=== fifo_param_flat ===
fifo_param_flat/placement_by_type.png
(2 px per um)
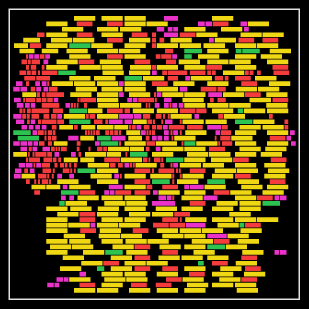
===== config.mk =====
export PLATFORM = sky130hd
export DESIGN_NAME = fifo_param_flat
export DESIGN_NICKNAME = d
export VERILOG_FILES = /design/src/rtl/fifo_param_if.sv /design/src/rtl/fifo_param.sv /design/src/flat_wrapper.sv
export SDC_FILE = /design/constraint.sdc
export NUM_CORES = 1
export LEC_CHECK = 0
export CORE_UTILIZATION = 55
export CTS_CLUSTER_DIAMETER = 60
export CTS_CLUSTER_SIZE = 30
export DETAILED_ROUTE_END_ITERATION = 12
export PLACE_DENSITY_LB_ADDON = 0.2
export SYNTH_ARGS = -nofsm -noshare
export SYNTH_HDL_FRONTEND = slang
export SYNTH_SLANG_ARGS = --single-unit

===== constraint.sdc =====
create_clock -name CLOCK -period 2.5 [get_ports CLOCK]
set_clock_uncertainty 0.05 [all_clocks]
set_input_delay 0.5 -clock CLOCK [delete_from_list [all_inputs] [get_ports CLOCK]]
set_output_delay 0.5 -clock CLOCK [all_outputs]
set_load 0.03 [all_outputs]

===== src/rtl/fifo_param_if.sv =====
// Producer/consumer-side bundle for fifo_param: flush and the write and read
// requests in, show-ahead data, status flags and occupancy out.
interface fifo_param_if #(
    parameter int WIDTH = 8,
    parameter int DEPTH = 32
);
    localparam int CW = $clog2(DEPTH) + 1;

    logic             CLEAR_N;
    logic             WRITE;
    logic             READ;
    logic [WIDTH-1:0] DATA_IN;
    logic [WIDTH-1:0] DATA_OUT;
    logic             F_FULL_N;
    logic             F_EMPTY_N;
    logic             F_AFULL_N;
    logic             F_AEMPTY_N;
    logic             OVERFLOW;
    logic             UNDERFLOW;
    logic [CW-1:0]    USE_DW;

    // User side: issues requests and observes the FIFO state
    modport master (
        output CLEAR_N, WRITE, READ, DATA_IN,
        input  DATA_OUT, F_FULL_N, F_EMPTY_N, F_AFULL_N, F_AEMPTY_N,
               OVERFLOW, UNDERFLOW, USE_DW
    );

    // FIFO side
    modport slave (
        input  CLEAR_N, WRITE, READ, DATA_IN,
        output DATA_OUT, F_FULL_N, F_EMPTY_N, F_AFULL_N, F_AEMPTY_N,
               OVERFLOW, UNDERFLOW, USE_DW
    );
endinterface


===== src/rtl/fifo_param.sv =====
// Parametrised synchronous show-ahead FIFO with almost-full/almost-empty
// flags, sticky overflow/underflow flags and a full-range occupancy count.
module fifo_param #(
    parameter int WIDTH      = 8,
    parameter int DEPTH      = 32,
    parameter int AFULL_LVL  = DEPTH - 4,
    parameter int AEMPTY_LVL = 4
) (
    input  logic         CLOCK,
    input  logic         RESET,
    fifo_param_if.slave  bus
);
    localparam int AW = $clog2(DEPTH);
    localparam int CW = AW + 1;
    localparam logic [CW-1:0] DEPTH_C  = CW'(DEPTH);
    localparam logic [CW-1:0] AFULL_C  = CW'(AFULL_LVL);
    localparam logic [CW-1:0] AEMPTY_C = CW'(AEMPTY_LVL);

    logic [WIDTH-1:0] mem [DEPTH];

    logic [AW-1:0] wr_ptr_q, wr_ptr_d;
    logic [AW-1:0] rd_ptr_q, rd_ptr_d;
    logic [CW-1:0] count_q, count_d;
    logic          ovf_q, ovf_d;
    logic          udf_q, udf_d;
    logic          rd_acc, wr_acc, mem_we;

    // Accept decisions and next-state; reset and flush override any request
    // in the same cycle, so neither the array nor the error flags see it.
    always_comb begin
        rd_acc   = bus.READ && (count_q != '0);
        wr_acc   = bus.WRITE && ((count_q != DEPTH_C) || rd_acc);
        wr_ptr_d = wr_ptr_q;
        rd_ptr_d = rd_ptr_q;
        count_d  = count_q;
        ovf_d    = ovf_q;
        udf_d    = udf_q;
        mem_we   = 1'b0;
        if (RESET || !bus.CLEAR_N) begin
            wr_ptr_d = '0;
            rd_ptr_d = '0;
            count_d  = '0;
            ovf_d    = 1'b0;
            udf_d    = 1'b0;
        end else begin
            mem_we = wr_acc;
            if (wr_acc) wr_ptr_d = wr_ptr_q + AW'(1);
            if (rd_acc) rd_ptr_d = rd_ptr_q + AW'(1);
            if (wr_acc && !rd_acc) count_d = count_q + CW'(1);
            if (rd_acc && !wr_acc) count_d = count_q - CW'(1);
            if (bus.WRITE && !wr_acc) ovf_d = 1'b1;
            if (bus.READ && !rd_acc)  udf_d = 1'b1;
        end
    end

    // State registers
    always_ff @(posedge CLOCK) begin
        wr_ptr_q <= wr_ptr_d;
        rd_ptr_q <= rd_ptr_d;
        count_q  <= count_d;
        ovf_q    <= ovf_d;
        udf_q    <= udf_d;
    end

    // Storage array; contents deliberately survive reset and flush
    always_ff @(posedge CLOCK) begin
        if (mem_we) mem[wr_ptr_q] <= bus.DATA_IN;
    end

    // Show-ahead head word and flags decoded from registered state only
    assign bus.DATA_OUT   = (count_q != '0) ? mem[rd_ptr_q] : '0;
    assign bus.F_FULL_N   = (count_q != DEPTH_C);
    assign bus.F_EMPTY_N  = (count_q != '0);
    assign bus.F_AFULL_N  = (count_q < AFULL_C);
    assign bus.F_AEMPTY_N = (count_q > AEMPTY_C);
    assign bus.OVERFLOW   = ovf_q;
    assign bus.UNDERFLOW  = udf_q;
    assign bus.USE_DW     = count_q;
endmodule


===== src/flat_wrapper.sv =====
// flat-port wrapper written by rule: the top's interface ports become plain ports
module fifo_param_flat 
#(
    parameter int WIDTH      = 8,
    parameter int DEPTH      = 32,
    parameter int AFULL_LVL  = DEPTH - 4,
    parameter int AEMPTY_LVL = 4
)
  (CLOCK, RESET, bus_CLEAR_N, bus_WRITE, bus_READ, bus_DATA_IN, bus_DATA_OUT, bus_F_FULL_N, bus_F_EMPTY_N, bus_F_AFULL_N, bus_F_AEMPTY_N, bus_OVERFLOW, bus_UNDERFLOW, bus_USE_DW);
  fifo_param_if #(.WIDTH(WIDTH), .DEPTH(DEPTH)) bus_i ();
  input  logic CLOCK;
  input  logic RESET;
  input wire logic [$bits(bus_i.CLEAR_N)-1:0] bus_CLEAR_N;
  input wire logic [$bits(bus_i.WRITE)-1:0] bus_WRITE;
  input wire logic [$bits(bus_i.READ)-1:0] bus_READ;
  input wire logic [$bits(bus_i.DATA_IN)-1:0] bus_DATA_IN;
  output wire logic [$bits(bus_i.DATA_OUT)-1:0] bus_DATA_OUT;
  output wire logic [$bits(bus_i.F_FULL_N)-1:0] bus_F_FULL_N;
  output wire logic [$bits(bus_i.F_EMPTY_N)-1:0] bus_F_EMPTY_N;
  output wire logic [$bits(bus_i.F_AFULL_N)-1:0] bus_F_AFULL_N;
  output wire logic [$bits(bus_i.F_AEMPTY_N)-1:0] bus_F_AEMPTY_N;
  output wire logic [$bits(bus_i.OVERFLOW)-1:0] bus_OVERFLOW;
  output wire logic [$bits(bus_i.UNDERFLOW)-1:0] bus_UNDERFLOW;
  output wire logic [$bits(bus_i.USE_DW)-1:0] bus_USE_DW;
  assign bus_i.CLEAR_N = bus_CLEAR_N;
  assign bus_i.WRITE = bus_WRITE;
  assign bus_i.READ = bus_READ;
  assign bus_i.DATA_IN = bus_DATA_IN;
  assign bus_DATA_OUT = bus_i.DATA_OUT;
  assign bus_F_FULL_N = bus_i.F_FULL_N;
  assign bus_F_EMPTY_N = bus_i.F_EMPTY_N;
  assign bus_F_AFULL_N = bus_i.F_AFULL_N;
  assign bus_F_AEMPTY_N = bus_i.F_AEMPTY_N;
  assign bus_OVERFLOW = bus_i.OVERFLOW;
  assign bus_UNDERFLOW = bus_i.UNDERFLOW;
  assign bus_USE_DW = bus_i.USE_DW;
  fifo_param #(.WIDTH(WIDTH), .DEPTH(DEPTH), .AFULL_LVL(AFULL_LVL), .AEMPTY_LVL(AEMPTY_LVL)) u_core (.CLOCK(CLOCK), .RESET(RESET), .bus(bus_i));
endmodule

==> impl_metrics.py <==
# Synthesis and PnR figures
metrics = {
    "final_layout": {
        "regArea_um2": 8160,
        "top_register": "u_core.mem",
    },
    "sta": {
        "tns_ns": -5.42,
        "setup_viol": 11,
        "setup_ws_ns": -0.622,
    },
    "synth": {
        "edf_count": 256,
        "ys_sh_xor": 0.00551,
        "ys_area_um2": 11100,
        "ys_seq_frac": 0.732,
        "flop_cell": "edfxtp_1",
    },
    "placement": {
        "dp_cells": 916,
        "hpwlAfterDp_um": 15000,
    },
    "power_and_ir_drop": {
        "pg_clk_mw": 3.14,
        "p_per_area_nw_per_um2": 653,
        "leakagePower_nw": 4.25,
    },
    "detailed_routing": {
        "wire_per_inst_um": 24.5,
        "firstDrtPassIters": 4,
        "routed_via_density": 6.13,
        "drt_iter0_drc": 443,
    },
    "worst_setup_path": {
        "max_stage_delay_ns": 0.55,
        "path_depth": 7,
        "critPathTopFamily": "multiplexers",
        "r2r-end": "u_core.bus.USE_DW[5]",
    },
    "clock_network": {
        "clk_pin_slew_ns": 0.09,
    },
    "run_status": {
        "violations": "setup timing",
        "status": "complete, but fails checks",
    },
    "min_path": {
        "min-delay-start": "u_core.bus.UNDERFLOW",
    },
    "die": {
        "fp.dieW_um": 144,
    },
}
## Picture notes: fifo_param_flat/placement_by_type.png
combinational and other logic: drawn in red, cells 270. sequential cells: drawn in yellow, cells 279. clock drivers and dummy loads: drawn in green, cells 29. remaining buffers and delay cells: drawn in magenta, cells 119.
core box area: 19700 um^2
Core Rows: 51
final core utilization: 0.679
flop share of the area: 0.611
post-route cell area: 13400 um^2


=== decode_issue_queue_flat ===
File: config.mk
export PLATFORM = sky130hd
export DESIGN_NAME = decode_issue_queue_flat
export DESIGN_NICKNAME = d
export VERILOG_FILES = /design/src/rtl/decode_issue_queue_if.sv /design/src/rtl/decode_issue_queue.sv /design/src/flat_wrapper.sv
export SDC_FILE = /design/constraint.sdc
export NUM_CORES = 1
export LEC_CHECK = 0
export CAP_MARGIN = 20
export CORE_MARGIN = 4
export CORE_UTILIZATION = 53
export DETAILED_ROUTE_END_ITERATION = 8
export GPL_TIMING_DRIVEN = 0
export PLACE_DENSITY_LB_ADDON = 0.2
export SYNTH_ARGS = -nofsm -noshare
export SYNTH_HDL_FRONTEND = slang
export SYNTH_SLANG_ARGS = --single-unit
File: constraint.sdc
create_clock -name clk -period 8.7 [get_ports clk]
set_clock_uncertainty 0.15 [all_clocks]
set_input_delay 0.87 -clock clk [delete_from_list [all_inputs] [get_ports clk]]
set_output_delay 0.87 -clock clk [all_outputs]
set_load 0.01 [all_outputs]
File: src/rtl/decode_issue_queue_if.sv
// decode_issue_queue_if: fetch/execute handshake bundle for decode_issue_queue.
//   in_*     : fetch side (valid/ready push of instruction word and PC)
//   out_*    : execute side (valid/ready pop of head entry with decoded fields)
//   flush    : redirect, discards queued entries and any same-cycle push
// modport slave is the queue itself; modport master is the fetch/execute side.
interface decode_issue_queue_if;
  logic        in_valid;
  logic        in_ready;
  logic [31:0] in_inst;
  logic [31:0] in_pc;
  logic        out_valid;
  logic        out_ready;
  logic [31:0] out_inst;
  logic [31:0] out_pc;
  logic [31:0] out_imm;
  logic [2:0]  out_fmt;
  logic        out_illegal;
  logic        flush;

  modport slave (
    input  in_valid, in_inst, in_pc, out_ready, flush,
    output in_ready, out_valid, out_inst, out_pc, out_imm, out_fmt, out_illegal
  );

  modport master (
    output in_valid, in_inst, in_pc, out_ready, flush,
    input  in_ready, out_valid, out_inst, out_pc, out_imm, out_fmt, out_illegal
  );
endinterface

File: src/rtl/decode_issue_queue.sv
// decode_issue_queue: two-entry FIFO between fetch and execute in the RV32I
// core. Each accepted instruction is classified and its sign-extended
// immediate generated at push time, so execute sees decoded fields straight
// from registers.
// Ports:
//   clk  : core clock, rising edge
//   rst  : asynchronous active-high reset
//   bus  : decode_issue_queue_if.slave (push side in_*, pop side out_*, flush)
module decode_issue_queue #(
  parameter int XLEN  = 32,
  parameter int DEPTH = 2
) (
  input logic                  clk,
  input logic                  rst,
  decode_issue_queue_if.slave  bus
);

  localparam logic [1:0] ST_EMPTY = 2'd0;
  localparam logic [1:0] ST_ONE   = 2'd1;
  localparam logic [1:0] ST_TWO   = 2'd2;

  localparam logic [2:0] FMT_R   = 3'd0;
  localparam logic [2:0] FMT_I   = 3'd1;
  localparam logic [2:0] FMT_S   = 3'd2;
  localparam logic [2:0] FMT_B   = 3'd3;
  localparam logic [2:0] FMT_U   = 3'd4;
  localparam logic [2:0] FMT_J   = 3'd5;
  localparam logic [2:0] FMT_ILL = 3'd7;

  // Returns {fmt[2:0], illegal, imm[31:0]} for one instruction word.
  function automatic logic [35:0] decode(input logic [31:0] inst);
    logic [2:0]  fmt;
    logic        ill;
    logic [31:0] imm;
    fmt = FMT_ILL;
    ill = 1'b1;
    imm = 32'd0;
    case (inst[6:0])
      7'h03, 7'h0F, 7'h13, 7'h67, 7'h73: begin
        fmt = FMT_I;
        ill = 1'b0;
        imm = {{20{inst[31]}}, inst[31:20]};
      end
      7'h23: begin
        fmt = FMT_S;
        ill = 1'b0;
        imm = {{20{inst[31]}}, inst[31:25], inst[11:7]};
      end
      7'h63: begin
        fmt = FMT_B;
        ill = 1'b0;
        imm = {{19{inst[31]}}, inst[31], inst[7], inst[30:25], inst[11:8], 1'b0};
      end
      7'h17, 7'h37: begin
        fmt = FMT_U;
        ill = 1'b0;
        imm = {inst[31:12], 12'd0};
      end
      7'h6F: begin
        fmt = FMT_J;
        ill = 1'b0;
        imm = {{11{inst[31]}}, inst[31], inst[19:12], inst[20], inst[30:21], 1'b0};
      end
      7'h33: begin
        fmt = FMT_R;
        ill = 1'b0;
        imm = 32'd0;
      end
      default: begin
        // Unknown opcodes (including RV64 OP-IMM-32) are still queued.
        fmt = FMT_ILL;
        ill = 1'b1;
        imm = 32'd0;
      end
    endcase
    return {fmt, ill, imm};
  endfunction

  logic [1:0]      state_r;
  logic [1:0]      state_next_s;
  logic            wr_ptr_r;
  logic            rd_ptr_r;
  logic [XLEN-1:0] inst_r [DEPTH];
  logic [XLEN-1:0] pc_r   [DEPTH];
  logic [XLEN-1:0] imm_r  [DEPTH];
  logic [2:0]      fmt_r  [DEPTH];
  logic            ill_r  [DEPTH];

  logic            in_ready_s;
  logic            out_valid_s;
  logic            push_s;
  logic            pop_s;
  logic [35:0]     dec_s;

  // in_ready depends only on registered state so it never waits on out_ready.
  assign in_ready_s  = (state_r != ST_TWO) & ~rst;
  assign out_valid_s = (state_r != ST_EMPTY);
  assign push_s      = bus.in_valid & in_ready_s;
  assign pop_s       = out_valid_s & bus.out_ready;
  assign dec_s       = decode(bus.in_inst);

  assign bus.in_ready    = in_ready_s;
  assign bus.out_valid   = out_valid_s;
  assign bus.out_inst    = inst_r[rd_ptr_r];
  assign bus.out_pc      = pc_r[rd_ptr_r];
  assign bus.out_imm     = imm_r[rd_ptr_r];
  assign bus.out_fmt     = fmt_r[rd_ptr_r];
  assign bus.out_illegal = ill_r[rd_ptr_r];

  // Occupancy next-state; flush overrides push and pop.
  always_comb begin
    state_next_s = state_r;
    if (bus.flush) begin
      state_next_s = ST_EMPTY;
    end else begin
      case (state_r)
        ST_EMPTY: state_next_s = push_s ? ST_ONE : ST_EMPTY;
        ST_ONE: begin
          if (push_s && !pop_s) begin
            state_next_s = ST_TWO;
          end else if (!push_s && pop_s) begin
            state_next_s = ST_EMPTY;
          end else begin
            state_next_s = ST_ONE;
          end
        end
        ST_TWO:   state_next_s = pop_s ? ST_ONE : ST_TWO;
        default:  state_next_s = ST_EMPTY;
      endcase
    end
  end

  // State and ring pointers.
  always_ff @(posedge clk or posedge rst) begin
    if (rst) begin
      state_r  <= ST_EMPTY;
      wr_ptr_r <= 1'b0;
      rd_ptr_r <= 1'b0;
    end else if (bus.flush) begin
      state_r  <= ST_EMPTY;
      wr_ptr_r <= 1'b0;
      rd_ptr_r <= 1'b0;
    end else begin
      state_r  <= state_next_s;
      wr_ptr_r <= wr_ptr_r ^ push_s;
      rd_ptr_r <= rd_ptr_r ^ pop_s;
    end
  end

  // Entry storage; cleared on reset so the head fields read as zero.
  always_ff @(posedge clk or posedge rst) begin
    if (rst) begin
      for (int i = 0; i < DEPTH; i++) begin
        inst_r[i] <= '0;
        pc_r[i]   <= '0;
        imm_r[i]  <= '0;
        fmt_r[i]  <= 3'd0;
        ill_r[i]  <= 1'b0;
      end
    end else if (push_s && !bus.flush) begin
      inst_r[wr_ptr_r] <= bus.in_inst;
      pc_r[wr_ptr_r]   <= bus.in_pc;
      imm_r[wr_ptr_r]  <= dec_s[31:0];
      fmt_r[wr_ptr_r]  <= dec_s[35:33];
      ill_r[wr_ptr_r]  <= dec_s[32];
    end else begin
      inst_r[wr_ptr_r] <= inst_r[wr_ptr_r];
    end
  end

endmodule

File: src/flat_wrapper.sv
// flat-port wrapper written by rule: the top's interface ports become plain ports
module decode_issue_queue_flat 
#(
  parameter int XLEN  = 32,
  parameter int DEPTH = 2
)
  (clk, rst, bus_in_valid, bus_in_inst, bus_in_pc, bus_out_ready, bus_flush, bus_in_ready, bus_out_valid, bus_out_inst, bus_out_pc, bus_out_imm, bus_out_fmt, bus_out_illegal);
  decode_issue_queue_if bus_i ();
  input logic clk;
  input logic rst;
  input wire logic [$bits(bus_i.in_valid)-1:0] bus_in_valid;
  input wire logic [$bits(bus_i.in_inst)-1:0] bus_in_inst;
  input wire logic [$bits(bus_i.in_pc)-1:0] bus_in_pc;
  input wire logic [$bits(bus_i.out_ready)-1:0] bus_out_ready;
  input wire logic [$bits(bus_i.flush)-1:0] bus_flush;
  output wire logic [$bits(bus_i.in_ready)-1:0] bus_in_ready;
  output wire logic [$bits(bus_i.out_valid)-1:0] bus_out_valid;
  output wire logic [$bits(bus_i.out_inst)-1:0] bus_out_inst;
  output wire logic [$bits(bus_i.out_pc)-1:0] bus_out_pc;
  output wire logic [$bits(bus_i.out_imm)-1:0] bus_out_imm;
  output wire logic [$bits(bus_i.out_fmt)-1:0] bus_out_fmt;
  output wire logic [$bits(bus_i.out_illegal)-1:0] bus_out_illegal;
  assign bus_i.in_valid = bus_in_valid;
  assign bus_i.in_inst = bus_in_inst;
  assign bus_i.in_pc = bus_in_pc;
  assign bus_i.out_ready = bus_out_ready;
  assign bus_i.flush = bus_flush;
  assign bus_in_ready = bus_i.in_ready;
  assign bus_out_valid = bus_i.out_valid;
  assign bus_out_inst = bus_i.out_inst;
  assign bus_out_pc = bus_i.out_pc;
  assign bus_out_imm = bus_i.out_imm;
  assign bus_out_fmt = bus_i.out_fmt;
  assign bus_out_illegal = bus_i.out_illegal;
  decode_issue_queue #(.XLEN(XLEN), .DEPTH(DEPTH)) u_core (.clk(clk), .rst(rst), .bus(bus_i));
endmodule
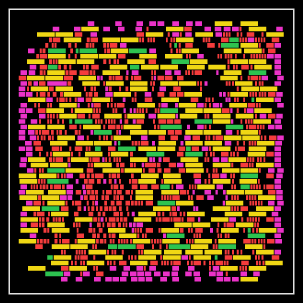
decode_issue_queue_flat/placement_by_type.png
(2 px per um)
remaining buffers and delay cells: drawn in magenta, cells 236. clock drivers and dummy loads: drawn in green, cells 42. combinational and other logic: drawn in red, cells 747. sequential cells: drawn in yellow, cells 204.
post-route cell area: 12300 um^2
final core utilization: 0.706

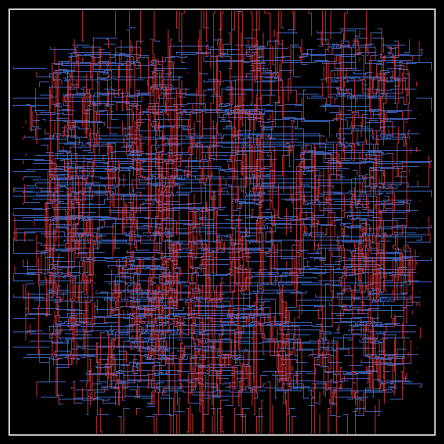
decode_issue_queue_flat/wires.png
(3 px per um) Only two layers are drawn.
metal 2: drawn in red, wire length 12200 um. metal 1: drawn in blue, wire length 11200 um.
routed vias: 7941
wire length per cell: 18.1 um
All-Layer GR Usage: 0.264
final wirelength: 26300 um

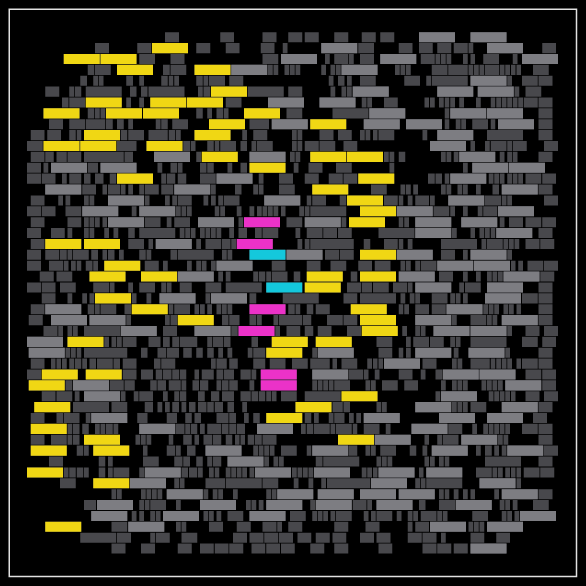
decode_issue_queue_flat/flops_by_reg.png
(4 px per um) Other sequential cells in the stronger gray, the rest of the logic in the fainter gray.
u_core.imm_r: drawn in yellow, flops 64. u_core.ill_r: drawn in cyan, flops 2. u_core.fmt_r: drawn in magenta, flops 6, where center.
flop share of the area: 0.417
Power Sequential: 1.24 mW
Flop area: 5100 um^2

==> impl_metrics.py <==
# Synthesis and PnR figures
metrics = {
    "power_and_ir_drop": {
        "pwr-share-seq": 0.427,
        "leakagePower_nw": 5.81,
        "comb_power_share": 0.222,
        "p_switching_mw": 0.788,
        "maxPowerGroup": "sequential cells",
    },
    "grt": {
        "grt.met3_usage": 0.0435,
        "gr-total-overflow": 0,
    },
    "synth": {
        "ys_ff": 204,
        "fp_nets": 1086,
        "yosysMostFrequentCell": "nand2_1",
        "yosys-top-cells-count": "444 x nand2_1, 204 x dfrtp_1, 100 x mux2_2",
        "ys_sh_simple": 0.227,
        "yosys.area_share.adder": 0,
    },
    "worst_setup_path": {
        "critPathKind": "reg2out",
        "crit_required_ns": 7.68,
        "crit_slowest_cell": "clkbuf_1",
        "worst_path_most_repeated_cell": "clkbuf_1",
    },
    "clock_network": {
        "numCtsBuffers": 23,
        "cts_tree": "yes",
    },
    "detailed_routing": {
        "ant_nets": 0,
        "firstDrtPassIters": 5,
    },
    "sta": {
        "slew_headroom": 0.476,
        "drv_slew": 0,
    },
    "placement": {
        "dpl_cell_area_um2": 11400,
    },
    "run_status": {
        "status": "completed",
    },
    "final_layout": {
        "diodes": 0,
        "fill_cells": 1366,
        "final_nets": 1281,
        "lay_top_count": "nand2_1",
        "mi_logic_area_um2": 4010,
        "drive_above_1_share": 0.152,
    },
    "min_path": {
        "min-delay-start": "u_core.pc_r[12]",
    },
}

=== multicycle_ctrl_rv32i_flat ===
multicycle_ctrl_rv32i_flat/placement_by_type.png
(3 px per um)
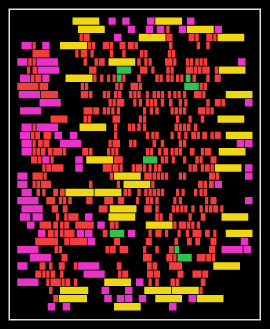
multicycle_ctrl_rv32i_flat/placement.png
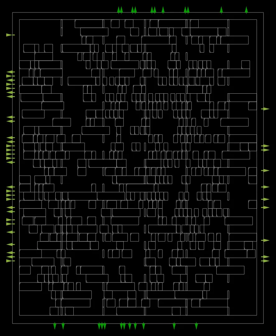
multicycle_ctrl_rv32i_flat/wires.png
(4 px per um) Only two layers are drawn.
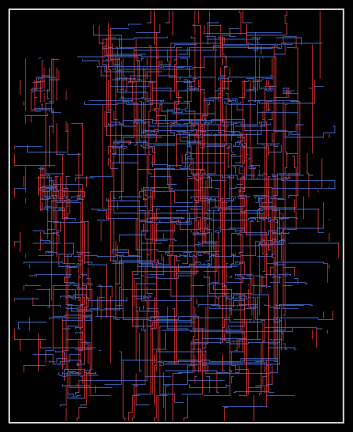
`config.mk`:
```
export PLATFORM = sky130hd
export DESIGN_NAME = multicycle_ctrl_rv32i_flat
export DESIGN_NICKNAME = d
export VERILOG_FILES = /design/src/rtl/rv32i_ctrl_pkg.sv /design/src/rtl/multicycle_ctrl_rv32i_if.sv /design/src/rtl/branch_type_decoder_rv32i.sv /design/src/rtl/multicycle_ctrl_rv32i.sv /design/src/flat_wrapper.sv
export SDC_FILE = /design/constraint.sdc
export NUM_CORES = 1
export LEC_CHECK = 0
export ABC_AREA = 1
export CORE_ASPECT_RATIO = 1.25
export CORE_MARGIN = 2
export CORE_UTILIZATION = 35
export CTS_BUF_LIST = sky130_fd_sc_hd__clkbuf_4 sky130_fd_sc_hd__clkbuf_8
export DETAILED_ROUTE_END_ITERATION = 8
export PLACE_DENSITY_LB_ADDON = 0.08
export SLEW_MARGIN = 10
export SYNTH_ARGS = -nofsm -noshare
export SYNTH_HDL_FRONTEND = slang
export SYNTH_SLANG_ARGS = --single-unit
```
`constraint.sdc`:
```
create_clock -name clock -period 2.55 [get_ports clock]
set_input_delay 0.3825 -clock clock [delete_from_list [all_inputs] [get_ports clock]]
set_output_delay 0.3825 -clock clock [all_outputs]
set_load 0.1 [all_outputs]
```
`src/rtl/rv32i_ctrl_pkg.sv`:
```
// Shared encodings for the multi-cycle RV32I control unit: opcodes, FSM states,
// branch-type codes and writeback-source selects.
package rv32i_ctrl_pkg;

  localparam logic [6:0] OpcLoad   = 7'b0000011;
  localparam logic [6:0] OpcStore  = 7'b0100011;
  localparam logic [6:0] OpcBranch = 7'b1100011;
  localparam logic [6:0] OpcJal    = 7'b1101111;
  localparam logic [6:0] OpcJalr   = 7'b1100111;
  localparam logic [6:0] OpcOp     = 7'b0110011;
  localparam logic [6:0] OpcOpImm  = 7'b0010011;
  localparam logic [6:0] OpcLui    = 7'b0110111;
  localparam logic [6:0] OpcAuipc  = 7'b0010111;

  // StTrap is only reachable when the illegal-instruction trap is built in.
  typedef enum logic [2:0] {
    StFetch     = 3'd0,
    StDecode    = 3'd1,
    StExecute   = 3'd2,
    StMem       = 3'd3,
    StWriteback = 3'd4,
    StTrap      = 3'd5
  } state_e;

  localparam logic [2:0] BtBeq  = 3'b000;
  localparam logic [2:0] BtBge  = 3'b001;
  localparam logic [2:0] BtBgeu = 3'b010;
  localparam logic [2:0] BtBlt  = 3'b011;
  localparam logic [2:0] BtBltu = 3'b100;
  localparam logic [2:0] BtBne  = 3'b101;

  localparam logic [1:0] WbAlu = 2'b00;
  localparam logic [1:0] WbMem = 2'b01;
  localparam logic [1:0] WbPc4 = 2'b10;

endpackage

```
`src/rtl/multicycle_ctrl_rv32i_if.sv`:
```
// Control-unit bus: decoded IR fields and memory handshakes in, datapath strobes out.
// Optional: MULTICYCLE_CTRL_ILLEGAL_TRAP_EN adds the illegal_instr signal.
interface multicycle_ctrl_rv32i_if #(
  parameter int unsigned RETIRE_CNT_W = 32
);
  logic [6:0]              opcode;
  logic [2:0]              funct3;
  logic                    imem_ready;
  logic                    dmem_ready;
  logic                    imem_req;
  logic                    cu_irwrite;
  logic                    cu_pcwrite;
  logic                    cu_branch;
  logic [2:0]              cu_branchtype;
  logic                    cu_jump;
  logic                    cu_regwrite;
  logic                    cu_memread;
  logic                    cu_memwrite;
  logic [1:0]              cu_wbsel;
  logic                    cu_alusrc;
  logic [RETIRE_CNT_W-1:0] retired;
  logic [2:0]              state_dbg;
`ifdef MULTICYCLE_CTRL_ILLEGAL_TRAP_EN
  logic                    illegal_instr;
`endif

  // Controller side.
  modport master (
    input  opcode, funct3, imem_ready, dmem_ready,
`ifdef MULTICYCLE_CTRL_ILLEGAL_TRAP_EN
    output illegal_instr,
`endif
    output imem_req, cu_irwrite, cu_pcwrite, cu_branch, cu_branchtype, cu_jump,
           cu_regwrite, cu_memread, cu_memwrite, cu_wbsel, cu_alusrc, retired, state_dbg
  );

  // Datapath / memory side.
  modport slave (
    output opcode, funct3, imem_ready, dmem_ready,
`ifdef MULTICYCLE_CTRL_ILLEGAL_TRAP_EN
    input  illegal_instr,
`endif
    input  imem_req, cu_irwrite, cu_pcwrite, cu_branch, cu_branchtype, cu_jump,
           cu_regwrite, cu_memread, cu_memwrite, cu_wbsel, cu_alusrc, retired, state_dbg
  );
endinterface

```
`src/rtl/branch_type_decoder_rv32i.sv`:
```
// Maps BRANCH funct3 onto the branch unit's type code; funct3 010/011 are invalid.
module branch_type_decoder_rv32i
  import rv32i_ctrl_pkg::*;
(
  input  logic [2:0] funct3,
  output logic       valid,
  output logic [2:0] branchtype
);

  // Pure lookup table.
  always_comb begin
    valid      = 1'b1;
    branchtype = BtBeq;
    case (funct3)
      3'b000:  branchtype = BtBeq;
      3'b001:  branchtype = BtBne;
      3'b100:  branchtype = BtBlt;
      3'b101:  branchtype = BtBge;
      3'b110:  branchtype = BtBltu;
      3'b111:  branchtype = BtBgeu;
      default: valid      = 1'b0;
    endcase
  end

endmodule

```
`src/rtl/multicycle_ctrl_rv32i.sv`:
```
// Multi-cycle RV32I control FSM: FETCH -> DECODE -> EXECUTE -> [MEM] -> [WRITEBACK].
// Strobes are decoded combinationally from the state register and IR fields.
// Optional: define MULTICYCLE_CTRL_ILLEGAL_TRAP_EN to lock into TRAP on an illegal
// instruction instead of retiring it as a NOP.
module multicycle_ctrl_rv32i
  import rv32i_ctrl_pkg::*;
#(
  parameter int unsigned RETIRE_CNT_W = 32
) (
  input logic                    clock,
  input logic                    reset,
  multicycle_ctrl_rv32i_if.master bus
);

  state_e                  state_q, state_d;
  logic [RETIRE_CNT_W-1:0] retired_q;
  logic                    bt_valid;
  logic [2:0]              bt_code;
  logic                    is_load;
  logic                    illegal;
  logic                    imem_req, irwrite, pcwrite, branch, jump;
  logic                    regwrite, memread, memwrite, alusrc;
  logic [2:0]              branchtype;
  logic [1:0]              wbsel;
`ifdef MULTICYCLE_CTRL_ILLEGAL_TRAP_EN
  logic                    in_trap;
`endif

  branch_type_decoder_rv32i u_bt_dec (
    .funct3     (bus.funct3),
    .valid      (bt_valid),
    .branchtype (bt_code)
  );

  assign is_load = (bus.opcode == OpcLoad);

  // State register.
  always_ff @(posedge clock or posedge reset) begin
    if (reset) state_q <= StFetch;
    else       state_q <= state_d;
  end

  // Retired-instruction counter: every PC write retires exactly one instruction.
  always_ff @(posedge clock or posedge reset) begin
    if (reset)        retired_q <= '0;
    else if (pcwrite) retired_q <= retired_q + RETIRE_CNT_W'(1);
  end

  // Next state and strobes; everything is forced low while reset is high.
  always_comb begin
    state_d    = state_q;
    imem_req   = 1'b0;
    irwrite    = 1'b0;
    pcwrite    = 1'b0;
    branch     = 1'b0;
    branchtype = BtBeq;
    jump       = 1'b0;
    regwrite   = 1'b0;
    memread    = 1'b0;
    memwrite   = 1'b0;
    wbsel      = WbAlu;
    alusrc     = 1'b0;
    illegal    = 1'b0;
`ifdef MULTICYCLE_CTRL_ILLEGAL_TRAP_EN
    in_trap    = 1'b0;
`endif
    case (state_q)
      StFetch: begin
        imem_req = 1'b1;
        if (bus.imem_ready) begin
          irwrite = 1'b1;
          state_d = StDecode;
        end
      end
      StDecode: state_d = StExecute;
      StExecute: begin
        case (bus.opcode)
          OpcBranch: begin
            if (bt_valid) begin
              branch     = 1'b1;
              branchtype = bt_code;
              pcwrite    = 1'b1;
              state_d    = StFetch;
            end else begin
              illegal = 1'b1;
            end
          end
          OpcJal, OpcJalr: begin
            jump     = 1'b1;
            pcwrite  = 1'b1;
            regwrite = 1'b1;
            wbsel    = WbPc4;
            state_d  = StFetch;
          end
          OpcLoad, OpcStore: begin
            alusrc  = 1'b1;
            state_d = StMem;
          end
          OpcOp: state_d = StWriteback;
          OpcOpImm, OpcLui, OpcAuipc: begin
            alusrc  = 1'b1;
            state_d = StWriteback;
          end
          default: illegal = 1'b1;
        endcase
        if (illegal) begin
`ifdef MULTICYCLE_CTRL_ILLEGAL_TRAP_EN
          state_d = StTrap;
`else
          // Retire as a NOP: PC advances through the branch unit with branch disabled.
          pcwrite = 1'b1;
          state_d = StFetch;
`endif
        end
      end
      StMem: begin
        memread  = is_load;
        memwrite = !is_load;
        if (bus.dmem_ready) begin
          if (is_load) begin
            state_d = StWriteback;
          end else begin
            pcwrite = 1'b1;
            state_d = StFetch;
          end
        end
      end
      StWriteback: begin
        regwrite = 1'b1;
        pcwrite  = 1'b1;
        wbsel    = is_load ? WbMem : WbAlu;
        state_d  = StFetch;
      end
`ifdef MULTICYCLE_CTRL_ILLEGAL_TRAP_EN
      StTrap: in_trap = 1'b1;
`endif
      default: state_d = StFetch;
    endcase
    if (reset) begin
      imem_req   = 1'b0;
      irwrite    = 1'b0;
      pcwrite    = 1'b0;
      branch     = 1'b0;
      branchtype = BtBeq;
      jump       = 1'b0;
      regwrite   = 1'b0;
      memread    = 1'b0;
      memwrite   = 1'b0;
      wbsel      = WbAlu;
      alusrc     = 1'b0;
`ifdef MULTICYCLE_CTRL_ILLEGAL_TRAP_EN
      in_trap    = 1'b0;
`endif
    end
  end

  assign bus.imem_req      = imem_req;
  assign bus.cu_irwrite    = irwrite;
  assign bus.cu_pcwrite    = pcwrite;
  assign bus.cu_branch     = branch;
  assign bus.cu_branchtype = branchtype;
  assign bus.cu_jump       = jump;
  assign bus.cu_regwrite   = regwrite;
  assign bus.cu_memread    = memread;
  assign bus.cu_memwrite   = memwrite;
  assign bus.cu_wbsel      = wbsel;
  assign bus.cu_alusrc     = alusrc;
  assign bus.retired       = retired_q;
  assign bus.state_dbg     = state_q;
`ifdef MULTICYCLE_CTRL_ILLEGAL_TRAP_EN
  assign bus.illegal_instr = in_trap;
`endif

endmodule

```
`src/flat_wrapper.sv`:
```
// flat-port wrapper written by rule: the top's interface ports become plain ports
module multicycle_ctrl_rv32i_flat import rv32i_ctrl_pkg::*;
#(
  parameter int unsigned RETIRE_CNT_W = 32
)
  (clock, reset, bus_opcode, bus_funct3, bus_imem_ready, bus_dmem_ready, bus_imem_req, bus_cu_irwrite, bus_cu_pcwrite, bus_cu_branch, bus_cu_branchtype, bus_cu_jump, bus_cu_regwrite, bus_cu_memread, bus_cu_memwrite, bus_cu_wbsel, bus_cu_alusrc, bus_retired, bus_state_dbg);
  multicycle_ctrl_rv32i_if #(.RETIRE_CNT_W(RETIRE_CNT_W)) bus_i ();
  input logic clock;
  input logic reset;
  input wire logic [$bits(bus_i.opcode)-1:0] bus_opcode;
  input wire logic [$bits(bus_i.funct3)-1:0] bus_funct3;
  input wire logic [$bits(bus_i.imem_ready)-1:0] bus_imem_ready;
  input wire logic [$bits(bus_i.dmem_ready)-1:0] bus_dmem_ready;
  output wire logic [$bits(bus_i.imem_req)-1:0] bus_imem_req;
  output wire logic [$bits(bus_i.cu_irwrite)-1:0] bus_cu_irwrite;
  output wire logic [$bits(bus_i.cu_pcwrite)-1:0] bus_cu_pcwrite;
  output wire logic [$bits(bus_i.cu_branch)-1:0] bus_cu_branch;
  output wire logic [$bits(bus_i.cu_branchtype)-1:0] bus_cu_branchtype;
  output wire logic [$bits(bus_i.cu_jump)-1:0] bus_cu_jump;
  output wire logic [$bits(bus_i.cu_regwrite)-1:0] bus_cu_regwrite;
  output wire logic [$bits(bus_i.cu_memread)-1:0] bus_cu_memread;
  output wire logic [$bits(bus_i.cu_memwrite)-1:0] bus_cu_memwrite;
  output wire logic [$bits(bus_i.cu_wbsel)-1:0] bus_cu_wbsel;
  output wire logic [$bits(bus_i.cu_alusrc)-1:0] bus_cu_alusrc;
  output wire logic [$bits(bus_i.retired)-1:0] bus_retired;
  output wire logic [$bits(bus_i.state_dbg)-1:0] bus_state_dbg;
  assign bus_i.opcode = bus_opcode;
  assign bus_i.funct3 = bus_funct3;
  assign bus_i.imem_ready = bus_imem_ready;
  assign bus_i.dmem_ready = bus_dmem_ready;
  assign bus_imem_req = bus_i.imem_req;
  assign bus_cu_irwrite = bus_i.cu_irwrite;
  assign bus_cu_pcwrite = bus_i.cu_pcwrite;
  assign bus_cu_branch = bus_i.cu_branch;
  assign bus_cu_branchtype = bus_i.cu_branchtype;
  assign bus_cu_jump = bus_i.cu_jump;
  assign bus_cu_regwrite = bus_i.cu_regwrite;
  assign bus_cu_memread = bus_i.cu_memread;
  assign bus_cu_memwrite = bus_i.cu_memwrite;
  assign bus_cu_wbsel = bus_i.cu_wbsel;
  assign bus_cu_alusrc = bus_i.cu_alusrc;
  assign bus_retired = bus_i.retired;
  assign bus_state_dbg = bus_i.state_dbg;
  multicycle_ctrl_rv32i #(.RETIRE_CNT_W(RETIRE_CNT_W)) u_core (.clock(clock), .reset(reset), .bus(bus_i));
endmodule
```
==> impl_metrics.py <==
# Synthesis and PnR figures
metrics = {
    "run_status": {
        "status": "completed",
    },
    "placement": {
        "dpl_cell_area_um2": 3650,
    },
    "clock_network": {
        "hold_buffers": 0,
        "clk_pin_slew_ns": 0.08,
        "numCtsBuffers": 5,
    },
    "sta": {
        "fmax_mhz": 424,
        "tns_ns": 0,
        "rsz0062_at_grt": "no",
    },
    "power_and_ir_drop": {
        "p_clk_frac": 0.192,
        "pg_clk_mw": 0.415,
        "comb-power_mw": 1.06,
        "comb_power_share": 0.489,
        "powerSeq_mw": 0.689,
        "intPower_mw": 1.06,
        "p_per_area_nw_per_um2": 577,
    },
    "worst_setup_path": {
        "r2r.worst_path.cells": 10,
        "max_stage_delay_ns": 0.50,
        "path_depth": 7,
        "crit_slowest_cell": "clkdlybuf4s50_1",
        "crit_buf_inv": 3,
    },
    "synth": {
        "avgSynthCellArea_um2": 6.29,
        "ys_seq_frac": 0.319,
        "yosys-top-cells-count": "176 x nand2_1, 62 x nor2_1, 35 x dfrtp_1",
        "ys_ff": 35,
        "yosys_cells": 436,
        "fp_nets": 451,
        "ys_area_um2": 2740,
        "yosysMostFrequentCell": "nand2_1",
    },
    "detailed_routing": {
        "firstDrtPassIters": 4,
        "drt_iter0_drc": 206,
    },
    "final_layout": {
        "most-common-layout-cells": "176 x nand2_1, 58 x nor2_1, 46 x buf_4, 33 x nand4_1, 32 x dfrtp_1",
        "regArea_um2": 880,
        "largest_reg_flops": 32,
        "buffers": 74,
        "clkCellAreaFrac": 0.0224,
        "mi_logic_area_um2": 1770,
        "sh_comb_area": 0.472,
    },
    "min_path": {
        "hold_path.class": "reg2reg",
        "hold_path_depth": 2,
        "worstHoldEndpoint": "u_core.bus.state_dbg[1]",
    },
    "run": {
        "tool_warnings": 27,
    },
    "grt": {
        "grt_start_max_net_pins": 50,
        "grtUsageMet2": 0.376,
    },
}
Notes on multicycle_ctrl_rv32i_flat/placement_by_type.png above:
sequential cells: drawn in yellow, cells 35. remaining buffers and delay cells: drawn in magenta, cells 74. combinational and other logic: drawn in red, cells 388. clock drivers and dummy loads: drawn in green, cells 8.
flop share of the area: 0.235
final core utilization: 0.486
post-route cell area: 3750 um^2

Notes on multicycle_ctrl_rv32i_flat/placement.png above:
Core Rows: 36
core box area: 7700 um^2
post-route insts no fill: 600
Fill cells: 809

Notes on multicycle_ctrl_rv32i_flat/wires.png above:
metal 1: drawn in blue, wire length 3550 um. metal 2: drawn in red, wire length 4240 um.
final wirelength: 8430 um
routed vias: 3056
wire length per cell: 14.0 um
All-Layer GR Usage: 0.206


=== gate_exerciser ===
<file path="config.mk">
export PLATFORM = sky130hd
export DESIGN_NAME = gate_exerciser
export DESIGN_NICKNAME = d
export VERILOG_FILES = /design/src/rtl/gate_exerciser.sv
export SDC_FILE = /design/constraint.sdc
export NUM_CORES = 1
export LEC_CHECK = 0
export CAP_MARGIN = 5
export CORE_ASPECT_RATIO = 0.8
export CORE_MARGIN = 5
export CORE_UTILIZATION = 50
export CTS_BUF_LIST = sky130_fd_sc_hd__clkbuf_4
export CTS_CLUSTER_DIAMETER = 200
export CTS_CLUSTER_SIZE = 24
export DETAILED_ROUTE_END_ITERATION = 8
export PLACE_DENSITY_LB_ADDON = 0.25
export SLEW_MARGIN = 0
export SYNTH_ARGS = -nofsm -noshare
export SYNTH_HDL_FRONTEND = slang
export SYNTH_SLANG_ARGS = --single-unit
</file>
<file path="constraint.sdc">
create_clock -name i_clk -period 2.56 [get_ports i_clk]
set_input_delay 0.256 -clock i_clk [delete_from_list [all_inputs] [get_ports i_clk]]
set_output_delay 0.256 -clock i_clk [all_outputs]
set_load 0.005 [all_outputs]
</file>
<file path="src/rtl/gate_exerciser.sv">
// -----------------------------------------------------------------------------
// gate_exerciser
//
// Self-test stimulus/response stage for the two-input basic-gate block.
// On an accepted start it walks the gate block's {a,b} inputs through
// 00 -> 01 -> 10 -> 11, PASSES times over. Each vector is held for
// HOLD_CYCLES cycles. On the last cycle of each hold window it compares the
// seven returned gate outputs with a hard-wired truth table. It then reports
// pass/fail, a saturating error count, sticky per-vector fail flags and the
// most recent failing vector/response.
//
// Parameters
//   HOLD_CYCLES  cycles each vector is held before it is checked (1..255)
//   PASSES       full four-vector sweeps per run (1..255)
//
// Ports
//   i_clk            rising-edge clock
//   i_rst            asynchronous active-high reset
//   i_start          run request, only honoured while idle
//   i_gate_in[6:0]   gate outputs {xnor,xor,nor,nand,or,and,b_not}
//   o_a, o_b         registered gate inputs
//   o_busy           run in progress
//   o_done           one-cycle end-of-run pulse
//   o_pass           last completed run saw zero mismatches
//   o_err_count[7:0] mismatching samples in current/last run (saturating)
//   o_fail_mask[3:0] sticky fail flag per vector {a,b}
//   o_last_fail_vec  {a,b} of the most recent mismatch
//   o_last_fail_got  gate outputs captured at the most recent mismatch
// -----------------------------------------------------------------------------
module gate_exerciser #(
    parameter int HOLD_CYCLES = 4,
    parameter int PASSES      = 1
) (
    input  logic       i_clk,
    input  logic       i_rst,
    input  logic       i_start,
    input  logic [6:0] i_gate_in,
    output logic       o_a,
    output logic       o_b,
    output logic       o_busy,
    output logic       o_done,
    output logic       o_pass,
    output logic [7:0] o_err_count,
    output logic [3:0] o_fail_mask,
    output logic [1:0] o_last_fail_vec,
    output logic [6:0] o_last_fail_got
);

    typedef enum logic [1:0] {
        ST_IDLE  = 2'd0,
        ST_DRIVE = 2'd1,
        ST_DONE  = 2'd2
    } state_t;

    // Terminal counts, computed once so the compares stay 8 bits wide.
    localparam logic [7:0] HOLD_LAST = 8'(HOLD_CYCLES - 1);
    localparam logic [7:0] PASS_LAST = 8'(PASSES - 1);

    // Golden response of a healthy gate block for input vector {a,b}.
    // Bit order: 0 b_not, 1 and, 2 or, 3 nand, 4 nor, 5 xor, 6 xnor.
    function automatic logic [6:0] expected_outputs(input logic [1:0] vec);
        logic [6:0] exp_v;
        case (vec)
            2'b00:   exp_v = 7'h59;
            2'b01:   exp_v = 7'h2C;
            2'b10:   exp_v = 7'h2D;
            2'b11:   exp_v = 7'h46;
            default: exp_v = 7'h00;
        endcase
        return exp_v;
    endfunction

    state_t     r_state;
    logic [7:0] r_hold_cnt;
    logic [7:0] r_pass_cnt;
    logic [1:0] r_vec;
    logic       r_busy;
    logic       r_done;
    logic       r_pass;
    logic [7:0] r_err_count;
    logic [3:0] r_fail_mask;
    logic [1:0] r_last_fail_vec;
    logic [6:0] r_last_fail_got;

    logic       w_sample;
    logic       w_mismatch;
    logic       w_last_sample;
    logic [7:0] w_err_next;

    // Sample strobe, compare result and next error count for the current edge.
    always_comb begin
        w_sample      = 1'b0;
        w_mismatch    = 1'b0;
        w_last_sample = 1'b0;
        w_err_next    = r_err_count;
        if ((r_state == ST_DRIVE) && (r_hold_cnt == HOLD_LAST)) begin
            w_sample = 1'b1;
        end else begin
            w_sample = 1'b0;
        end
        if (w_sample && (i_gate_in != expected_outputs(r_vec))) begin
            w_mismatch = 1'b1;
        end else begin
            w_mismatch = 1'b0;
        end
        // The compare on vector 11 of the final sweep ends the run.
        if (w_sample && (r_vec == 2'b11) && (r_pass_cnt == PASS_LAST)) begin
            w_last_sample = 1'b1;
        end else begin
            w_last_sample = 1'b0;
        end
        // Error count saturates at 255 so a long faulty run cannot wrap to "pass".
        if (w_mismatch && (r_err_count != 8'hFF)) begin
            w_err_next = r_err_count + 8'd1;
        end else begin
            w_err_next = r_err_count;
        end
    end

    // Run-control FSM with all result and stimulus registers.
    always_ff @(posedge i_clk or posedge i_rst) begin
        if (i_rst) begin
            r_state         <= ST_IDLE;
            r_hold_cnt      <= 8'd0;
            r_pass_cnt      <= 8'd0;
            r_vec           <= 2'b00;
            r_busy          <= 1'b0;
            r_done          <= 1'b0;
            r_pass          <= 1'b0;
            r_err_count     <= 8'd0;
            r_fail_mask     <= 4'b0000;
            r_last_fail_vec <= 2'b00;
            r_last_fail_got <= 7'h00;
        end else begin
            case (r_state)
                ST_IDLE: begin
                    r_done <= 1'b0;
                    if (i_start) begin
                        r_state         <= ST_DRIVE;
                        r_vec           <= 2'b00;
                        r_hold_cnt      <= 8'd0;
                        r_pass_cnt      <= 8'd0;
                        r_busy          <= 1'b1;
                        r_pass          <= 1'b0;
                        r_err_count     <= 8'd0;
                        r_fail_mask     <= 4'b0000;
                        r_last_fail_vec <= 2'b00;
                        r_last_fail_got <= 7'h00;
                    end else begin
                        r_state <= ST_IDLE;
                    end
                end

                ST_DRIVE: begin
                    if (!w_sample) begin
                        r_hold_cnt <= r_hold_cnt + 8'd1;
                    end else begin
                        r_hold_cnt  <= 8'd0;
                        r_err_count <= w_err_next;
                        if (w_mismatch) begin
                            r_fail_mask[r_vec] <= 1'b1;
                            r_last_fail_vec    <= r_vec;
                            r_last_fail_got    <= i_gate_in;
                        end else begin
                            r_last_fail_vec <= r_last_fail_vec;
                        end
                        if (w_last_sample) begin
                            // Pass flag includes the compare made on this same edge.
                            r_state <= ST_DONE;
                            r_done  <= 1'b1;
                            r_busy  <= 1'b0;
                            r_vec   <= 2'b00;
                            r_pass  <= (w_err_next == 8'd0);
                        end else begin
                            r_vec <= r_vec + 2'd1;
                            if (r_vec == 2'b11) begin
                                r_pass_cnt <= r_pass_cnt + 8'd1;
                            end else begin
                                r_pass_cnt <= r_pass_cnt;
                            end
                        end
                    end
                end

                ST_DONE: begin
                    r_done  <= 1'b0;
                    r_state <= ST_IDLE;
                end

                default: begin
                    r_state <= ST_IDLE;
                    r_busy  <= 1'b0;
                    r_done  <= 1'b0;
                    r_vec   <= 2'b00;
                end
            endcase
        end
    end

    assign o_a             = r_vec[1];
    assign o_b             = r_vec[0];
    assign o_busy          = r_busy;
    assign o_done          = r_done;
    assign o_pass          = r_pass;
    assign o_err_count     = r_err_count;
    assign o_fail_mask     = r_fail_mask;
    assign o_last_fail_vec = r_last_fail_vec;
    assign o_last_fail_got = r_last_fail_got;

endmodule

</file>
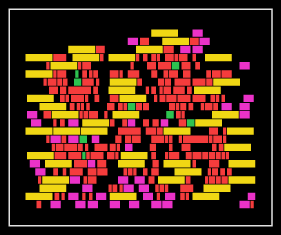
gate_exerciser/placement_by_type.png
(3 px per um)
combinational and other logic: drawn in red, cells 194. remaining buffers and delay cells: drawn in magenta, cells 41. sequential cells: drawn in yellow, cells 43. clock drivers and dummy loads: drawn in green, cells 8.
flop share of the area: 0.376
final core utilization: 0.622
core box area: 4600 um^2

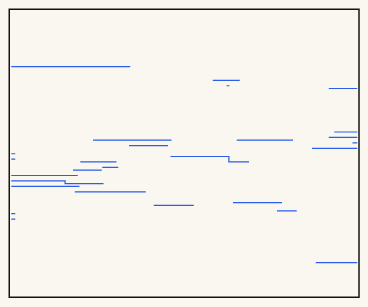
gate_exerciser/layer_met3.png
(4 px per um)
The layer carries 263 um of wire. 24 nets have wire on it.
routed vias: 1910
met3 track demand over resource: 0.0448
final wirelength: 5220 um

==> impl_metrics.py <==
# Synthesis and PnR figures
metrics = {
    "final_layout": {
        "regArea_um2": 1080,
        "buffers": 41,
        "most-common-layout-cells": "43 x dfrtp_1, 37 x nand2_1, 35 x clkdlybuf4s50_1, 20 x nor2_1, 17 x o21ai_0",
        "diodes": 0,
    },
    "detailed_routing": {
        "dr_wl_met3_um": 262,
    },
    "worst_setup_path": {
        "critPathLaunchType": "flop",
        "cp.arrival_ns": 2.57,
        "r2r_setup_slack_ns": 0.27,
    },
    "synth": {
        "ys_sh_simple": 0.249,
        "yosysMostFrequentCell": "dfrtp_1",
    },
    "clock_network": {
        "postCtsSetupBuffers": 0,
        "cts_buffer_depth": 2,
        "numCtsBuffers": 5,
    },
    "sta": {
        "fin_worst_hold_slack_ns": 0.307,
    },
    "power_and_ir_drop": {
        "switching_share": 0.239,
        "comb-power_mw": 0.0454,
    },
    "run_status": {
        "status": "completed",
    },
    "placement": {
        "hpwlAfterDp_um": 3850,
        "post-place-ws_ns": 0.310,
    },
    "die": {
        "fp.dieW_um": 87.1,
    },
}
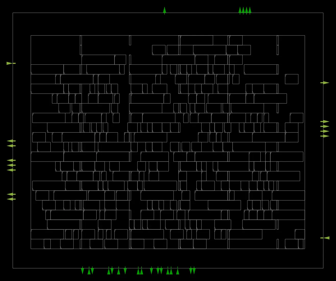
gate_exerciser/placement.png
Fill cells: 376
Core Rows: 22
seq_cells: 43
post-route insts no fill: 346


=== regfile_mp ===
regfile_mp/flops_by_reg.png
(1 px per um) Other sequential cells in the stronger gray, the rest of the logic in the fainter gray.
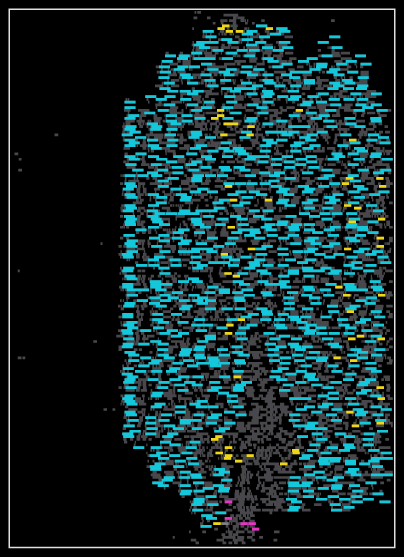
regfile_mp/placement_by_type.png
(1 px per um)
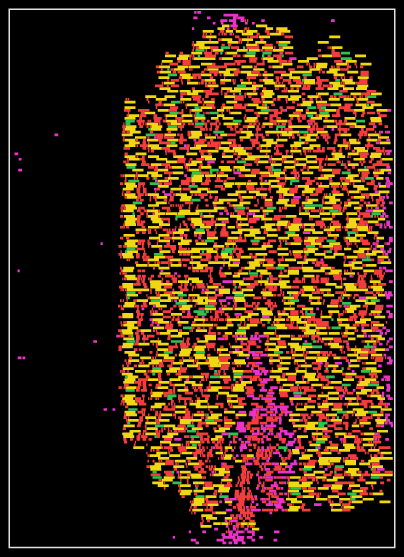
`config.mk`:
```
export PLATFORM = sky130hd
export DESIGN_NAME = regfile_mp
export DESIGN_NICKNAME = d
export VERILOG_FILES = /design/src/rtl/regfile_pkg.sv /design/src/rtl/regfile_rdport.sv /design/src/rtl/regfile_mp.sv
export SDC_FILE = /design/constraint.sdc
export NUM_CORES = 2
export LEC_CHECK = 0
export CAP_MARGIN = 0
export CORE_ASPECT_RATIO = 1.4
export CORE_UTILIZATION = 30
export DETAILED_ROUTE_END_ITERATION = 10
export PLACE_DENSITY_LB_ADDON = 0.3
export SLEW_MARGIN = 15
export SYNTH_ARGS = -nofsm -noshare
export SYNTH_HDL_FRONTEND = slang
export SYNTH_SLANG_ARGS = --single-unit
export TNS_END_PERCENT = 5
```
`constraint.sdc`:
```
create_clock -name clk -period 4.4 [get_ports clk]
set_input_delay 0.66 -clock clk [delete_from_list [all_inputs] [get_ports clk]]
set_output_delay 0.66 -clock clk [all_outputs]
set_load 0.01 [all_outputs]
```
`src/rtl/regfile_pkg.sv`:
```
//------------------------------------------------------------------------------
// Module   : regfile_pkg
// Brief    : Shared types and helpers for the multi-port register file.
// Revision : 1.0
//------------------------------------------------------------------------------
`default_nettype none

package regfile_pkg;

   typedef enum logic [0:0] {
      CLEAR = 1'b0,
      READY = 1'b1
   } rf_state_t;

   localparam logic C_ZERO_BIT = 1'b0;

   function automatic int rf_depth(input int aw);
      return 1 << aw;
   endfunction

endpackage

`default_nettype wire

```
`src/rtl/regfile_rdport.sv`:
```
//------------------------------------------------------------------------------
// Module   : regfile_rdport
// Brief    : One read port: write-to-read bypass and register-0 forcing.
// Revision : 1.0
//------------------------------------------------------------------------------
`default_nettype none

module regfile_rdport
   import regfile_pkg::*;
#(
   parameter int DATA_WIDTH = 32,
   parameter int ADDR_WIDTH = 5,
   parameter int BYPASS     = 1
) (
   input  logic [ADDR_WIDTH-1:0] i_ra,
   input  logic [DATA_WIDTH-1:0] i_stored,
   input  logic                  i_we0,
   input  logic [ADDR_WIDTH-1:0] i_wa0,
   input  logic [DATA_WIDTH-1:0] i_wd0,
   input  logic                  i_we1,
   input  logic [ADDR_WIDTH-1:0] i_wa1,
   input  logic [DATA_WIDTH-1:0] i_wd1,
   output logic [DATA_WIDTH-1:0] o_data
);

   // Port 1 is checked last so it overrides port 0 on an address match.
   always_comb begin
      o_data = i_stored;
      if (BYPASS != 0) begin
         if (i_we0 && (i_wa0 == i_ra)) o_data = i_wd0;
         if (i_we1 && (i_wa1 == i_ra)) o_data = i_wd1;
      end
      if (i_ra == '0) o_data = {DATA_WIDTH{C_ZERO_BIT}};
   end

endmodule

`default_nettype wire

```
`src/rtl/regfile_mp.sv`:
```
//------------------------------------------------------------------------------
// Module   : regfile_mp
// Brief    : Multi-port register file, two prioritised write ports, registered
//            reads, r0 hard-wired to zero, sequential clear after reset.
// Revision : 1.0
//------------------------------------------------------------------------------
`default_nettype none

module regfile_mp
   import regfile_pkg::*;
#(
   parameter int DATA_WIDTH = 32,
   parameter int ADDR_WIDTH = 5,
   parameter int NUM_RD     = 2,
   parameter int BYPASS     = 1
) (
   input  logic                         clk,
   input  logic                         rst,
   input  logic                         we0,
   input  logic [ADDR_WIDTH-1:0]        wa0,
   input  logic [DATA_WIDTH-1:0]        wd0,
   input  logic                         we1,
   input  logic [ADDR_WIDTH-1:0]        wa1,
   input  logic [DATA_WIDTH-1:0]        wd1,
   input  logic [NUM_RD*ADDR_WIDTH-1:0] ra,
   output logic [NUM_RD*DATA_WIDTH-1:0] rd,
   output logic                         ready
);

   localparam int DEPTH = rf_depth(ADDR_WIDTH);

   rf_state_t                    r_state;
   rf_state_t                    w_state_next;
   logic [ADDR_WIDTH-1:0]        r_clr_idx;
   logic                         r_ready;
   logic [NUM_RD*DATA_WIDTH-1:0] r_rd;
   logic [NUM_RD*DATA_WIDTH-1:0] w_rd;
   logic [DATA_WIDTH-1:0]        r_mem [DEPTH];
   logic                         w_wr0;
   logic                         w_wr1;

   assign w_wr0 = we0 && (wa0 != '0);
   assign w_wr1 = we1 && (wa1 != '0);

   always_ff @(posedge clk) begin
      if (rst) r_state <= CLEAR;
      else     r_state <= w_state_next;
   end

   always_comb begin
      w_state_next = r_state;
      case (r_state)
         CLEAR:   if (&r_clr_idx) w_state_next = READY;
         READY:   w_state_next = READY;
         default: w_state_next = CLEAR;
      endcase
   end

   always_ff @(posedge clk) begin
      if (rst) begin
         r_clr_idx <= '0;
         r_ready   <= 1'b0;
         r_rd      <= '0;
      end else begin
         if (r_state == CLEAR) r_clr_idx <= r_clr_idx + 1'b1;
         r_ready <= (w_state_next == READY);
         r_rd    <= (r_state == READY) ? w_rd : '0;
      end
   end

   // Storage has no reset of its own; the clear sequencer zeroes it.
   // Port 1 is assigned last so it wins a same-address collision.
   always_ff @(posedge clk) begin
      if (!rst) begin
         if (r_state == CLEAR) begin
            r_mem[r_clr_idx] <= {DATA_WIDTH{C_ZERO_BIT}};
         end else begin
            if (w_wr0) r_mem[wa0] <= wd0;
            if (w_wr1) r_mem[wa1] <= wd1;
         end
      end
   end

   for (genvar k = 0; k < NUM_RD; k++) begin : g_rdport
      regfile_rdport #(
         .DATA_WIDTH (DATA_WIDTH),
         .ADDR_WIDTH (ADDR_WIDTH),
         .BYPASS     (BYPASS)
      ) u_rdport (
         .i_ra     (ra[k*ADDR_WIDTH +: ADDR_WIDTH]),
         .i_stored (r_mem[ra[k*ADDR_WIDTH +: ADDR_WIDTH]]),
         .i_we0    (we0),
         .i_wa0    (wa0),
         .i_wd0    (wd0),
         .i_we1    (we1),
         .i_wa1    (wa1),
         .i_wd1    (wd1),
         .o_data   (w_rd[k*DATA_WIDTH +: DATA_WIDTH])
      );
   end

   assign rd    = r_rd;
   assign ready = r_ready;

endmodule

`default_nettype wire

```
==> impl_metrics.py <==
# Synthesis and PnR figures
metrics = {
    "synth": {
        "ys_sh_simple": 0.0892,
        "top_area_frac": 0.502,
        "flop_cell": "edfxtp_1",
        "yosys-mux-area-fraction": 0.204,
        "ys_warn_count": 0,
        "yosys_cells": 5338,
        "avgSynthCellArea_um2": 11.5,
    },
    "grt": {
        "grt_pass1_vias": 45600,
        "grt_pass1_wl_um": 346000,
        "grt.met3_usage": 0.0306,
    },
    "power_and_ir_drop": {
        "pwr-share-seq": 0.499,
        "maxPowerGroup": "sequential cells",
        "pg_clk_mw": 9.45,
        "p_clk_frac": 0.416,
        "comb_power_share": 0.085,
        "p_total_mw": 22.7,
        "intPower_mw": 17.2,
    },
    "clock_network": {
        "clk_pin_slew_ns": 0.07,
        "root_buffer": "clkbuf_16",
        "cts-htree-levels": 3,
    },
    "final_layout": {
        "inverters": 41,
        "area_delta_synth_final_pct": 15.5,
        "comb.multi_input.count": 3552,
        "buf_share": 0.0633,
        "largestClassByArea": "sequential cells",
        "lay_top_count": "nand2_1",
        "final_nets": 5314,
        "buffers": 429,
    },
    "detailed_routing": {
        "routed_via_density": 5.87,
        "vias": 46900,
        "dr_wl_met3_um": 19200,
        "wl_um": 249000,
        "dr_wl_met2_um": 124000,
    },
    "placement": {
        "routabilityCongestion": 0.910,
        "dpl_cell_area_um2": 67300,
    },
    "sta": {
        "period_used_share": 0.760,
        "setup_viol": 0,
        "drv_slew": 0,
        "period_minus_slack_ns": 3.35,
        "tns_ns": 0,
        "rsz0062_at_grt": "no",
        "finClkSkew_ns": 0.0352,
        "fmax_mhz": 299,
    },
    "worst_setup_path": {
        "crit_fanout": 19,
        "r2r.worst_path.cells": 8,
        "startpoint": "ready",
        "reg2reg_from": "ready",
        "critPathTopFamily": "AND-OR/OR-AND gates",
        "path_cells": "and3b_1 -> o21ai_2 -> a21boi_0 -> buf_4 -> nand3_1 -> buf_4 -> o22ai_4 -> buf_4",
    },
    "run": {
        "cap_violations": 0,
        "tool_warnings": 27,
    },
    "min_path": {
        "worstHoldEndpoint": "rd[9]",
        "min-delay-start": "wd1[9]",
    },
    "die": {
        "io-pin-count": 153,
        "die_h_um": 537,
    },
    "run_status": {
        "status": "completed",
    },
}
About regfile_mp/flops_by_reg.png:
rd: drawn in yellow, flops 64. r_clr_idx: drawn in magenta, flops 5, where bottom center. r_mem: drawn in cyan, flops 1024.
Another 1 sequential cells are not colored.
final core utilization: 0.348
Power Sequential: 11.3 mW
flop share of the area: 0.454

About regfile_mp/placement_by_type.png:
remaining buffers and delay cells: drawn in magenta, cells 429. clock drivers and dummy loads: drawn in green, cells 198. combinational and other logic: drawn in red, cells 3593. sequential cells: drawn in yellow, cells 1094.
Core Rows: 196
core box area: 203000 um^2
post-route cell area: 70800 um^2


=== shp_apply_flat ===
## src/rtl/shp_apply_if.sv

```systemverilog
// Pixel/amount bus for the sharpening apply stage: taps, amount, blanking and stall in; sharpened pixel out.
interface shp_apply_if #(
    parameter int DW    = 12,
    parameter int AMT_W = 12
);
    logic             i_hs;
    logic             i_vs;
    logic             shp_en;
    logic [DW-1:0]    i_pix_c;
    logic [DW-1:0]    i_pix_l;
    logic [DW-1:0]    i_pix_r;
    logic [AMT_W-1:0] amout;
    logic [DW-1:0]    o_pix;
    logic             o_vld;

    modport master (
        output i_hs, i_vs, shp_en, i_pix_c, i_pix_l, i_pix_r, amout,
        input  o_pix, o_vld
    );

    modport slave (
        input  i_hs, i_vs, shp_en, i_pix_c, i_pix_l, i_pix_r, amout,
        output o_pix, o_vld
    );
endinterface

```

## src/rtl/shp_apply.sv

```systemverilog
// Sharpening apply: out = clamp(c + round(amount * (2c - l - r))), taps delayed to meet the amount.
// Optional coring of small high-pass values is enabled with `define SHP_APPLY_CORING_EN.
module shp_apply #(
    parameter int DW        = 12,
    parameter int AMT_W     = 12,
    parameter int ALIGN_DLY = 4,
    parameter int CORE_TH   = 16
) (
    input  logic       clk,
    input  logic       rst,
    shp_apply_if.slave bus
);
    localparam int HW   = DW + 2;
    localparam int PW   = HW + AMT_W;
    localparam int RW   = PW - 9;
    localparam int SW   = RW + 1;
    localparam int FILL = ALIGN_DLY + 3;
    localparam int CW   = $clog2(FILL + 1);

    logic flush;
    logic adv;

    logic [3*DW-1:0]         dl_q [ALIGN_DLY];
    logic [DW-1:0]           tap_c, tap_l, tap_r;

    logic signed [HW-1:0]    hp_d, hp1_q;
    logic [DW-1:0]           c1_q, c2_q;
    logic [AMT_W-1:0]        amt1_q;
    logic signed [PW-1:0]    prod;
    logic signed [PW:0]      rsum;
    logic signed [RW-1:0]    rnd_d, rnd_q;
    logic signed [SW-1:0]    sum;
    logic [DW-1:0]           pix_d, pix_q;
    logic [CW-1:0]           cnt_d, cnt_q;
    logic                    vld_q;

    // Blanking is treated exactly like reset so every line restarts from an empty pipeline.
    assign flush = rst || !bus.i_hs || !bus.i_vs;
    assign adv   = bus.shp_en;

    assign {tap_c, tap_l, tap_r} = dl_q[ALIGN_DLY-1];

    always_comb begin
        hp_d = $signed({1'b0, tap_c, 1'b0}) - $signed({2'b00, tap_l}) - $signed({2'b00, tap_r});
`ifdef SHP_APPLY_CORING_EN
        begin
            logic [HW-1:0] hp_abs;
            hp_abs = hp_d[HW-1] ? HW'(-hp_d) : HW'(hp_d);
            if (hp_abs < HW'(CORE_TH)) begin
                hp_d = '0;
            end
        end
`endif
    end

    always_comb begin
        prod  = hp1_q * $signed({1'b0, amt1_q});
        rsum  = $signed({prod[PW-1], prod}) + $signed((PW+1)'(512));
        rnd_d = rsum[PW:10];
    end

    always_comb begin
        sum = $signed({{(SW-DW){1'b0}}, c2_q}) + $signed({rnd_q[RW-1], rnd_q});
        if (sum[SW-1]) begin
            pix_d = '0;
        end else if (|sum[SW-2:DW]) begin
            pix_d = '1;
        end else begin
            pix_d = sum[DW-1:0];
        end
    end

    always_comb begin
        cnt_d = (cnt_q == CW'(FILL)) ? cnt_q : cnt_q + 1'b1;
    end

    always_ff @(posedge clk) begin
        if (flush) begin
            for (int unsigned i = 0; i < ALIGN_DLY; i++) begin
                dl_q[i] <= '0;
            end
            hp1_q  <= '0;
            c1_q   <= '0;
            amt1_q <= '0;
            rnd_q  <= '0;
            c2_q   <= '0;
            pix_q  <= '0;
            cnt_q  <= '0;
            vld_q  <= 1'b0;
        end else if (adv) begin
            dl_q[0] <= {bus.i_pix_c, bus.i_pix_l, bus.i_pix_r};
            for (int unsigned i = 1; i < ALIGN_DLY; i++) begin
                dl_q[i] <= dl_q[i-1];
            end
            hp1_q  <= hp_d;
            c1_q   <= tap_c;
            amt1_q <= bus.amout;
            rnd_q  <= rnd_d;
            c2_q   <= c1_q;
            pix_q  <= pix_d;
            cnt_q  <= cnt_d;
            vld_q  <= (cnt_d == CW'(FILL));
        end
    end

    assign bus.o_pix = pix_q;
    assign bus.o_vld = vld_q;
endmodule
```

## src/flat_wrapper.sv

```systemverilog
// flat-port wrapper written by rule: the top's interface ports become plain ports
module shp_apply_flat 
#(
    parameter int DW        = 12,
    parameter int AMT_W     = 12,
    parameter int ALIGN_DLY = 4,
    parameter int CORE_TH   = 16
)
  (clk, rst, bus_i_hs, bus_i_vs, bus_shp_en, bus_i_pix_c, bus_i_pix_l, bus_i_pix_r, bus_amout, bus_o_pix, bus_o_vld);
  shp_apply_if #(.DW(DW), .AMT_W(AMT_W)) bus_i ();
  input  logic clk;
  input  logic rst;
  input wire logic [$bits(bus_i.i_hs)-1:0] bus_i_hs;
  input wire logic [$bits(bus_i.i_vs)-1:0] bus_i_vs;
  input wire logic [$bits(bus_i.shp_en)-1:0] bus_shp_en;
  input wire logic [$bits(bus_i.i_pix_c)-1:0] bus_i_pix_c;
  input wire logic [$bits(bus_i.i_pix_l)-1:0] bus_i_pix_l;
  input wire logic [$bits(bus_i.i_pix_r)-1:0] bus_i_pix_r;
  input wire logic [$bits(bus_i.amout)-1:0] bus_amout;
  output wire logic [$bits(bus_i.o_pix)-1:0] bus_o_pix;
  output wire logic [$bits(bus_i.o_vld)-1:0] bus_o_vld;
  assign bus_i.i_hs = bus_i_hs;
  assign bus_i.i_vs = bus_i_vs;
  assign bus_i.shp_en = bus_shp_en;
  assign bus_i.i_pix_c = bus_i_pix_c;
  assign bus_i.i_pix_l = bus_i_pix_l;
  assign bus_i.i_pix_r = bus_i_pix_r;
  assign bus_i.amout = bus_amout;
  assign bus_o_pix = bus_i.o_pix;
  assign bus_o_vld = bus_i.o_vld;
  shp_apply #(.DW(DW), .AMT_W(AMT_W), .ALIGN_DLY(ALIGN_DLY), .CORE_TH(CORE_TH)) u_core (.clk(clk), .rst(rst), .bus(bus_i));
endmodule
```

## config.mk

```make
export PLATFORM = sky130hd
export DESIGN_NAME = shp_apply_flat
export DESIGN_NICKNAME = d
export VERILOG_FILES = /design/src/rtl/shp_apply_if.sv /design/src/rtl/shp_apply.sv /design/src/flat_wrapper.sv
export SDC_FILE = /design/constraint.sdc
export NUM_CORES = 1
export LEC_CHECK = 0
export CAP_MARGIN = 5
export CORE_MARGIN = 1.5
export CORE_UTILIZATION = 40
export DETAILED_ROUTE_END_ITERATION = 10
export SLEW_MARGIN = 20
export SYNTH_ARGS = -nofsm -noshare
export SYNTH_HDL_FRONTEND = slang
export SYNTH_SLANG_ARGS = --single-unit
export TNS_END_PERCENT = 10
```

## constraint.sdc

```tcl
create_clock -name clk -period 7.41 [get_ports clk]
set_input_delay 1.1115 -clock clk [delete_from_list [all_inputs] [get_ports clk]]
set_output_delay 1.1115 -clock clk [all_outputs]
set_load 0.02 [all_outputs]
```

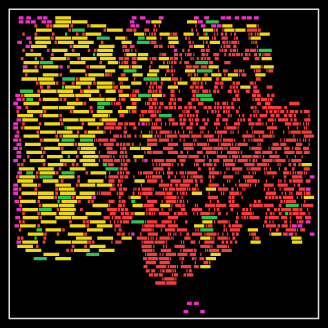
shp_apply_flat/placement_by_type.png
(1.5 px per um)
remaining buffers and delay cells: drawn in magenta, cells 73. combinational and other logic: drawn in red, cells 1278. clock drivers and dummy loads: drawn in green, cells 48. sequential cells: drawn in yellow, cells 227.
final core utilization: 0.458
core box area: 40000 um^2
post-route cell area: 18300 um^2
Core Rows: 73

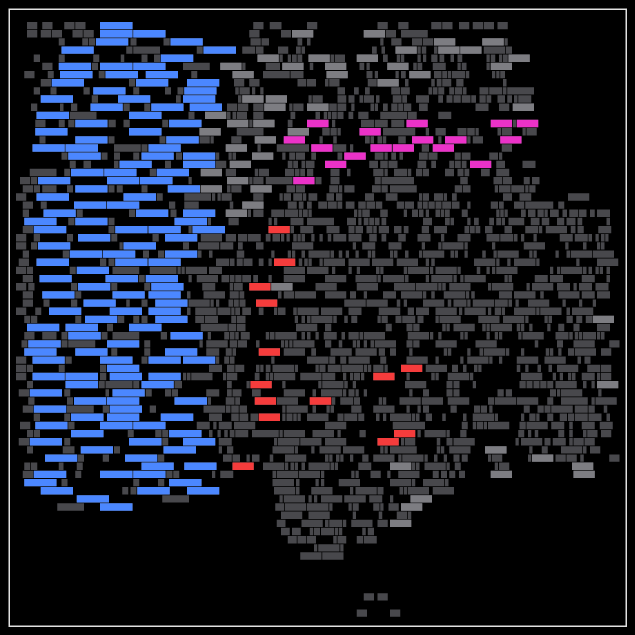
shp_apply_flat/flops_by_reg.png
(3 px per um) Other sequential cells in the stronger gray, the rest of the logic in the fainter gray.
u_core.dl_q: drawn in blue, flops 144. u_core.hp1_q: drawn in red, flops 14. u_core.rnd_q: drawn in magenta, flops 17.
Another 52 sequential cells are not colored.
flop share of the area: 0.327
Flop area: 5990 um^2

==> impl_metrics.py <==
# Synthesis and PnR figures
metrics = {
    "clock_network": {
        "clk_latency_ns": 0.55,
        "cts_buffer_depth": 3,
        "clk_pin_slew_ns": 0.06,
    },
    "die": {
        "die-area_um2": 42100,
        "taps": 525,
        "fp_util": 0.408,
    },
    "placement": {
        "routabilityCongestion": 0.869,
        "portBuffers": 65,
        "post-place-ws_ns": 0.946,
    },
    "final_layout": {
        "final_nets": 1911,
        "diodes": 0,
        "area_delta_synth_final_pct": 12.0,
        "comb.multi_input.count": 1020,
    },
    "detailed_routing": {
        "maxUsedRoutingLayer": "met4",
        "dr_wl_met3_um": 1200,
        "routed_via_density": 4.99,
        "ant_nets": 0,
    },
    "sta": {
        "hold_violations": 0,
        "finClkSkew_ns": 0.00642,
        "rsz0062_at_grt": "no",
        "slew_headroom": 0.366,
    },
    "power_and_ir_drop": {
        "irDropWorstVdd_v": 0.000173,
        "switching_share": 0.230,
        "p_switching_mw": 0.675,
        "leakagePower_nw": 8.86,
        "powerSeq_mw": 1.39,
    },
    "synth": {
        "ys_ff": 227,
        "topCellsByArea": "edfxtp_1 26%, fa_1 20%, dfxtp_1 10%",
        "topCombFamilyByArea": "adder cells",
        "yosys-mux-area-fraction": 0.0289,
        "yosys.area_share.adder": 0.269,
        "ys_area_um2": 16300,
        "syn_inst": 1587,
        "yosys_cells": 1587,
    },
    "worst_setup_path": {
        "cp.arrival_ns": 6.98,
        "r2r-end": "u_core.rnd_q[12]",
    },
    "min_path": {
        "hold_path_depth": 2,
        "worstHoldEndpoint": "u_core.bus.o_vld",
    },
    "run_status": {
        "status": "completed",
    },
}

=== seq_detect_ctrl ===
<file path="src/rtl/seq_detect_pkg.sv">
// Shared encodings and default sizes for the serial pattern-recognition controller.
package seq_detect_pkg;

  localparam int W_DEF       = 8;
  localparam int PAT_MAX_DEF = 8;
  localparam int CNT_W_DEF   = 8;

  typedef enum logic [2:0] {
    S_IDLE  = 3'd0,
    S_WAIT  = 3'd1,
    S_SHIFT = 3'd2,
    S_FLUSH = 3'd3,
    S_DONE  = 3'd4
  } state_t;

endpackage

</file>
<file path="src/rtl/seq_window_match.sv">
// Recognition window: shift register, saturating bits-seen counter and masked compare.
// hit is evaluated on the post-shift window so the caller can register it on the shifting edge.
module seq_window_match
  import seq_detect_pkg::*;
#(
  parameter int PAT_MAX = PAT_MAX_DEF,
  parameter int LEN_W   = $clog2(PAT_MAX + 1)
) (
  input  logic               clk,
  input  logic               reset,
  input  logic               shift_en,
  input  logic               bit_in,
  input  logic               clear,
  input  logic [PAT_MAX-1:0] pattern,
  input  logic [LEN_W-1:0]   len,
  output logic               hit
);

  localparam logic [LEN_W-1:0] LEN_MAX = LEN_W'(PAT_MAX);

  logic [PAT_MAX-1:0] r_window;
  logic [LEN_W-1:0]   r_bits_seen;

  logic [PAT_MAX-1:0] w_win_next;
  logic [LEN_W-1:0]   w_bits_next;
  logic [LEN_W-1:0]   w_len_eff;
  logic [PAT_MAX-1:0] w_mask;

  assign w_win_next  = {r_window[PAT_MAX-2:0], bit_in};
  assign w_bits_next = (r_bits_seen == LEN_MAX) ? r_bits_seen : r_bits_seen + 1'b1;
  assign w_len_eff   = (len > LEN_MAX) ? LEN_MAX : len;

  always_comb begin
    w_mask = '0;
    for (int i = 0; i < PAT_MAX; i++) begin
      if (i < int'(w_len_eff)) w_mask[i] = 1'b1;
    end
  end

  assign hit = shift_en && (w_len_eff != '0) && (w_bits_next >= w_len_eff) &&
               (((w_win_next ^ pattern) & w_mask) == '0);

  always_ff @(posedge clk or posedge reset) begin
    if (reset) begin
      r_window    <= '0;
      r_bits_seen <= '0;
    end else if (clear) begin
      r_window    <= '0;
      r_bits_seen <= '0;
    end else if (shift_en) begin
      r_window    <= w_win_next;
      r_bits_seen <= w_bits_next;
    end
  end

endmodule

</file>
<file path="src/rtl/seq_detect_ctrl.sv">
// Frame controller: accepts words, serializes them MSB-first into the matcher, counts matches.
// Optional early termination via the abort input when SEQ_DETECT_ABORT_EN is defined.
module seq_detect_ctrl
  import seq_detect_pkg::*;
#(
  parameter int W       = W_DEF,
  parameter int PAT_MAX = PAT_MAX_DEF,
  parameter int CNT_W   = CNT_W_DEF,
  localparam int LEN_W  = $clog2(PAT_MAX + 1)
) (
  input  logic               clk,
  input  logic               reset,
  input  logic               start,
  input  logic [PAT_MAX-1:0] cfg_pattern,
  input  logic [LEN_W-1:0]   cfg_len,
  input  logic               in_valid,
  input  logic [W-1:0]       in_data,
  input  logic               in_last,
`ifdef SEQ_DETECT_ABORT_EN
  input  logic               abort,
`endif
  output logic               in_ready,
  output logic               match_pulse,
  output logic [CNT_W-1:0]   match_count,
  output logic               busy,
  output logic               done
);

  localparam int BIT_W = (W > 1) ? $clog2(W) : 1;
  localparam logic [CNT_W-1:0] CNT_MAX = {CNT_W{1'b1}};

  state_t             r_state;
  logic [PAT_MAX-1:0] r_pattern;
  logic [LEN_W-1:0]   r_len;
  logic [W-1:0]       r_word;
  logic               r_last;
  logic [BIT_W-1:0]   r_bit_cnt;
  logic               r_in_ready;
  logic               r_match_pulse;
  logic [CNT_W-1:0]   r_match_count;
  logic               r_done;

  logic w_abort;
  logic w_shift_en;
  logic w_clear;
  logic w_hit;

`ifdef SEQ_DETECT_ABORT_EN
  assign w_abort = abort && (r_state != S_IDLE);
`else
  assign w_abort = 1'b0;
`endif

  // An aborting cycle must not shift, so no match can land on the abort edge.
  assign w_shift_en = (r_state == S_SHIFT) && !w_abort;
  assign w_clear    = (r_state == S_IDLE) && start;

  seq_window_match #(
    .PAT_MAX (PAT_MAX),
    .LEN_W   (LEN_W)
  ) u_match (
    .clk      (clk),
    .reset    (reset),
    .shift_en (w_shift_en),
    .bit_in   (r_word[r_bit_cnt]),
    .clear    (w_clear),
    .pattern  (r_pattern),
    .len      (r_len),
    .hit      (w_hit)
  );

  always_ff @(posedge clk or posedge reset) begin
    if (reset) begin
      r_state       <= S_IDLE;
      r_pattern     <= '0;
      r_len         <= '0;
      r_word        <= '0;
      r_last        <= 1'b0;
      r_bit_cnt     <= '0;
      r_in_ready    <= 1'b0;
      r_match_pulse <= 1'b0;
      r_match_count <= '0;
      r_done        <= 1'b0;
    end else begin
      r_match_pulse <= w_hit;
      r_done        <= 1'b0;
      if (w_hit && (r_match_count != CNT_MAX)) r_match_count <= r_match_count + 1'b1;

      if (w_abort) begin
        r_state    <= S_IDLE;
        r_in_ready <= 1'b0;
      end else begin
        case (r_state)
          S_IDLE: begin
            if (start) begin
              r_pattern     <= cfg_pattern;
              r_len         <= cfg_len;
              r_match_count <= '0;
              r_in_ready    <= 1'b1;
              r_state       <= S_WAIT;
            end
          end
          S_WAIT: begin
            if (in_valid && r_in_ready) begin
              r_word     <= in_data;
              r_last     <= in_last;
              r_bit_cnt  <= BIT_W'(W - 1);
              r_in_ready <= 1'b0;
              r_state    <= S_SHIFT;
            end
          end
          S_SHIFT: begin
            // Bit index counts down so the MSB goes first and zero is the terminal count.
            if (r_bit_cnt == '0) begin
              if (r_last) begin
                r_state <= S_FLUSH;
              end else begin
                r_in_ready <= 1'b1;
                r_state    <= S_WAIT;
              end
            end else begin
              r_bit_cnt <= r_bit_cnt - 1'b1;
            end
          end
          S_FLUSH: begin
            r_done  <= 1'b1;
            r_state <= S_DONE;
          end
          S_DONE: begin
            r_state <= S_IDLE;
          end
          default: begin
            r_in_ready <= 1'b0;
            r_state    <= S_IDLE;
          end
        endcase
      end
    end
  end

  assign in_ready    = r_in_ready;
  assign match_pulse = r_match_pulse;
  assign match_count = r_match_count;
  assign busy        = (r_state != S_IDLE);
  assign done        = r_done;

endmodule

</file>
<file path="config.mk">
export PLATFORM = sky130hd
export DESIGN_NAME = seq_detect_ctrl
export DESIGN_NICKNAME = d
export VERILOG_FILES = /design/src/rtl/seq_detect_pkg.sv /design/src/rtl/seq_window_match.sv /design/src/rtl/seq_detect_ctrl.sv
export SDC_FILE = /design/constraint.sdc
export NUM_CORES = 1
export LEC_CHECK = 0
export CAP_MARGIN = 20
export CORE_MARGIN = 2
export CORE_UTILIZATION = 48
export CTS_CLUSTER_SIZE = 20
export DETAILED_ROUTE_END_ITERATION = 10
export GPL_ROUTABILITY_DRIVEN = 0
export PLACE_DENSITY = 0.75
export SETUP_SLACK_MARGIN = 0.1
export SLEW_MARGIN = 20
export SYNTH_ARGS = -nofsm -noshare
export SYNTH_HDL_FRONTEND = slang
export SYNTH_SLANG_ARGS = --single-unit
</file>
<file path="constraint.sdc">
create_clock -name clk -period 2.4 [get_ports clk]
set_clock_uncertainty 0.05 [all_clocks]
set_input_delay 0.48 -clock clk [delete_from_list [all_inputs] [get_ports clk]]
set_output_delay 0.48 -clock clk [all_outputs]
set_load 0.005 [all_outputs]
</file>
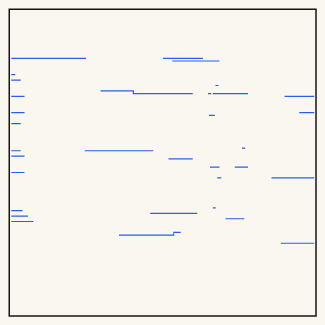
seq_detect_ctrl/layer_met3.png
(4 px per um)
The wires run mostly horizontal. The layer holds 3.5% of the routed length.
final wirelength: 5470 um
met3 track demand over resource: 0.0486
routed vias: 2160

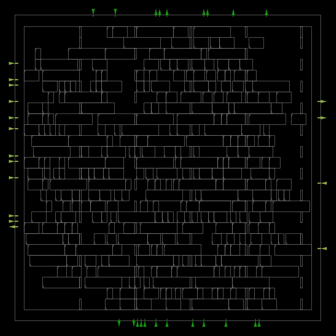
seq_detect_ctrl/placement.png
seq_cells: 49
Core Rows: 26

==> impl_metrics.py <==
# Synthesis and PnR figures
metrics = {
    "worst_setup_path": {
        "worstSetupEndpointType": "flop",
        "path_cells": "inv_2 -> ha_4 -> nand2_4 -> nor2_4 -> xnor2_2 -> ha_1 -> o21ai_2 -> a221oi_2 -> nand4_2 -> buf_4 -> or3_1 -> a21oi_1",
        "crit_fanout": 5,
        "crit_buf_inv": 2,
        "r2r_setup_slack_ns": -0.21,
        "r2r.worst_path.cells": 12,
        "startpoint": "u_match.r_bits_seen[0]",
        "critPathTopFamily": "simple AND/OR/NAND/NOR gates",
        "timing.critical_path.to": "match_count[0]",
    },
    "final_layout": {
        "fill_cells": 433,
        "design_area_um2": 3290,
        "comb.multi_input.count": 207,
        "area_delta_synth_final_pct": 31.1,
        "most-common-layout-cells": "85 x nand2_1, 49 x dfrtp_1, 36 x clkdlybuf4s50_1, 23 x buf_4, 16 x a21oi_1",
        "buf_share": 0.174,
        "sh_seq_area": 0.372,
        "diodes": 0,
        "lay_top_count": "nand2_1",
        "mi_logic_area_um2": 1260,
        "regArea_um2": 1230,
        "fin_util": 0.649,
    },
    "die": {
        "taps": 70,
        "core_area_um2": 5070,
    },
    "power_and_ir_drop": {
        "p_switching_mw": 1.30,
        "comb-power_mw": 1.62,
        "pwr-share-seq": 0.378,
        "pg_clk_mw": 0.492,
        "p_total_mw": 3.39,
    },
    "grt": {
        "top_usage_layer": "met2",
        "grt_pass1_vias": 2138,
        "grt_pass1_wl_um": 9770,
        "gr-total-overflow": 0,
        "use_met1": 0.273,
        "grtUsageMet2": 0.328,
    },
    "sta": {
        "tns_ns": -1.19,
        "worst_pin_slew_ns": 0.488,
        "setup_viol": 8,
        "setup_ws_ns": -0.211,
        "hold_violations": 0,
        "rsz0062_at_grt": "yes",
        "period_used_share": 1.09,
    },
    "clock_network": {
        "cts_tree": "yes",
        "cts-htree-levels": 2,
        "cts_sinks": 49,
    },
    "synth": {
        "ys_seq_frac": 0.488,
        "ys_warn_count": 0,
        "syn_inst": 284,
        "yosys_cells": 284,
        "flop_cell": "dfrtp_1",
        "yosysMostFrequentCell": "nand2_1",
        "synth_cell_types": 40,
    },
    "detailed_routing": {
        "ant_nets": 0,
        "wire_per_inst_um": 13.4,
        "wl_met1_um": 2460,
        "dr_wl_met3_um": 193,
    },
    "run_status": {
        "violations": "setup timing",
        "status": "complete, but fails checks",
    },
    "placement": {
        "dp_cells": 395,
        "portBuffers": 36,
    },
}

=== ft2232h_cmd_decoder ===
ft2232h_cmd_decoder/flops_by_reg.png
(6 px per um) Other sequential cells in the stronger gray, the rest of the logic in the fainter gray.
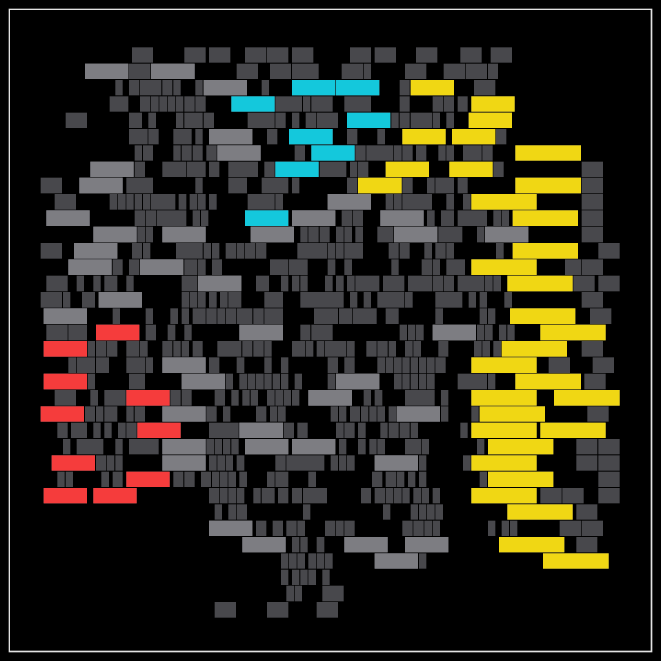
[src/rtl/ft2232h_cmd_decoder.sv]
`default_nettype none
// ============================================================================
// Module   : ft2232h_cmd_decoder
// Brief    : FT2232H sync-FIFO read handshake plus 5-byte framed command parser
//            (AA, CMD, ADDR, DATA, CSUM) driving an LED and a control bank.
// Revision : 1.0  initial release
// ============================================================================
module ft2232h_cmd_decoder #(
    parameter int         NUM_REGS    = 4,
    parameter int         REG_AW      = 2,
    parameter int         TIMEOUT_CYC = 1024,
    parameter logic [7:0] PREAMBLE    = 8'hAA,
    parameter logic [7:0] CMD_SETLED  = 8'h01,
    parameter logic [7:0] CMD_WRREG   = 8'h02,
    parameter logic [7:0] CMD_CLRALL  = 8'h03
) (
    input  logic                  clk_i,
    input  logic                  rst_i,
    input  logic                  rxf_i,
    input  logic [7:0]            data_i,
    input  logic                  hold_i,
    output logic                  oe_o,
    output logic                  rd_o,
    output logic [7:0]            led_o,
    output logic [NUM_REGS*8-1:0] regs_o,
    output logic                  frame_ok_o,
    output logic                  frame_err_o,
    output logic [7:0]            err_cnt_o
);

    localparam logic [1:0] c_RD_IDLE = 2'd0;
    localparam logic [1:0] c_RD_OE   = 2'd1;
    localparam logic [1:0] c_RD_READ = 2'd2;

    localparam logic [2:0] c_P_PRE  = 3'd0;
    localparam logic [2:0] c_P_CMD  = 3'd1;
    localparam logic [2:0] c_P_ADDR = 3'd2;
    localparam logic [2:0] c_P_DATA = 3'd3;
    localparam logic [2:0] c_P_CSUM = 3'd4;

    localparam int                c_TO_W    = (TIMEOUT_CYC > 1) ? $clog2(TIMEOUT_CYC) : 1;
    localparam logic [c_TO_W-1:0] c_TO_LAST = c_TO_W'(TIMEOUT_CYC - 1);
    localparam logic [c_TO_W-1:0] c_TO_ONE  = c_TO_W'(1);
    localparam logic [7:0]        c_NREGS8  = 8'(NUM_REGS);

    logic [1:0]        r_rd_state, w_rd_state_nxt;
    logic              r_oe, r_rd, w_oe_nxt, w_rd_nxt;
    logic [2:0]        r_p_state, w_p_state_nxt;
    logic [c_TO_W-1:0] r_to_cnt;
    logic [7:0]        r_cmd, r_addr, r_data;
    logic [7:0]        r_led, r_err_cnt;
    logic [7:0]        r_regs [NUM_REGS];
    logic              r_ok, r_err;
    logic              w_accept, w_timeout, w_eval, w_csum_ok, w_cmd_ok;
    logic              w_good, w_bad;

    // ---------------- read handshake FSM ----------------
    always_comb begin
        w_rd_state_nxt = r_rd_state;
        w_oe_nxt       = 1'b1;
        w_rd_nxt       = 1'b1;
        case (r_rd_state)
            c_RD_IDLE: begin
                if (!rxf_i && !hold_i) begin
                    w_rd_state_nxt = c_RD_OE;
                    w_oe_nxt       = 1'b0;
                end
            end
            c_RD_OE: begin
                w_rd_state_nxt = c_RD_READ;
                w_oe_nxt       = 1'b0;
                w_rd_nxt       = 1'b0;
            end
            c_RD_READ: begin
                if (rxf_i || hold_i) begin
                    w_rd_state_nxt = c_RD_IDLE;
                end else begin
                    w_oe_nxt = 1'b0;
                    w_rd_nxt = 1'b0;
                end
            end
            default: w_rd_state_nxt = c_RD_IDLE;
        endcase
    end

    always_ff @(posedge clk_i) begin
        if (!rst_i) begin
            r_rd_state <= c_RD_IDLE;
            r_oe       <= 1'b1;
            r_rd       <= 1'b1;
        end else begin
            r_rd_state <= w_rd_state_nxt;
            r_oe       <= w_oe_nxt;
            r_rd       <= w_rd_nxt;
        end
    end

    // A byte on the edge where RXF# rises is left in the chip.
    assign w_accept = !r_rd && !rxf_i;

    // ---------------- frame parser FSM ----------------
    always_comb begin
        w_p_state_nxt = r_p_state;
        w_timeout     = 1'b0;
        if (w_accept) begin
            case (r_p_state)
                c_P_PRE:  w_p_state_nxt = (data_i == PREAMBLE) ? c_P_CMD : c_P_PRE;
                c_P_CMD:  w_p_state_nxt = c_P_ADDR;
                c_P_ADDR: w_p_state_nxt = c_P_DATA;
                c_P_DATA: w_p_state_nxt = c_P_CSUM;
                default:  w_p_state_nxt = c_P_PRE;
            endcase
        end else if (r_p_state != c_P_PRE && r_to_cnt == c_TO_LAST) begin
            w_timeout     = 1'b1;
            w_p_state_nxt = c_P_PRE;
        end
    end

    assign w_eval    = w_accept && (r_p_state == c_P_CSUM);
    assign w_csum_ok = (data_i == (r_cmd ^ r_addr ^ r_data));
    assign w_cmd_ok  = (r_cmd == CMD_SETLED) || (r_cmd == CMD_CLRALL) ||
                       ((r_cmd == CMD_WRREG) && (r_addr < c_NREGS8));
    assign w_good    = w_eval && w_csum_ok && w_cmd_ok;
    assign w_bad     = (w_eval && !(w_csum_ok && w_cmd_ok)) || w_timeout;

    always_ff @(posedge clk_i) begin
        if (!rst_i) begin
            r_p_state <= c_P_PRE;
            r_to_cnt  <= '0;
            r_cmd     <= 8'h00;
            r_addr    <= 8'h00;
            r_data    <= 8'h00;
        end else begin
            r_p_state <= w_p_state_nxt;
            if (w_accept || w_timeout || r_p_state == c_P_PRE) begin
                r_to_cnt <= '0;
            end else begin
                r_to_cnt <= r_to_cnt + c_TO_ONE;
            end
            if (w_accept) begin
                if (r_p_state == c_P_CMD)  r_cmd  <= data_i;
                if (r_p_state == c_P_ADDR) r_addr <= data_i;
                if (r_p_state == c_P_DATA) r_data <= data_i;
            end
        end
    end

    // ---------------- command execution ----------------
    always_ff @(posedge clk_i) begin
        if (!rst_i) begin
            r_led     <= 8'h00;
            r_ok      <= 1'b0;
            r_err     <= 1'b0;
            r_err_cnt <= 8'h00;
            for (int k = 0; k < NUM_REGS; k++) r_regs[k] <= 8'h00;
        end else begin
            r_ok  <= w_good;
            r_err <= w_bad;
            if (w_bad && r_err_cnt != 8'hFF) r_err_cnt <= r_err_cnt + 8'd1;
            if (w_good) begin
                if (r_cmd == CMD_SETLED) begin
                    r_led <= r_data;
                end else if (r_cmd == CMD_CLRALL) begin
                    r_led <= 8'h00;
                    for (int k = 0; k < NUM_REGS; k++) r_regs[k] <= 8'h00;
                end else begin
                    for (int k = 0; k < NUM_REGS; k++) begin
                        if (r_addr[REG_AW-1:0] == REG_AW'(k)) r_regs[k] <= r_data;
                    end
                end
            end
        end
    end

    generate
        for (genvar k = 0; k < NUM_REGS; k++) begin : g_pack
            assign regs_o[8*k +: 8] = r_regs[k];
        end
    endgenerate

    assign oe_o        = r_oe;
    assign rd_o        = r_rd;
    assign led_o       = r_led;
    assign frame_ok_o  = r_ok;
    assign frame_err_o = r_err;
    assign err_cnt_o   = r_err_cnt;

endmodule
`default_nettype wire

[config.mk]
export PLATFORM = sky130hd
export DESIGN_NAME = ft2232h_cmd_decoder
export DESIGN_NICKNAME = d
export VERILOG_FILES = /design/src/rtl/ft2232h_cmd_decoder.sv
export SDC_FILE = /design/constraint.sdc
export NUM_CORES = 1
export LEC_CHECK = 0
export ABC_AREA = 1
export CAP_MARGIN = 20
export CORE_MARGIN = 5
export CORE_UTILIZATION = 45
export DETAILED_ROUTE_END_ITERATION = 16
export GPL_ROUTABILITY_DRIVEN = 0
export PLACE_DENSITY_LB_ADDON = 0.25
export SYNTH_ARGS = -nofsm -noshare
export SYNTH_HDL_FRONTEND = slang
export SYNTH_SLANG_ARGS = --single-unit
[constraint.sdc]
create_clock -name clk_i -period 5.15 [get_ports clk_i]
set_input_delay 0.515 -clock clk_i [delete_from_list [all_inputs] [get_ports clk_i]]
set_output_delay 0.515 -clock clk_i [all_outputs]
set_load 0.05 [all_outputs]
==> impl_metrics.py <==
# Synthesis and PnR figures
metrics = {
    "placement": {
        "dp_cells": 695,
        "post-place-ws_ns": 2.18,
    },
    "final_layout": {
        "buffers": 66,
        "drive_above_1_share": 0.102,
        "buf_share": 0.127,
        "comb.multi_input.count": 362,
        "lay_top_count": "nand2_1",
        "sh_comb_area": 0.363,
        "most-common-layout-cells": "132 x nand2_1, 67 x dfxtp_1, 63 x clkdlybuf4s50_1, 61 x nor2_1, 57 x inv_1",
        "inverters": 65,
        "largestRegisters": "r_regs (32), r_to_cnt (10)",
        "mi_logic_area_um2": 1860,
        "num-clock-buffers": 9,
    },
    "run": {
        "cap_violations": 0,
    },
    "clock_network": {
        "ctsResizeCount": 0,
        "root_buffer": "clkbuf_8",
        "cts-htree-levels": 3,
    },
    "worst_setup_path": {
        "critPathTopFamily": "buffers and inverters",
        "reg2reg_from": "r_data[6]",
        "crit_slowest_cell": "clkdlybuf4s50_1",
        "path_cells": "clkdlybuf4s50_1 -> buf_4 -> inv_1 -> nor2_4 -> nand4_2 -> nand2_1",
        "startpoint": "rst_i",
        "worstSetupEndpointType": "flop",
        "r2r.worst_path.cells": 12,
        "max_stage_delay_ns": 0.46,
        "crit_buf_inv": 3,
    },
    "sta": {
        "setup_ws_ns": 2.53,
        "tns_ns": 0,
        "fmax_mhz": 381,
        "rsz0062_at_grt": "no",
    },
    "power_and_ir_drop": {
        "switching_share": 0.255,
        "p_per_area_nw_per_um2": 249,
        "comb-power_mw": 0.112,
        "leakagePower_nw": 2.01,
        "pwr-share-seq": 0.586,
        "intPower_mw": 0.951,
        "p_total_mw": 1.28,
        "p_clk_frac": 0.326,
        "pg_clk_mw": 0.416,
    },
    "synth": {
        "top_area_frac": 0.318,
        "syn_area_um2": 4220,
        "yosys-top-cells-count": "132 x nand2_1, 67 x dfxtp_1, 61 x nor2_1",
        "edf_count": 24,
        "topCellsByArea": "dfxtp_1 32%, edfxtp_1 17%, nand2_1 12%",
        "topCombFamilyByArea": "simple AND/OR/NAND/NOR gates",
        "ys_warn_count": 0,
        "yosys_cells": 528,
        "fp_nets": 542,
        "avgSynthCellArea_um2": 7.98,
    },
    "grt": {
        "antenna_found_initial": 0,
        "grt_pass1_wl_um": 15900,
        "gr-total-overflow": 0,
        "grt_pass1_vias": 3363,
    },
    "detailed_routing": {
        "wl_met1_um": 4210,
        "wl_um": 9630,
        "drt_iter0_drc": 149,
        "maxUsedRoutingLayer": "met4",
        "wire_per_inst_um": 13.5,
    },
    "die": {
        "core_area_um2": 9200,
        "die-area_um2": 11400,
        "die_h_um": 107,
        "taps": 111,
        "fp_util": 0.458,
    },
    "run_status": {
        "status": "completed",
    },
    "min_path": {
        "worstHoldEndpoint": "r_to_cnt[0]",
    },
}
## Picture notes: ft2232h_cmd_decoder/flops_by_reg.png
led_o: drawn in cyan, flops 8, where top center. r_regs: drawn in yellow, flops 32. r_to_cnt: drawn in red, flops 10.
final core utilization: 0.558
Flop area: 2060 um^2
flop share of the area: 0.402
Power Sequential: 0.748 mW


=== mem_req_arb ===
mem_req_arb/placement_by_type.png
(1 px per um)
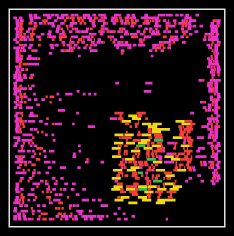
mem_req_arb/placement.png
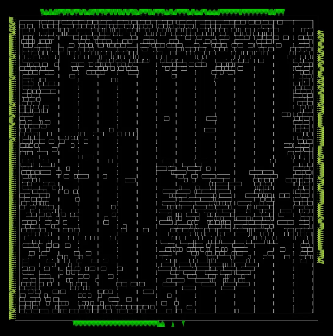
mem_req_arb/layer_met3.png
(1.5 px per um)
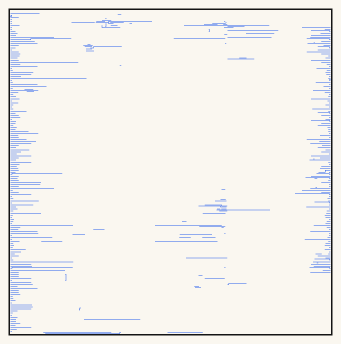
==> config.mk <==
export PLATFORM = sky130hd
export DESIGN_NAME = mem_req_arb
export DESIGN_NICKNAME = d
export VERILOG_FILES = /design/src/rtl/mem_req_arb_pkg.sv /design/src/rtl/mem_tag_owner_tbl.sv /design/src/rtl/mem_req_arb.sv
export SDC_FILE = /design/constraint.sdc
export NUM_CORES = 1
export LEC_CHECK = 0
export CORE_AREA = 3 3 211 213
export CTS_CLUSTER_DIAMETER = 200
export DETAILED_ROUTE_END_ITERATION = 6
export DIE_AREA = 0 0 214 216
export PLACE_DENSITY = 0.52
export SLEW_MARGIN = 20
export SYNTH_ARGS = -nofsm -noshare
export SYNTH_HDL_FRONTEND = slang
export SYNTH_SLANG_ARGS = --single-unit
==> constraint.sdc <==
create_clock -name clk -period 4.7 [get_ports clk]
set_input_delay 0.705 -clock clk [delete_from_list [all_inputs] [get_ports clk]]
set_output_delay 0.705 -clock clk [all_outputs]
set_load 0.02 [all_outputs]
==> src/rtl/mem_req_arb_pkg.sv <==
// Shared types for the memory request arbiter: bus command, requester id,
// owner-table entry, arbiter FSM state and the fixed-priority pick helper.
package mem_req_arb_pkg;

  localparam int NUM_REQ = 3;

  typedef enum logic [1:0] {
    CMD_NONE  = 2'd0,
    CMD_LOAD  = 2'd1,
    CMD_STORE = 2'd2
  } mem_cmd_e;

  // Value doubles as the bit position in the per-requester request vectors.
  typedef enum logic [1:0] {
    ID_IC = 2'd0,
    ID_DL = 2'd1,
    ID_DS = 2'd2
  } req_id_e;

  typedef struct packed {
    logic    vld;
    req_id_e id;
  } owner_t;

  typedef enum logic {
    S_IDLE = 1'b0,
    S_HOLD = 1'b1
  } arb_state_e;

  // Fixed order ds > dl > ic over a request mask.
  function automatic req_id_e pick_id(input logic [NUM_REQ-1:0] m);
    req_id_e id;
    if (m[2])      id = ID_DS;
    else if (m[1]) id = ID_DL;
    else           id = ID_IC;
    return id;
  endfunction

endpackage

==> src/rtl/mem_tag_owner_tbl.sv <==
// Memory-tag owner table plus outstanding-load counter. A return on the same
// tag as a new allocation frees the old entry first, so the allocation wins.
module mem_tag_owner_tbl
  import mem_req_arb_pkg::*;
#(
  parameter int TAG_W      = 4,
  parameter int MAX_LD_OUT = 8
) (
  input  logic             clk,
  input  logic             rst,
  input  logic             alloc_i,
  input  logic [TAG_W-1:0] alloc_tag_i,
  input  req_id_e          alloc_id_i,
  input  logic [TAG_W-1:0] ret_tag_i,
  output logic             ret_hit_o,
  output req_id_e          ret_id_o,
  output logic             ld_full_o
);

  localparam int NTAG = 1 << TAG_W;
  localparam int CW   = $clog2(MAX_LD_OUT + 1);

  owner_t [NTAG-1:0] owner_q, owner_d;
  logic   [CW-1:0]   ld_cnt_q, ld_cnt_d;

  // Tag 0 never names an owner; lookup is combinational so rsp has no latency.
  always_comb begin
    ret_hit_o = (ret_tag_i != '0) && owner_q[ret_tag_i].vld;
    ret_id_o  = owner_q[ret_tag_i].id;
    ld_full_o = (ld_cnt_q >= CW'(MAX_LD_OUT));
  end

  // Free then allocate; count moves only when exactly one of the two happens.
  always_comb begin
    owner_d  = owner_q;
    ld_cnt_d = ld_cnt_q;
    if (ret_hit_o) owner_d[ret_tag_i] = '0;
    if (alloc_i)   owner_d[alloc_tag_i] = '{vld: 1'b1, id: alloc_id_i};
    if (alloc_i && !ret_hit_o && (ld_cnt_q != CW'(MAX_LD_OUT)))
      ld_cnt_d = ld_cnt_q + CW'(1);
    else if (!alloc_i && ret_hit_o && (ld_cnt_q != '0))
      ld_cnt_d = ld_cnt_q - CW'(1);
  end

  // Table and counter state; reset discards every outstanding load.
  always_ff @(posedge clk or negedge rst) begin
    if (!rst) begin
      owner_q  <= '0;
      ld_cnt_q <= '0;
    end else begin
      owner_q  <= owner_d;
      ld_cnt_q <= ld_cnt_d;
    end
  end

endmodule

==> src/rtl/mem_req_arb.sv <==
// Three-way main-memory arbiter (Icache load, Dcache load, Dcache store).
// Fixed priority ds > dl > ic; a losing-to-memory grant is held until accepted
// or withdrawn. Define MEM_REQ_ARB_FAIR_EN to add per-requester starvation
// counters that promote a requester after STARVE_LIMIT waiting cycles.
module mem_req_arb
  import mem_req_arb_pkg::*;
#(
  parameter int TAG_W        = 4,
  parameter int MAX_LD_OUT   = 8,
  parameter int STARVE_LIMIT = 4
) (
  input  logic             clk,
  input  logic             rst,
  input  logic             ic_req_i,
  input  logic             dl_req_i,
  input  logic             ds_req_i,
  input  logic [63:0]      ic_addr_i,
  input  logic [63:0]      dl_addr_i,
  input  logic [63:0]      ds_addr_i,
  input  logic [63:0]      ds_data_i,
  output logic             ic_ack_o,
  output logic             dl_ack_o,
  output logic             ds_ack_o,
  output logic             ic_rsp_vld_o,
  output logic             dl_rsp_vld_o,
  output logic [TAG_W-1:0] rsp_tag_o,
  output logic [63:0]      rsp_data_o,
  output logic [1:0]       proc2mem_cmd_o,
  output logic [63:0]      proc2mem_addr_o,
  output logic [63:0]      proc2mem_data_o,
  input  logic [TAG_W-1:0] mem2proc_response_i,
  input  logic [TAG_W-1:0] mem2proc_tag_i,
  input  logic [63:0]      mem2proc_data_i,
  output logic             arb_ld_full_o
);

  arb_state_e         state_q, state_d;
  req_id_e            hold_id_q, hold_id_d;
  req_id_e            gnt_id, ret_id;
  mem_cmd_e           cmd;
  logic [NUM_REQ-1:0] req, elig, sel_mask, ack;
  logic               ld_full, ret_hit, gnt_vld, accept, hold_req, hold_live;

  // Requests are masked while in reset so every output sits at its idle value.
  always_comb begin
    req  = {ds_req_i, dl_req_i, ic_req_i} & {NUM_REQ{rst}};
    elig = req & {1'b1, ~ld_full, ~ld_full};
    case (hold_id_q)
      ID_DS:   hold_req = req[2];
      ID_DL:   hold_req = req[1];
      default: hold_req = req[0];
    endcase
    hold_live = (state_q == S_HOLD) && hold_req;
  end

`ifdef MEM_REQ_ARB_FAIR_EN
  localparam int WW = $clog2(STARVE_LIMIT + 1);

  logic [NUM_REQ-1:0][WW-1:0] wait_q, wait_d;
  logic [NUM_REQ-1:0]         promo;

  // Promoted requesters form their own tier; fixed order still breaks ties.
  always_comb begin
    for (int i = 0; i < NUM_REQ; i++) promo[i] = (wait_q[i] >= WW'(STARVE_LIMIT));
    sel_mask = (|(elig & promo)) ? (elig & promo) : elig;
  end

  // Saturating wait count: grows while requesting unacked, clears on ack.
  always_comb begin
    wait_d = wait_q;
    for (int i = 0; i < NUM_REQ; i++) begin
      if (ack[i])                                    wait_d[i] = '0;
      else if (req[i] && (wait_q[i] < WW'(STARVE_LIMIT))) wait_d[i] = wait_q[i] + WW'(1);
    end
  end

  // Starvation counter state.
  always_ff @(posedge clk or negedge rst) begin
    if (!rst) wait_q <= '0;
    else      wait_q <= wait_d;
  end
`else
  assign sel_mask = elig;
`endif

  // Grant selection and IDLE/HOLD next state; a withdrawn hold re-arbitrates now.
  always_comb begin
    state_d   = state_q;
    hold_id_d = hold_id_q;
    gnt_vld   = 1'b0;
    gnt_id    = ID_IC;
    if (hold_live) begin
      gnt_vld = 1'b1;
      gnt_id  = hold_id_q;
    end else if (|sel_mask) begin
      gnt_vld = 1'b1;
      gnt_id  = pick_id(sel_mask);
    end
    accept = gnt_vld && (mem2proc_response_i != '0);
    if (hold_live) begin
      if (accept) state_d = S_IDLE;
    end else if (state_q == S_HOLD) begin
      state_d = S_IDLE;
    end else if (gnt_vld && !accept) begin
      state_d   = S_HOLD;
      hold_id_d = gnt_id;
    end
  end

  // FSM state and latched grant.
  always_ff @(posedge clk or negedge rst) begin
    if (!rst) begin
      state_q   <= S_IDLE;
      hold_id_q <= ID_IC;
    end else begin
      state_q   <= state_d;
      hold_id_q <= hold_id_d;
    end
  end

  // Bus drive from the current grant; data only carries store payload.
  always_comb begin
    cmd             = CMD_NONE;
    proc2mem_addr_o = '0;
    proc2mem_data_o = '0;
    if (gnt_vld) begin
      case (gnt_id)
        ID_DS: begin
          cmd             = CMD_STORE;
          proc2mem_addr_o = ds_addr_i;
          proc2mem_data_o = ds_data_i;
        end
        ID_DL: begin
          cmd             = CMD_LOAD;
          proc2mem_addr_o = dl_addr_i;
        end
        default: begin
          cmd             = CMD_LOAD;
          proc2mem_addr_o = ic_addr_i;
        end
      endcase
    end
  end

  assign proc2mem_cmd_o = cmd;
  assign ack[0]   = accept && (gnt_id == ID_IC);
  assign ack[1]   = accept && (gnt_id == ID_DL);
  assign ack[2]   = accept && (gnt_id == ID_DS);
  assign ic_ack_o = ack[0];
  assign dl_ack_o = ack[1];
  assign ds_ack_o = ack[2];
  assign arb_ld_full_o = ld_full;

  mem_tag_owner_tbl #(
    .TAG_W      (TAG_W),
    .MAX_LD_OUT (MAX_LD_OUT)
  ) u_owner_tbl (
    .clk         (clk),
    .rst         (rst),
    .alloc_i     (accept && (gnt_id != ID_DS)),
    .alloc_tag_i (mem2proc_response_i),
    .alloc_id_i  (gnt_id),
    .ret_tag_i   (mem2proc_tag_i),
    .ret_hit_o   (ret_hit),
    .ret_id_o    (ret_id),
    .ld_full_o   (ld_full)
  );

  assign ic_rsp_vld_o = ret_hit && (ret_id == ID_IC);
  assign dl_rsp_vld_o = ret_hit && (ret_id == ID_DL);
  assign rsp_tag_o    = ret_hit ? mem2proc_tag_i  : '0;
  assign rsp_data_o   = ret_hit ? mem2proc_data_i : '0;

endmodule
==> impl_metrics.py <==
# Synthesis and PnR figures
metrics = {
    "power_and_ir_drop": {
        "comb_power_share": 0.643,
        "p_per_area_nw_per_um2": 243,
        "intPower_mw": 1.72,
        "powerSeq_mw": 0.658,
        "switching_share": 0.401,
        "pg_clk_mw": 0.368,
        "maxPowerGroup": "combinational cells",
    },
    "final_layout": {
        "fin_util": 0.275,
        "inverters": 7,
        "most-common-layout-cells": "499 x clkdlybuf4s50_1, 80 x nor2_1, 75 x and2_1, 70 x and3_1, 67 x a22oi_1",
        "top_register": "u_owner_tbl.owner_q",
        "fill_cells": 4597,
        "sh_comb_area": 0.308,
        "design_area_um2": 11800,
        "lay_top_count": "clkdlybuf4s50_1",
        "drive_above_1_share": 0.100,
        "clkCellAreaFrac": 0.0118,
        "area_delta_synth_final_pct": 125,
        "largest_reg_flops": 47,
        "comb.multi_input.count": 536,
    },
    "detailed_routing": {
        "ant_nets": 0,
        "drt_iter0_drc": 381,
        "firstDrtPassIters": 5,
        "routed_via_density": 4.22,
    },
    "die": {
        "die-area_um2": 46200,
        "fp.dieW_um": 214,
    },
    "placement": {
        "post-place-ws_ns": 0.133,
        "hpwlAfterDp_um": 31100,
    },
    "grt": {
        "use_met1": 0.185,
        "grt_start_max_net_pins": 83,
        "gr-total-overflow": 0,
        "top_usage_layer": "met2",
        "antenna_found_initial": 4,
    },
    "synth": {
        "yosysMostFrequentCell": "nor2_1",
        "ys_ff": 54,
        "syn_inst": 668,
        "ys_sh_aoi": 0.269,
        "ys_sh_simple": 0.313,
        "fp_nets": 1009,
        "top_area_frac": 0.258,
        "synth_cell_types": 49,
        "topCombFamilyByArea": "simple AND/OR/NAND/NOR gates",
        "yosys-top-cells-count": "80 x nor2_1, 75 x and2_1, 70 x and3_1",
        "avgSynthCellArea_um2": 7.85,
        "edf_count": 0,
    },
    "sta": {
        "period_minus_slack_ns": 4.53,
        "setup_viol": 0,
        "fmax_mhz": 221,
        "rsz0062_at_grt": "no",
        "tns_ns": 0,
        "fin_worst_hold_slack_ns": 0.239,
    },
    "clock_network": {
        "clk_pin_slew_ns": 0.07,
        "clk_latency_ns": 0.29,
        "postCtsSetupBuffers": 0,
        "cts_tree": "yes",
    },
    "worst_setup_path": {
        "path_cells": "clkdlybuf4s50_1 -> and2_1 -> o211a_1 -> mux2_2 -> ha_4 -> buf_4 -> nor2_1 -> a211oi_1 -> clkdlybuf4s50_1",
        "r2r-end": "u_owner_tbl.ld_cnt_q[3]",
        "path_depth": 9,
        "worstSetupEndpointType": "output port",
        "crit_buf_inv": 3,
        "max_stage_delay_ns": 0.67,
        "critPathTopFamily": "buffers and inverters",
    },
    "run_status": {
        "status": "completed",
    },
    "run": {
        "tool_warnings": 29,
        "cap_violations": 0,
    },
}
## Picture notes: mem_req_arb/placement_by_type.png
remaining buffers and delay cells: drawn in magenta, cells 584. sequential cells: drawn in yellow, cells 54. clock drivers and dummy loads: drawn in green, cells 6. combinational and other logic: drawn in red, cells 543.
core box area: 42900 um^2
flop share of the area: 0.114
Core Rows: 76

## Picture notes: mem_req_arb/placement.png
Well Taps: 585
post-route insts no fill: 1772
seq_cells: 54

## Picture notes: mem_req_arb/layer_met3.png
The longest straight run is 56.6 um. The layer carries 3000 um of wire. The wires run mostly horizontal. The layer holds 8.2% of the routed length.
met3 track demand over resource: 0.0353
routed vias: 7479


=== pipe_adder_stream ===
pipe_adder_stream/flops_by_reg.png
(10 px per um) Other sequential cells in the stronger gray, the rest of the logic in the fainter gray.
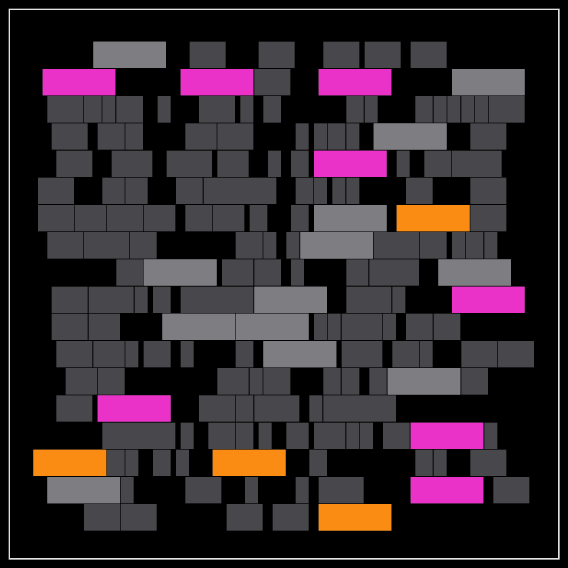
pipe_adder_stream/layer_met3.png
(6 px per um)
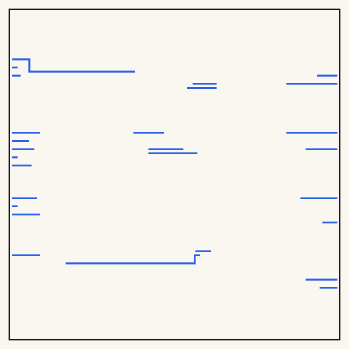
pipe_adder_stream/wires.png
(6 px per um) Only two layers are drawn.
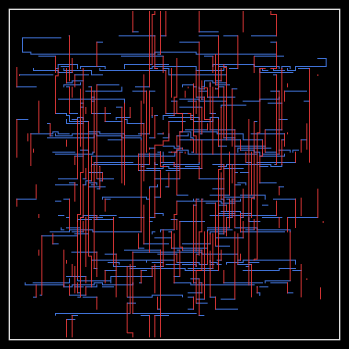
**config.mk**
```make
export PLATFORM = sky130hd
export DESIGN_NAME = pipe_adder_stream
export DESIGN_NICKNAME = d
export VERILOG_FILES = /design/src/rtl/pipe_adder_pkg.sv /design/src/rtl/pipe_adder_slice.sv /design/src/rtl/pipe_adder_stream.sv
export SDC_FILE = /design/constraint.sdc
export NUM_CORES = 1
export LEC_CHECK = 0
export CAP_MARGIN = 10
export CORE_MARGIN = 2
export CORE_UTILIZATION = 49
export CTS_BUF_LIST = sky130_fd_sc_hd__clkbuf_2
export CTS_CLUSTER_DIAMETER = 120
export CTS_CLUSTER_SIZE = 24
export DETAILED_ROUTE_END_ITERATION = 16
export PLACE_DENSITY_LB_ADDON = 0.05
export REMOVE_ABC_BUFFERS = 1
export SYNTH_ARGS = -nofsm -noshare
export SYNTH_HDL_FRONTEND = slang
export SYNTH_SLANG_ARGS = --single-unit
```
**constraint.sdc**
```tcl
create_clock -name clk -period 2.9 [get_ports clk]
set_input_delay 0.58 -clock clk [delete_from_list [all_inputs] [get_ports clk]]
set_output_delay 0.58 -clock clk [all_outputs]
set_load 0.005 [all_outputs]
```
**src/rtl/pipe_adder_pkg.sv**
```systemverilog
// Shared helpers for pipe_adder_stream: carry-slice sizing and saturation patterns.
package pipe_adder_pkg;

    localparam int SAT_MAX_W = 1024;

    function automatic int slice_width(input int width, input int stages);
        return width / stages;
    endfunction

    // 0111..1 in the low 'width' bits
    function automatic logic [SAT_MAX_W-1:0] sat_pos(input int width);
        logic [SAT_MAX_W-1:0] r;
        r = '0;
        for (int i = 0; i < width - 1; i++) r[i] = 1'b1;
        return r;
    endfunction

    // 1000..0 in the low 'width' bits
    function automatic logic [SAT_MAX_W-1:0] sat_neg(input int width);
        logic [SAT_MAX_W-1:0] r;
        r = '0;
        r[width-1] = 1'b1;
        return r;
    endfunction

endpackage

```
**src/rtl/pipe_adder_slice.sv**
```systemverilog
// One C-bit segment of the pipelined carry chain.
module pipe_adder_slice #(
    parameter int C = 4
) (
    input  logic [C-1:0] a_i,
    input  logic [C-1:0] b_i,
    input  logic         c_i,
    output logic [C-1:0] s_o,
    output logic         c_o
);

    logic [C:0] acc;

    assign acc        = {1'b0, a_i} + {1'b0, b_i} + {{C{1'b0}}, c_i};
    assign {c_o, s_o} = acc;

endmodule

```
**src/rtl/pipe_adder_stream.sv**
```systemverilog
// Streaming WIDTH-bit add/subtract with the carry chain split over STAGES registered slices.
// Define PIPE_ADDER_SAT_EN to saturate sum on signed overflow in the final stage.
module pipe_adder_stream
    import pipe_adder_pkg::*;
#(
    parameter int WIDTH  = 8,
    parameter int STAGES = 2
) (
    input  logic             clk,
    input  logic             rst,
    input  logic             in_valid,
    output logic             in_ready,
    input  logic [WIDTH-1:0] a,
    input  logic [WIDTH-1:0] b,
    input  logic             cin,
    input  logic             sub,
    output logic             out_valid,
    input  logic             out_ready,
    output logic [WIDTH-1:0] sum,
    output logic             carry,
    output logic             overflow
);

    localparam int C = slice_width(WIDTH, STAGES);
    localparam int L = STAGES - 1;

    if ((STAGES < 1) || (STAGES > WIDTH) || ((WIDTH % STAGES) != 0)) begin : g_param_chk
        $fatal(1, "pipe_adder_stream: need 1 <= STAGES <= WIDTH and WIDTH divisible by STAGES");
    end

    logic             en;
    logic [WIDTH-1:0] b_eff;
    logic             c0;

    logic             out_valid_q;
    logic [WIDTH-1:0] sum_q, sum_d, sum_raw;
    logic             carry_q, carry_d;
    logic             ovf_q, ovf_d;
    logic             v_last;
    logic [C-1:0]     a_last, b_last, s_last;

    // A stalled output freezes the whole pipe; bubbles are kept, never squeezed out.
    assign en       = !out_valid_q || out_ready;
    assign in_ready = en;
    assign b_eff    = sub ? ~b : b;
    assign c0       = cin ^ sub;

    // Combinational slice adders; stage k sees slice k of the skewed operands.
    for (genvar k = 0; k < STAGES; k++) begin : g_stg
        logic [C-1:0] a_s, b_s, s_s;
        logic         c_s, co_s;

        if (k == 0) begin : g_src_port
            assign a_s = a[C-1:0];
            assign b_s = b_eff[C-1:0];
            assign c_s = c0;
        end else begin : g_src_reg
            assign a_s = g_reg[k-1].a_hi_q[C-1:0];
            assign b_s = g_reg[k-1].b_hi_q[C-1:0];
            assign c_s = g_reg[k-1].c_q;
        end

        pipe_adder_slice #(.C(C)) u_slice (
            .a_i (a_s),
            .b_i (b_s),
            .c_i (c_s),
            .s_o (s_s),
            .c_o (co_s)
        );
    end

    // Inter-stage registers: pending upper operand bits above, resolved result bits below.
    for (genvar k = 0; k < STAGES - 1; k++) begin : g_reg
        localparam int HI_W = WIDTH - (k + 1) * C;
        localparam int LO_W = (k + 1) * C;

        logic            v_q, v_d;
        logic            c_q;
        logic [HI_W-1:0] a_hi_q, a_hi_d;
        logic [HI_W-1:0] b_hi_q, b_hi_d;
        logic [LO_W-1:0] lo_q, lo_d;

        if (k == 0) begin : g_nxt_port
            assign v_d    = in_valid;
            assign a_hi_d = a[WIDTH-1:C];
            assign b_hi_d = b_eff[WIDTH-1:C];
            assign lo_d   = g_stg[0].s_s;
        end else begin : g_nxt_reg
            assign v_d    = g_reg[k-1].v_q;
            assign a_hi_d = g_reg[k-1].a_hi_q[HI_W+C-1:C];
            assign b_hi_d = g_reg[k-1].b_hi_q[HI_W+C-1:C];
            assign lo_d   = {g_stg[k].s_s, g_reg[k-1].lo_q};
        end

        always_ff @(posedge clk) begin
            if (rst) begin
                v_q    <= 1'b0;
                c_q    <= 1'b0;
                a_hi_q <= '0;
                b_hi_q <= '0;
                lo_q   <= '0;
            end else if (en) begin
                v_q    <= v_d;
                c_q    <= g_stg[k].co_s;
                a_hi_q <= a_hi_d;
                b_hi_q <= b_hi_d;
                lo_q   <= lo_d;
            end
        end
    end

    assign a_last = g_stg[L].a_s;
    assign b_last = g_stg[L].b_s;
    assign s_last = g_stg[L].s_s;

    if (STAGES == 1) begin : g_out_one
        assign sum_raw = s_last;
        assign v_last  = in_valid;
    end else begin : g_out_many
        assign sum_raw = {s_last, g_reg[L-1].lo_q};
        assign v_last  = g_reg[L-1].v_q;
    end

    assign carry_d = g_stg[L].co_s;
    assign ovf_d   = (a_last[C-1] == b_last[C-1]) && (s_last[C-1] != a_last[C-1]);

`ifdef PIPE_ADDER_SAT_EN
    localparam logic [WIDTH-1:0] SAT_POS = WIDTH'(sat_pos(WIDTH));
    localparam logic [WIDTH-1:0] SAT_NEG = WIDTH'(sat_neg(WIDTH));

    // Overflow direction follows the operand sign; flags still report the raw result.
    always_comb begin
        sum_d = sum_raw;
        if (ovf_d) sum_d = a_last[C-1] ? SAT_NEG : SAT_POS;
    end
`else
    assign sum_d = sum_raw;
`endif

    always_ff @(posedge clk) begin
        if (rst) begin
            out_valid_q <= 1'b0;
            sum_q       <= '0;
            carry_q     <= 1'b0;
            ovf_q       <= 1'b0;
        end else if (en) begin
            out_valid_q <= v_last;
            sum_q       <= sum_d;
            carry_q     <= carry_d;
            ovf_q       <= ovf_d;
        end
    end

    assign out_valid = out_valid_q;
    assign sum       = sum_q;
    assign carry     = carry_q;
    assign overflow  = ovf_q;

endmodule

```
==> impl_metrics.py <==
# Synthesis and PnR figures
metrics = {
    "run_status": {
        "status": "completed",
    },
    "sta": {
        "setup_ws_ns": 0.529,
        "setup_viol": 0,
        "period_minus_slack_ns": 2.37,
        "tns_ns": 0,
    },
    "worst_setup_path": {
        "crit_fanout": 3,
        "critPathLaunchType": "input port",
        "r2r_setup_slack_ns": 1.30,
    },
    "die": {
        "die-area_um2": 3000,
        "rows": 18,
    },
    "final_layout": {
        "final_nets": 206,
        "fill_cells": 212,
        "lay_top_count": "clkdlybuf4s50_1",
    },
    "synth": {
        "topCellsByArea": "dfxtp_1 40%, nand2_1 8.0%, fa_1 6.3%",
        "yosysMostFrequentCell": "nand2_1",
        "yosys_cells": 141,
    },
    "detailed_routing": {
        "wl_met1_um": 1130,
    },
}
Notes on pipe_adder_stream/flops_by_reg.png above:
a_last: drawn in orange, flops 4. sum: drawn in magenta, flops 8, where spread over the die.
Another 13 sequential cells are not colored.
flop share of the area: 0.306
Power Sequential: 0.402 mW

Notes on pipe_adder_stream/layer_met3.png above:
The layer carries 144 um of wire. The layer holds 5.7% of the routed length. 25 nets have wire on it. The wires run mostly horizontal.
routed vias: 1044
met3 track demand over resource: 0.0410
final wirelength: 2520 um

Notes on pipe_adder_stream/wires.png above:
metal 1: drawn in blue, wire length 1130 um. metal 2: drawn in red, wire length 1230 um.
wire length per cell: 12.4 um
All-Layer GR Usage: 0.189



## Gallery

Metal layers overlaid.
Plate I
(4 px per um) Only two layers are drawn.
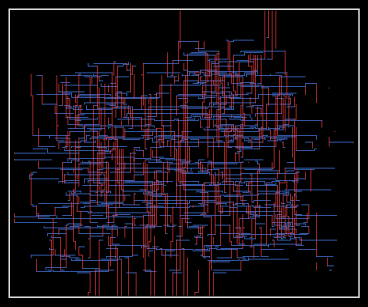
Plate II
(1.5 px per um) Only two layers are drawn.
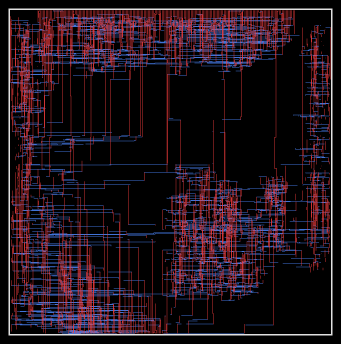
Plate III
(4 px per um) Only two layers are drawn.
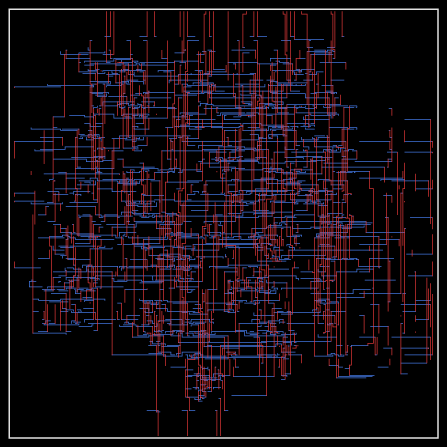
Plate IV
(1 px per um) Only two layers are drawn.
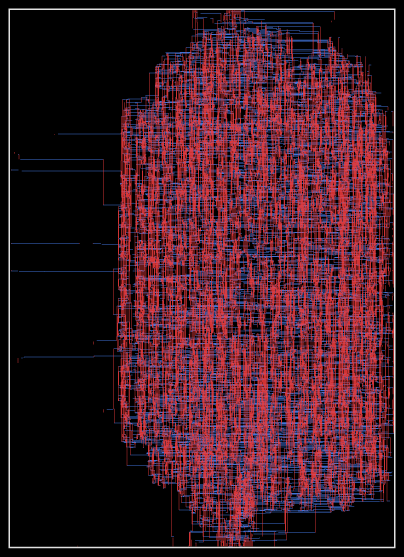
Plate V
(4 px per um) Only two layers are drawn.
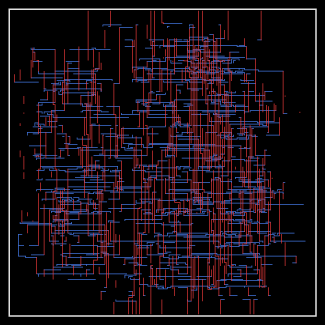
Plate VI
(2 px per um) Only two layers are drawn.
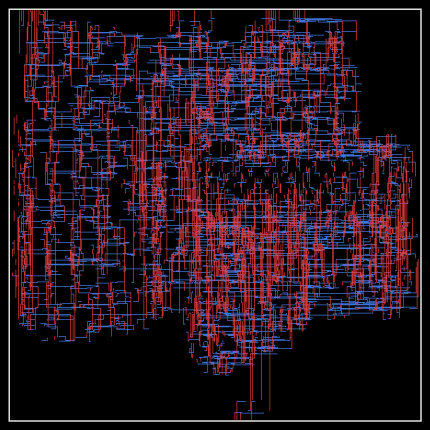
Plate III -> ft2232h_cmd_decoder
Plate I -> gate_exerciser
Plate V -> seq_detect_ctrl
Plate II -> mem_req_arb
Plate IV -> regfile_mp
Plate VI -> shp_apply_flat
The one with the most wire is Plate IV.

Key to Plate VI:
metal 1: drawn in blue, wire length 14000 um. metal 2: drawn in red, wire length 16700 um.


==> screenshots <==
Met3 routing.
image #1
(1 px per um)
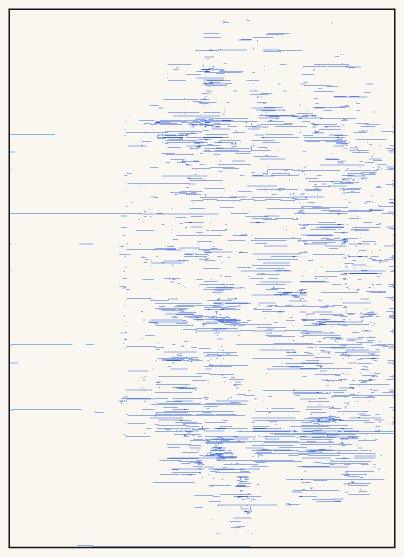
image #2
(4 px per um)
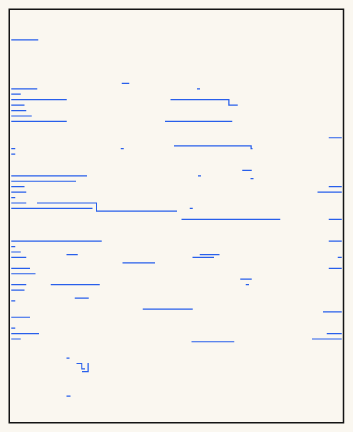
image #3
(2 px per um)
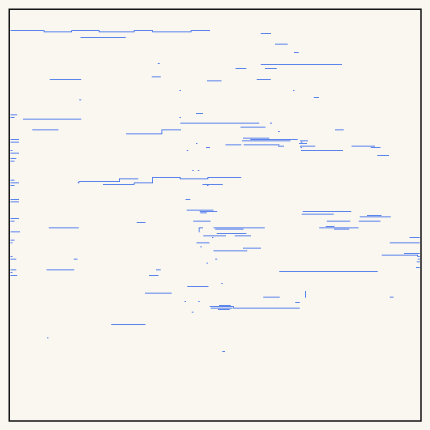
image #4
(2 px per um)
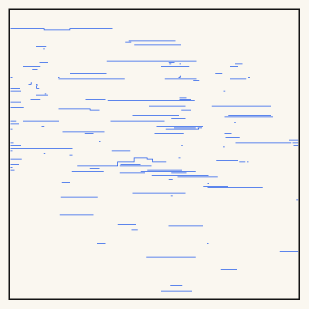
image #5
(4 px per um)
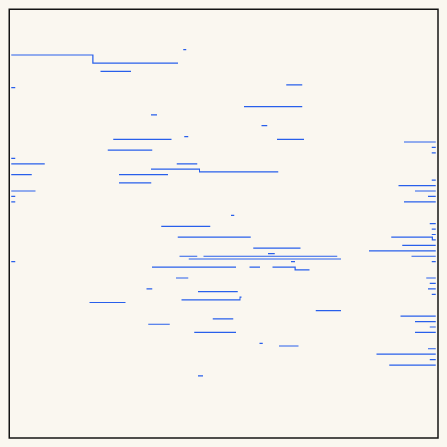
image #6
(3 px per um)
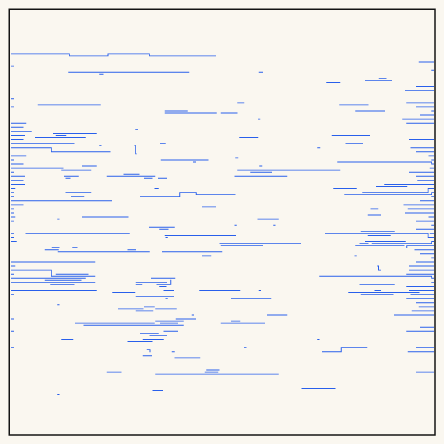
The one with the smallest die is image #2.
The one with the largest die is image #1.
image #3 -> shp_apply_flat
image #5 -> ft2232h_cmd_decoder
image #2 -> multicycle_ctrl_rv32i_flat
image #6 -> decode_issue_queue_flat
image #1 -> regfile_mp
image #4 -> fifo_param_flat

Power is estimated from default activity; no workload was simulated.
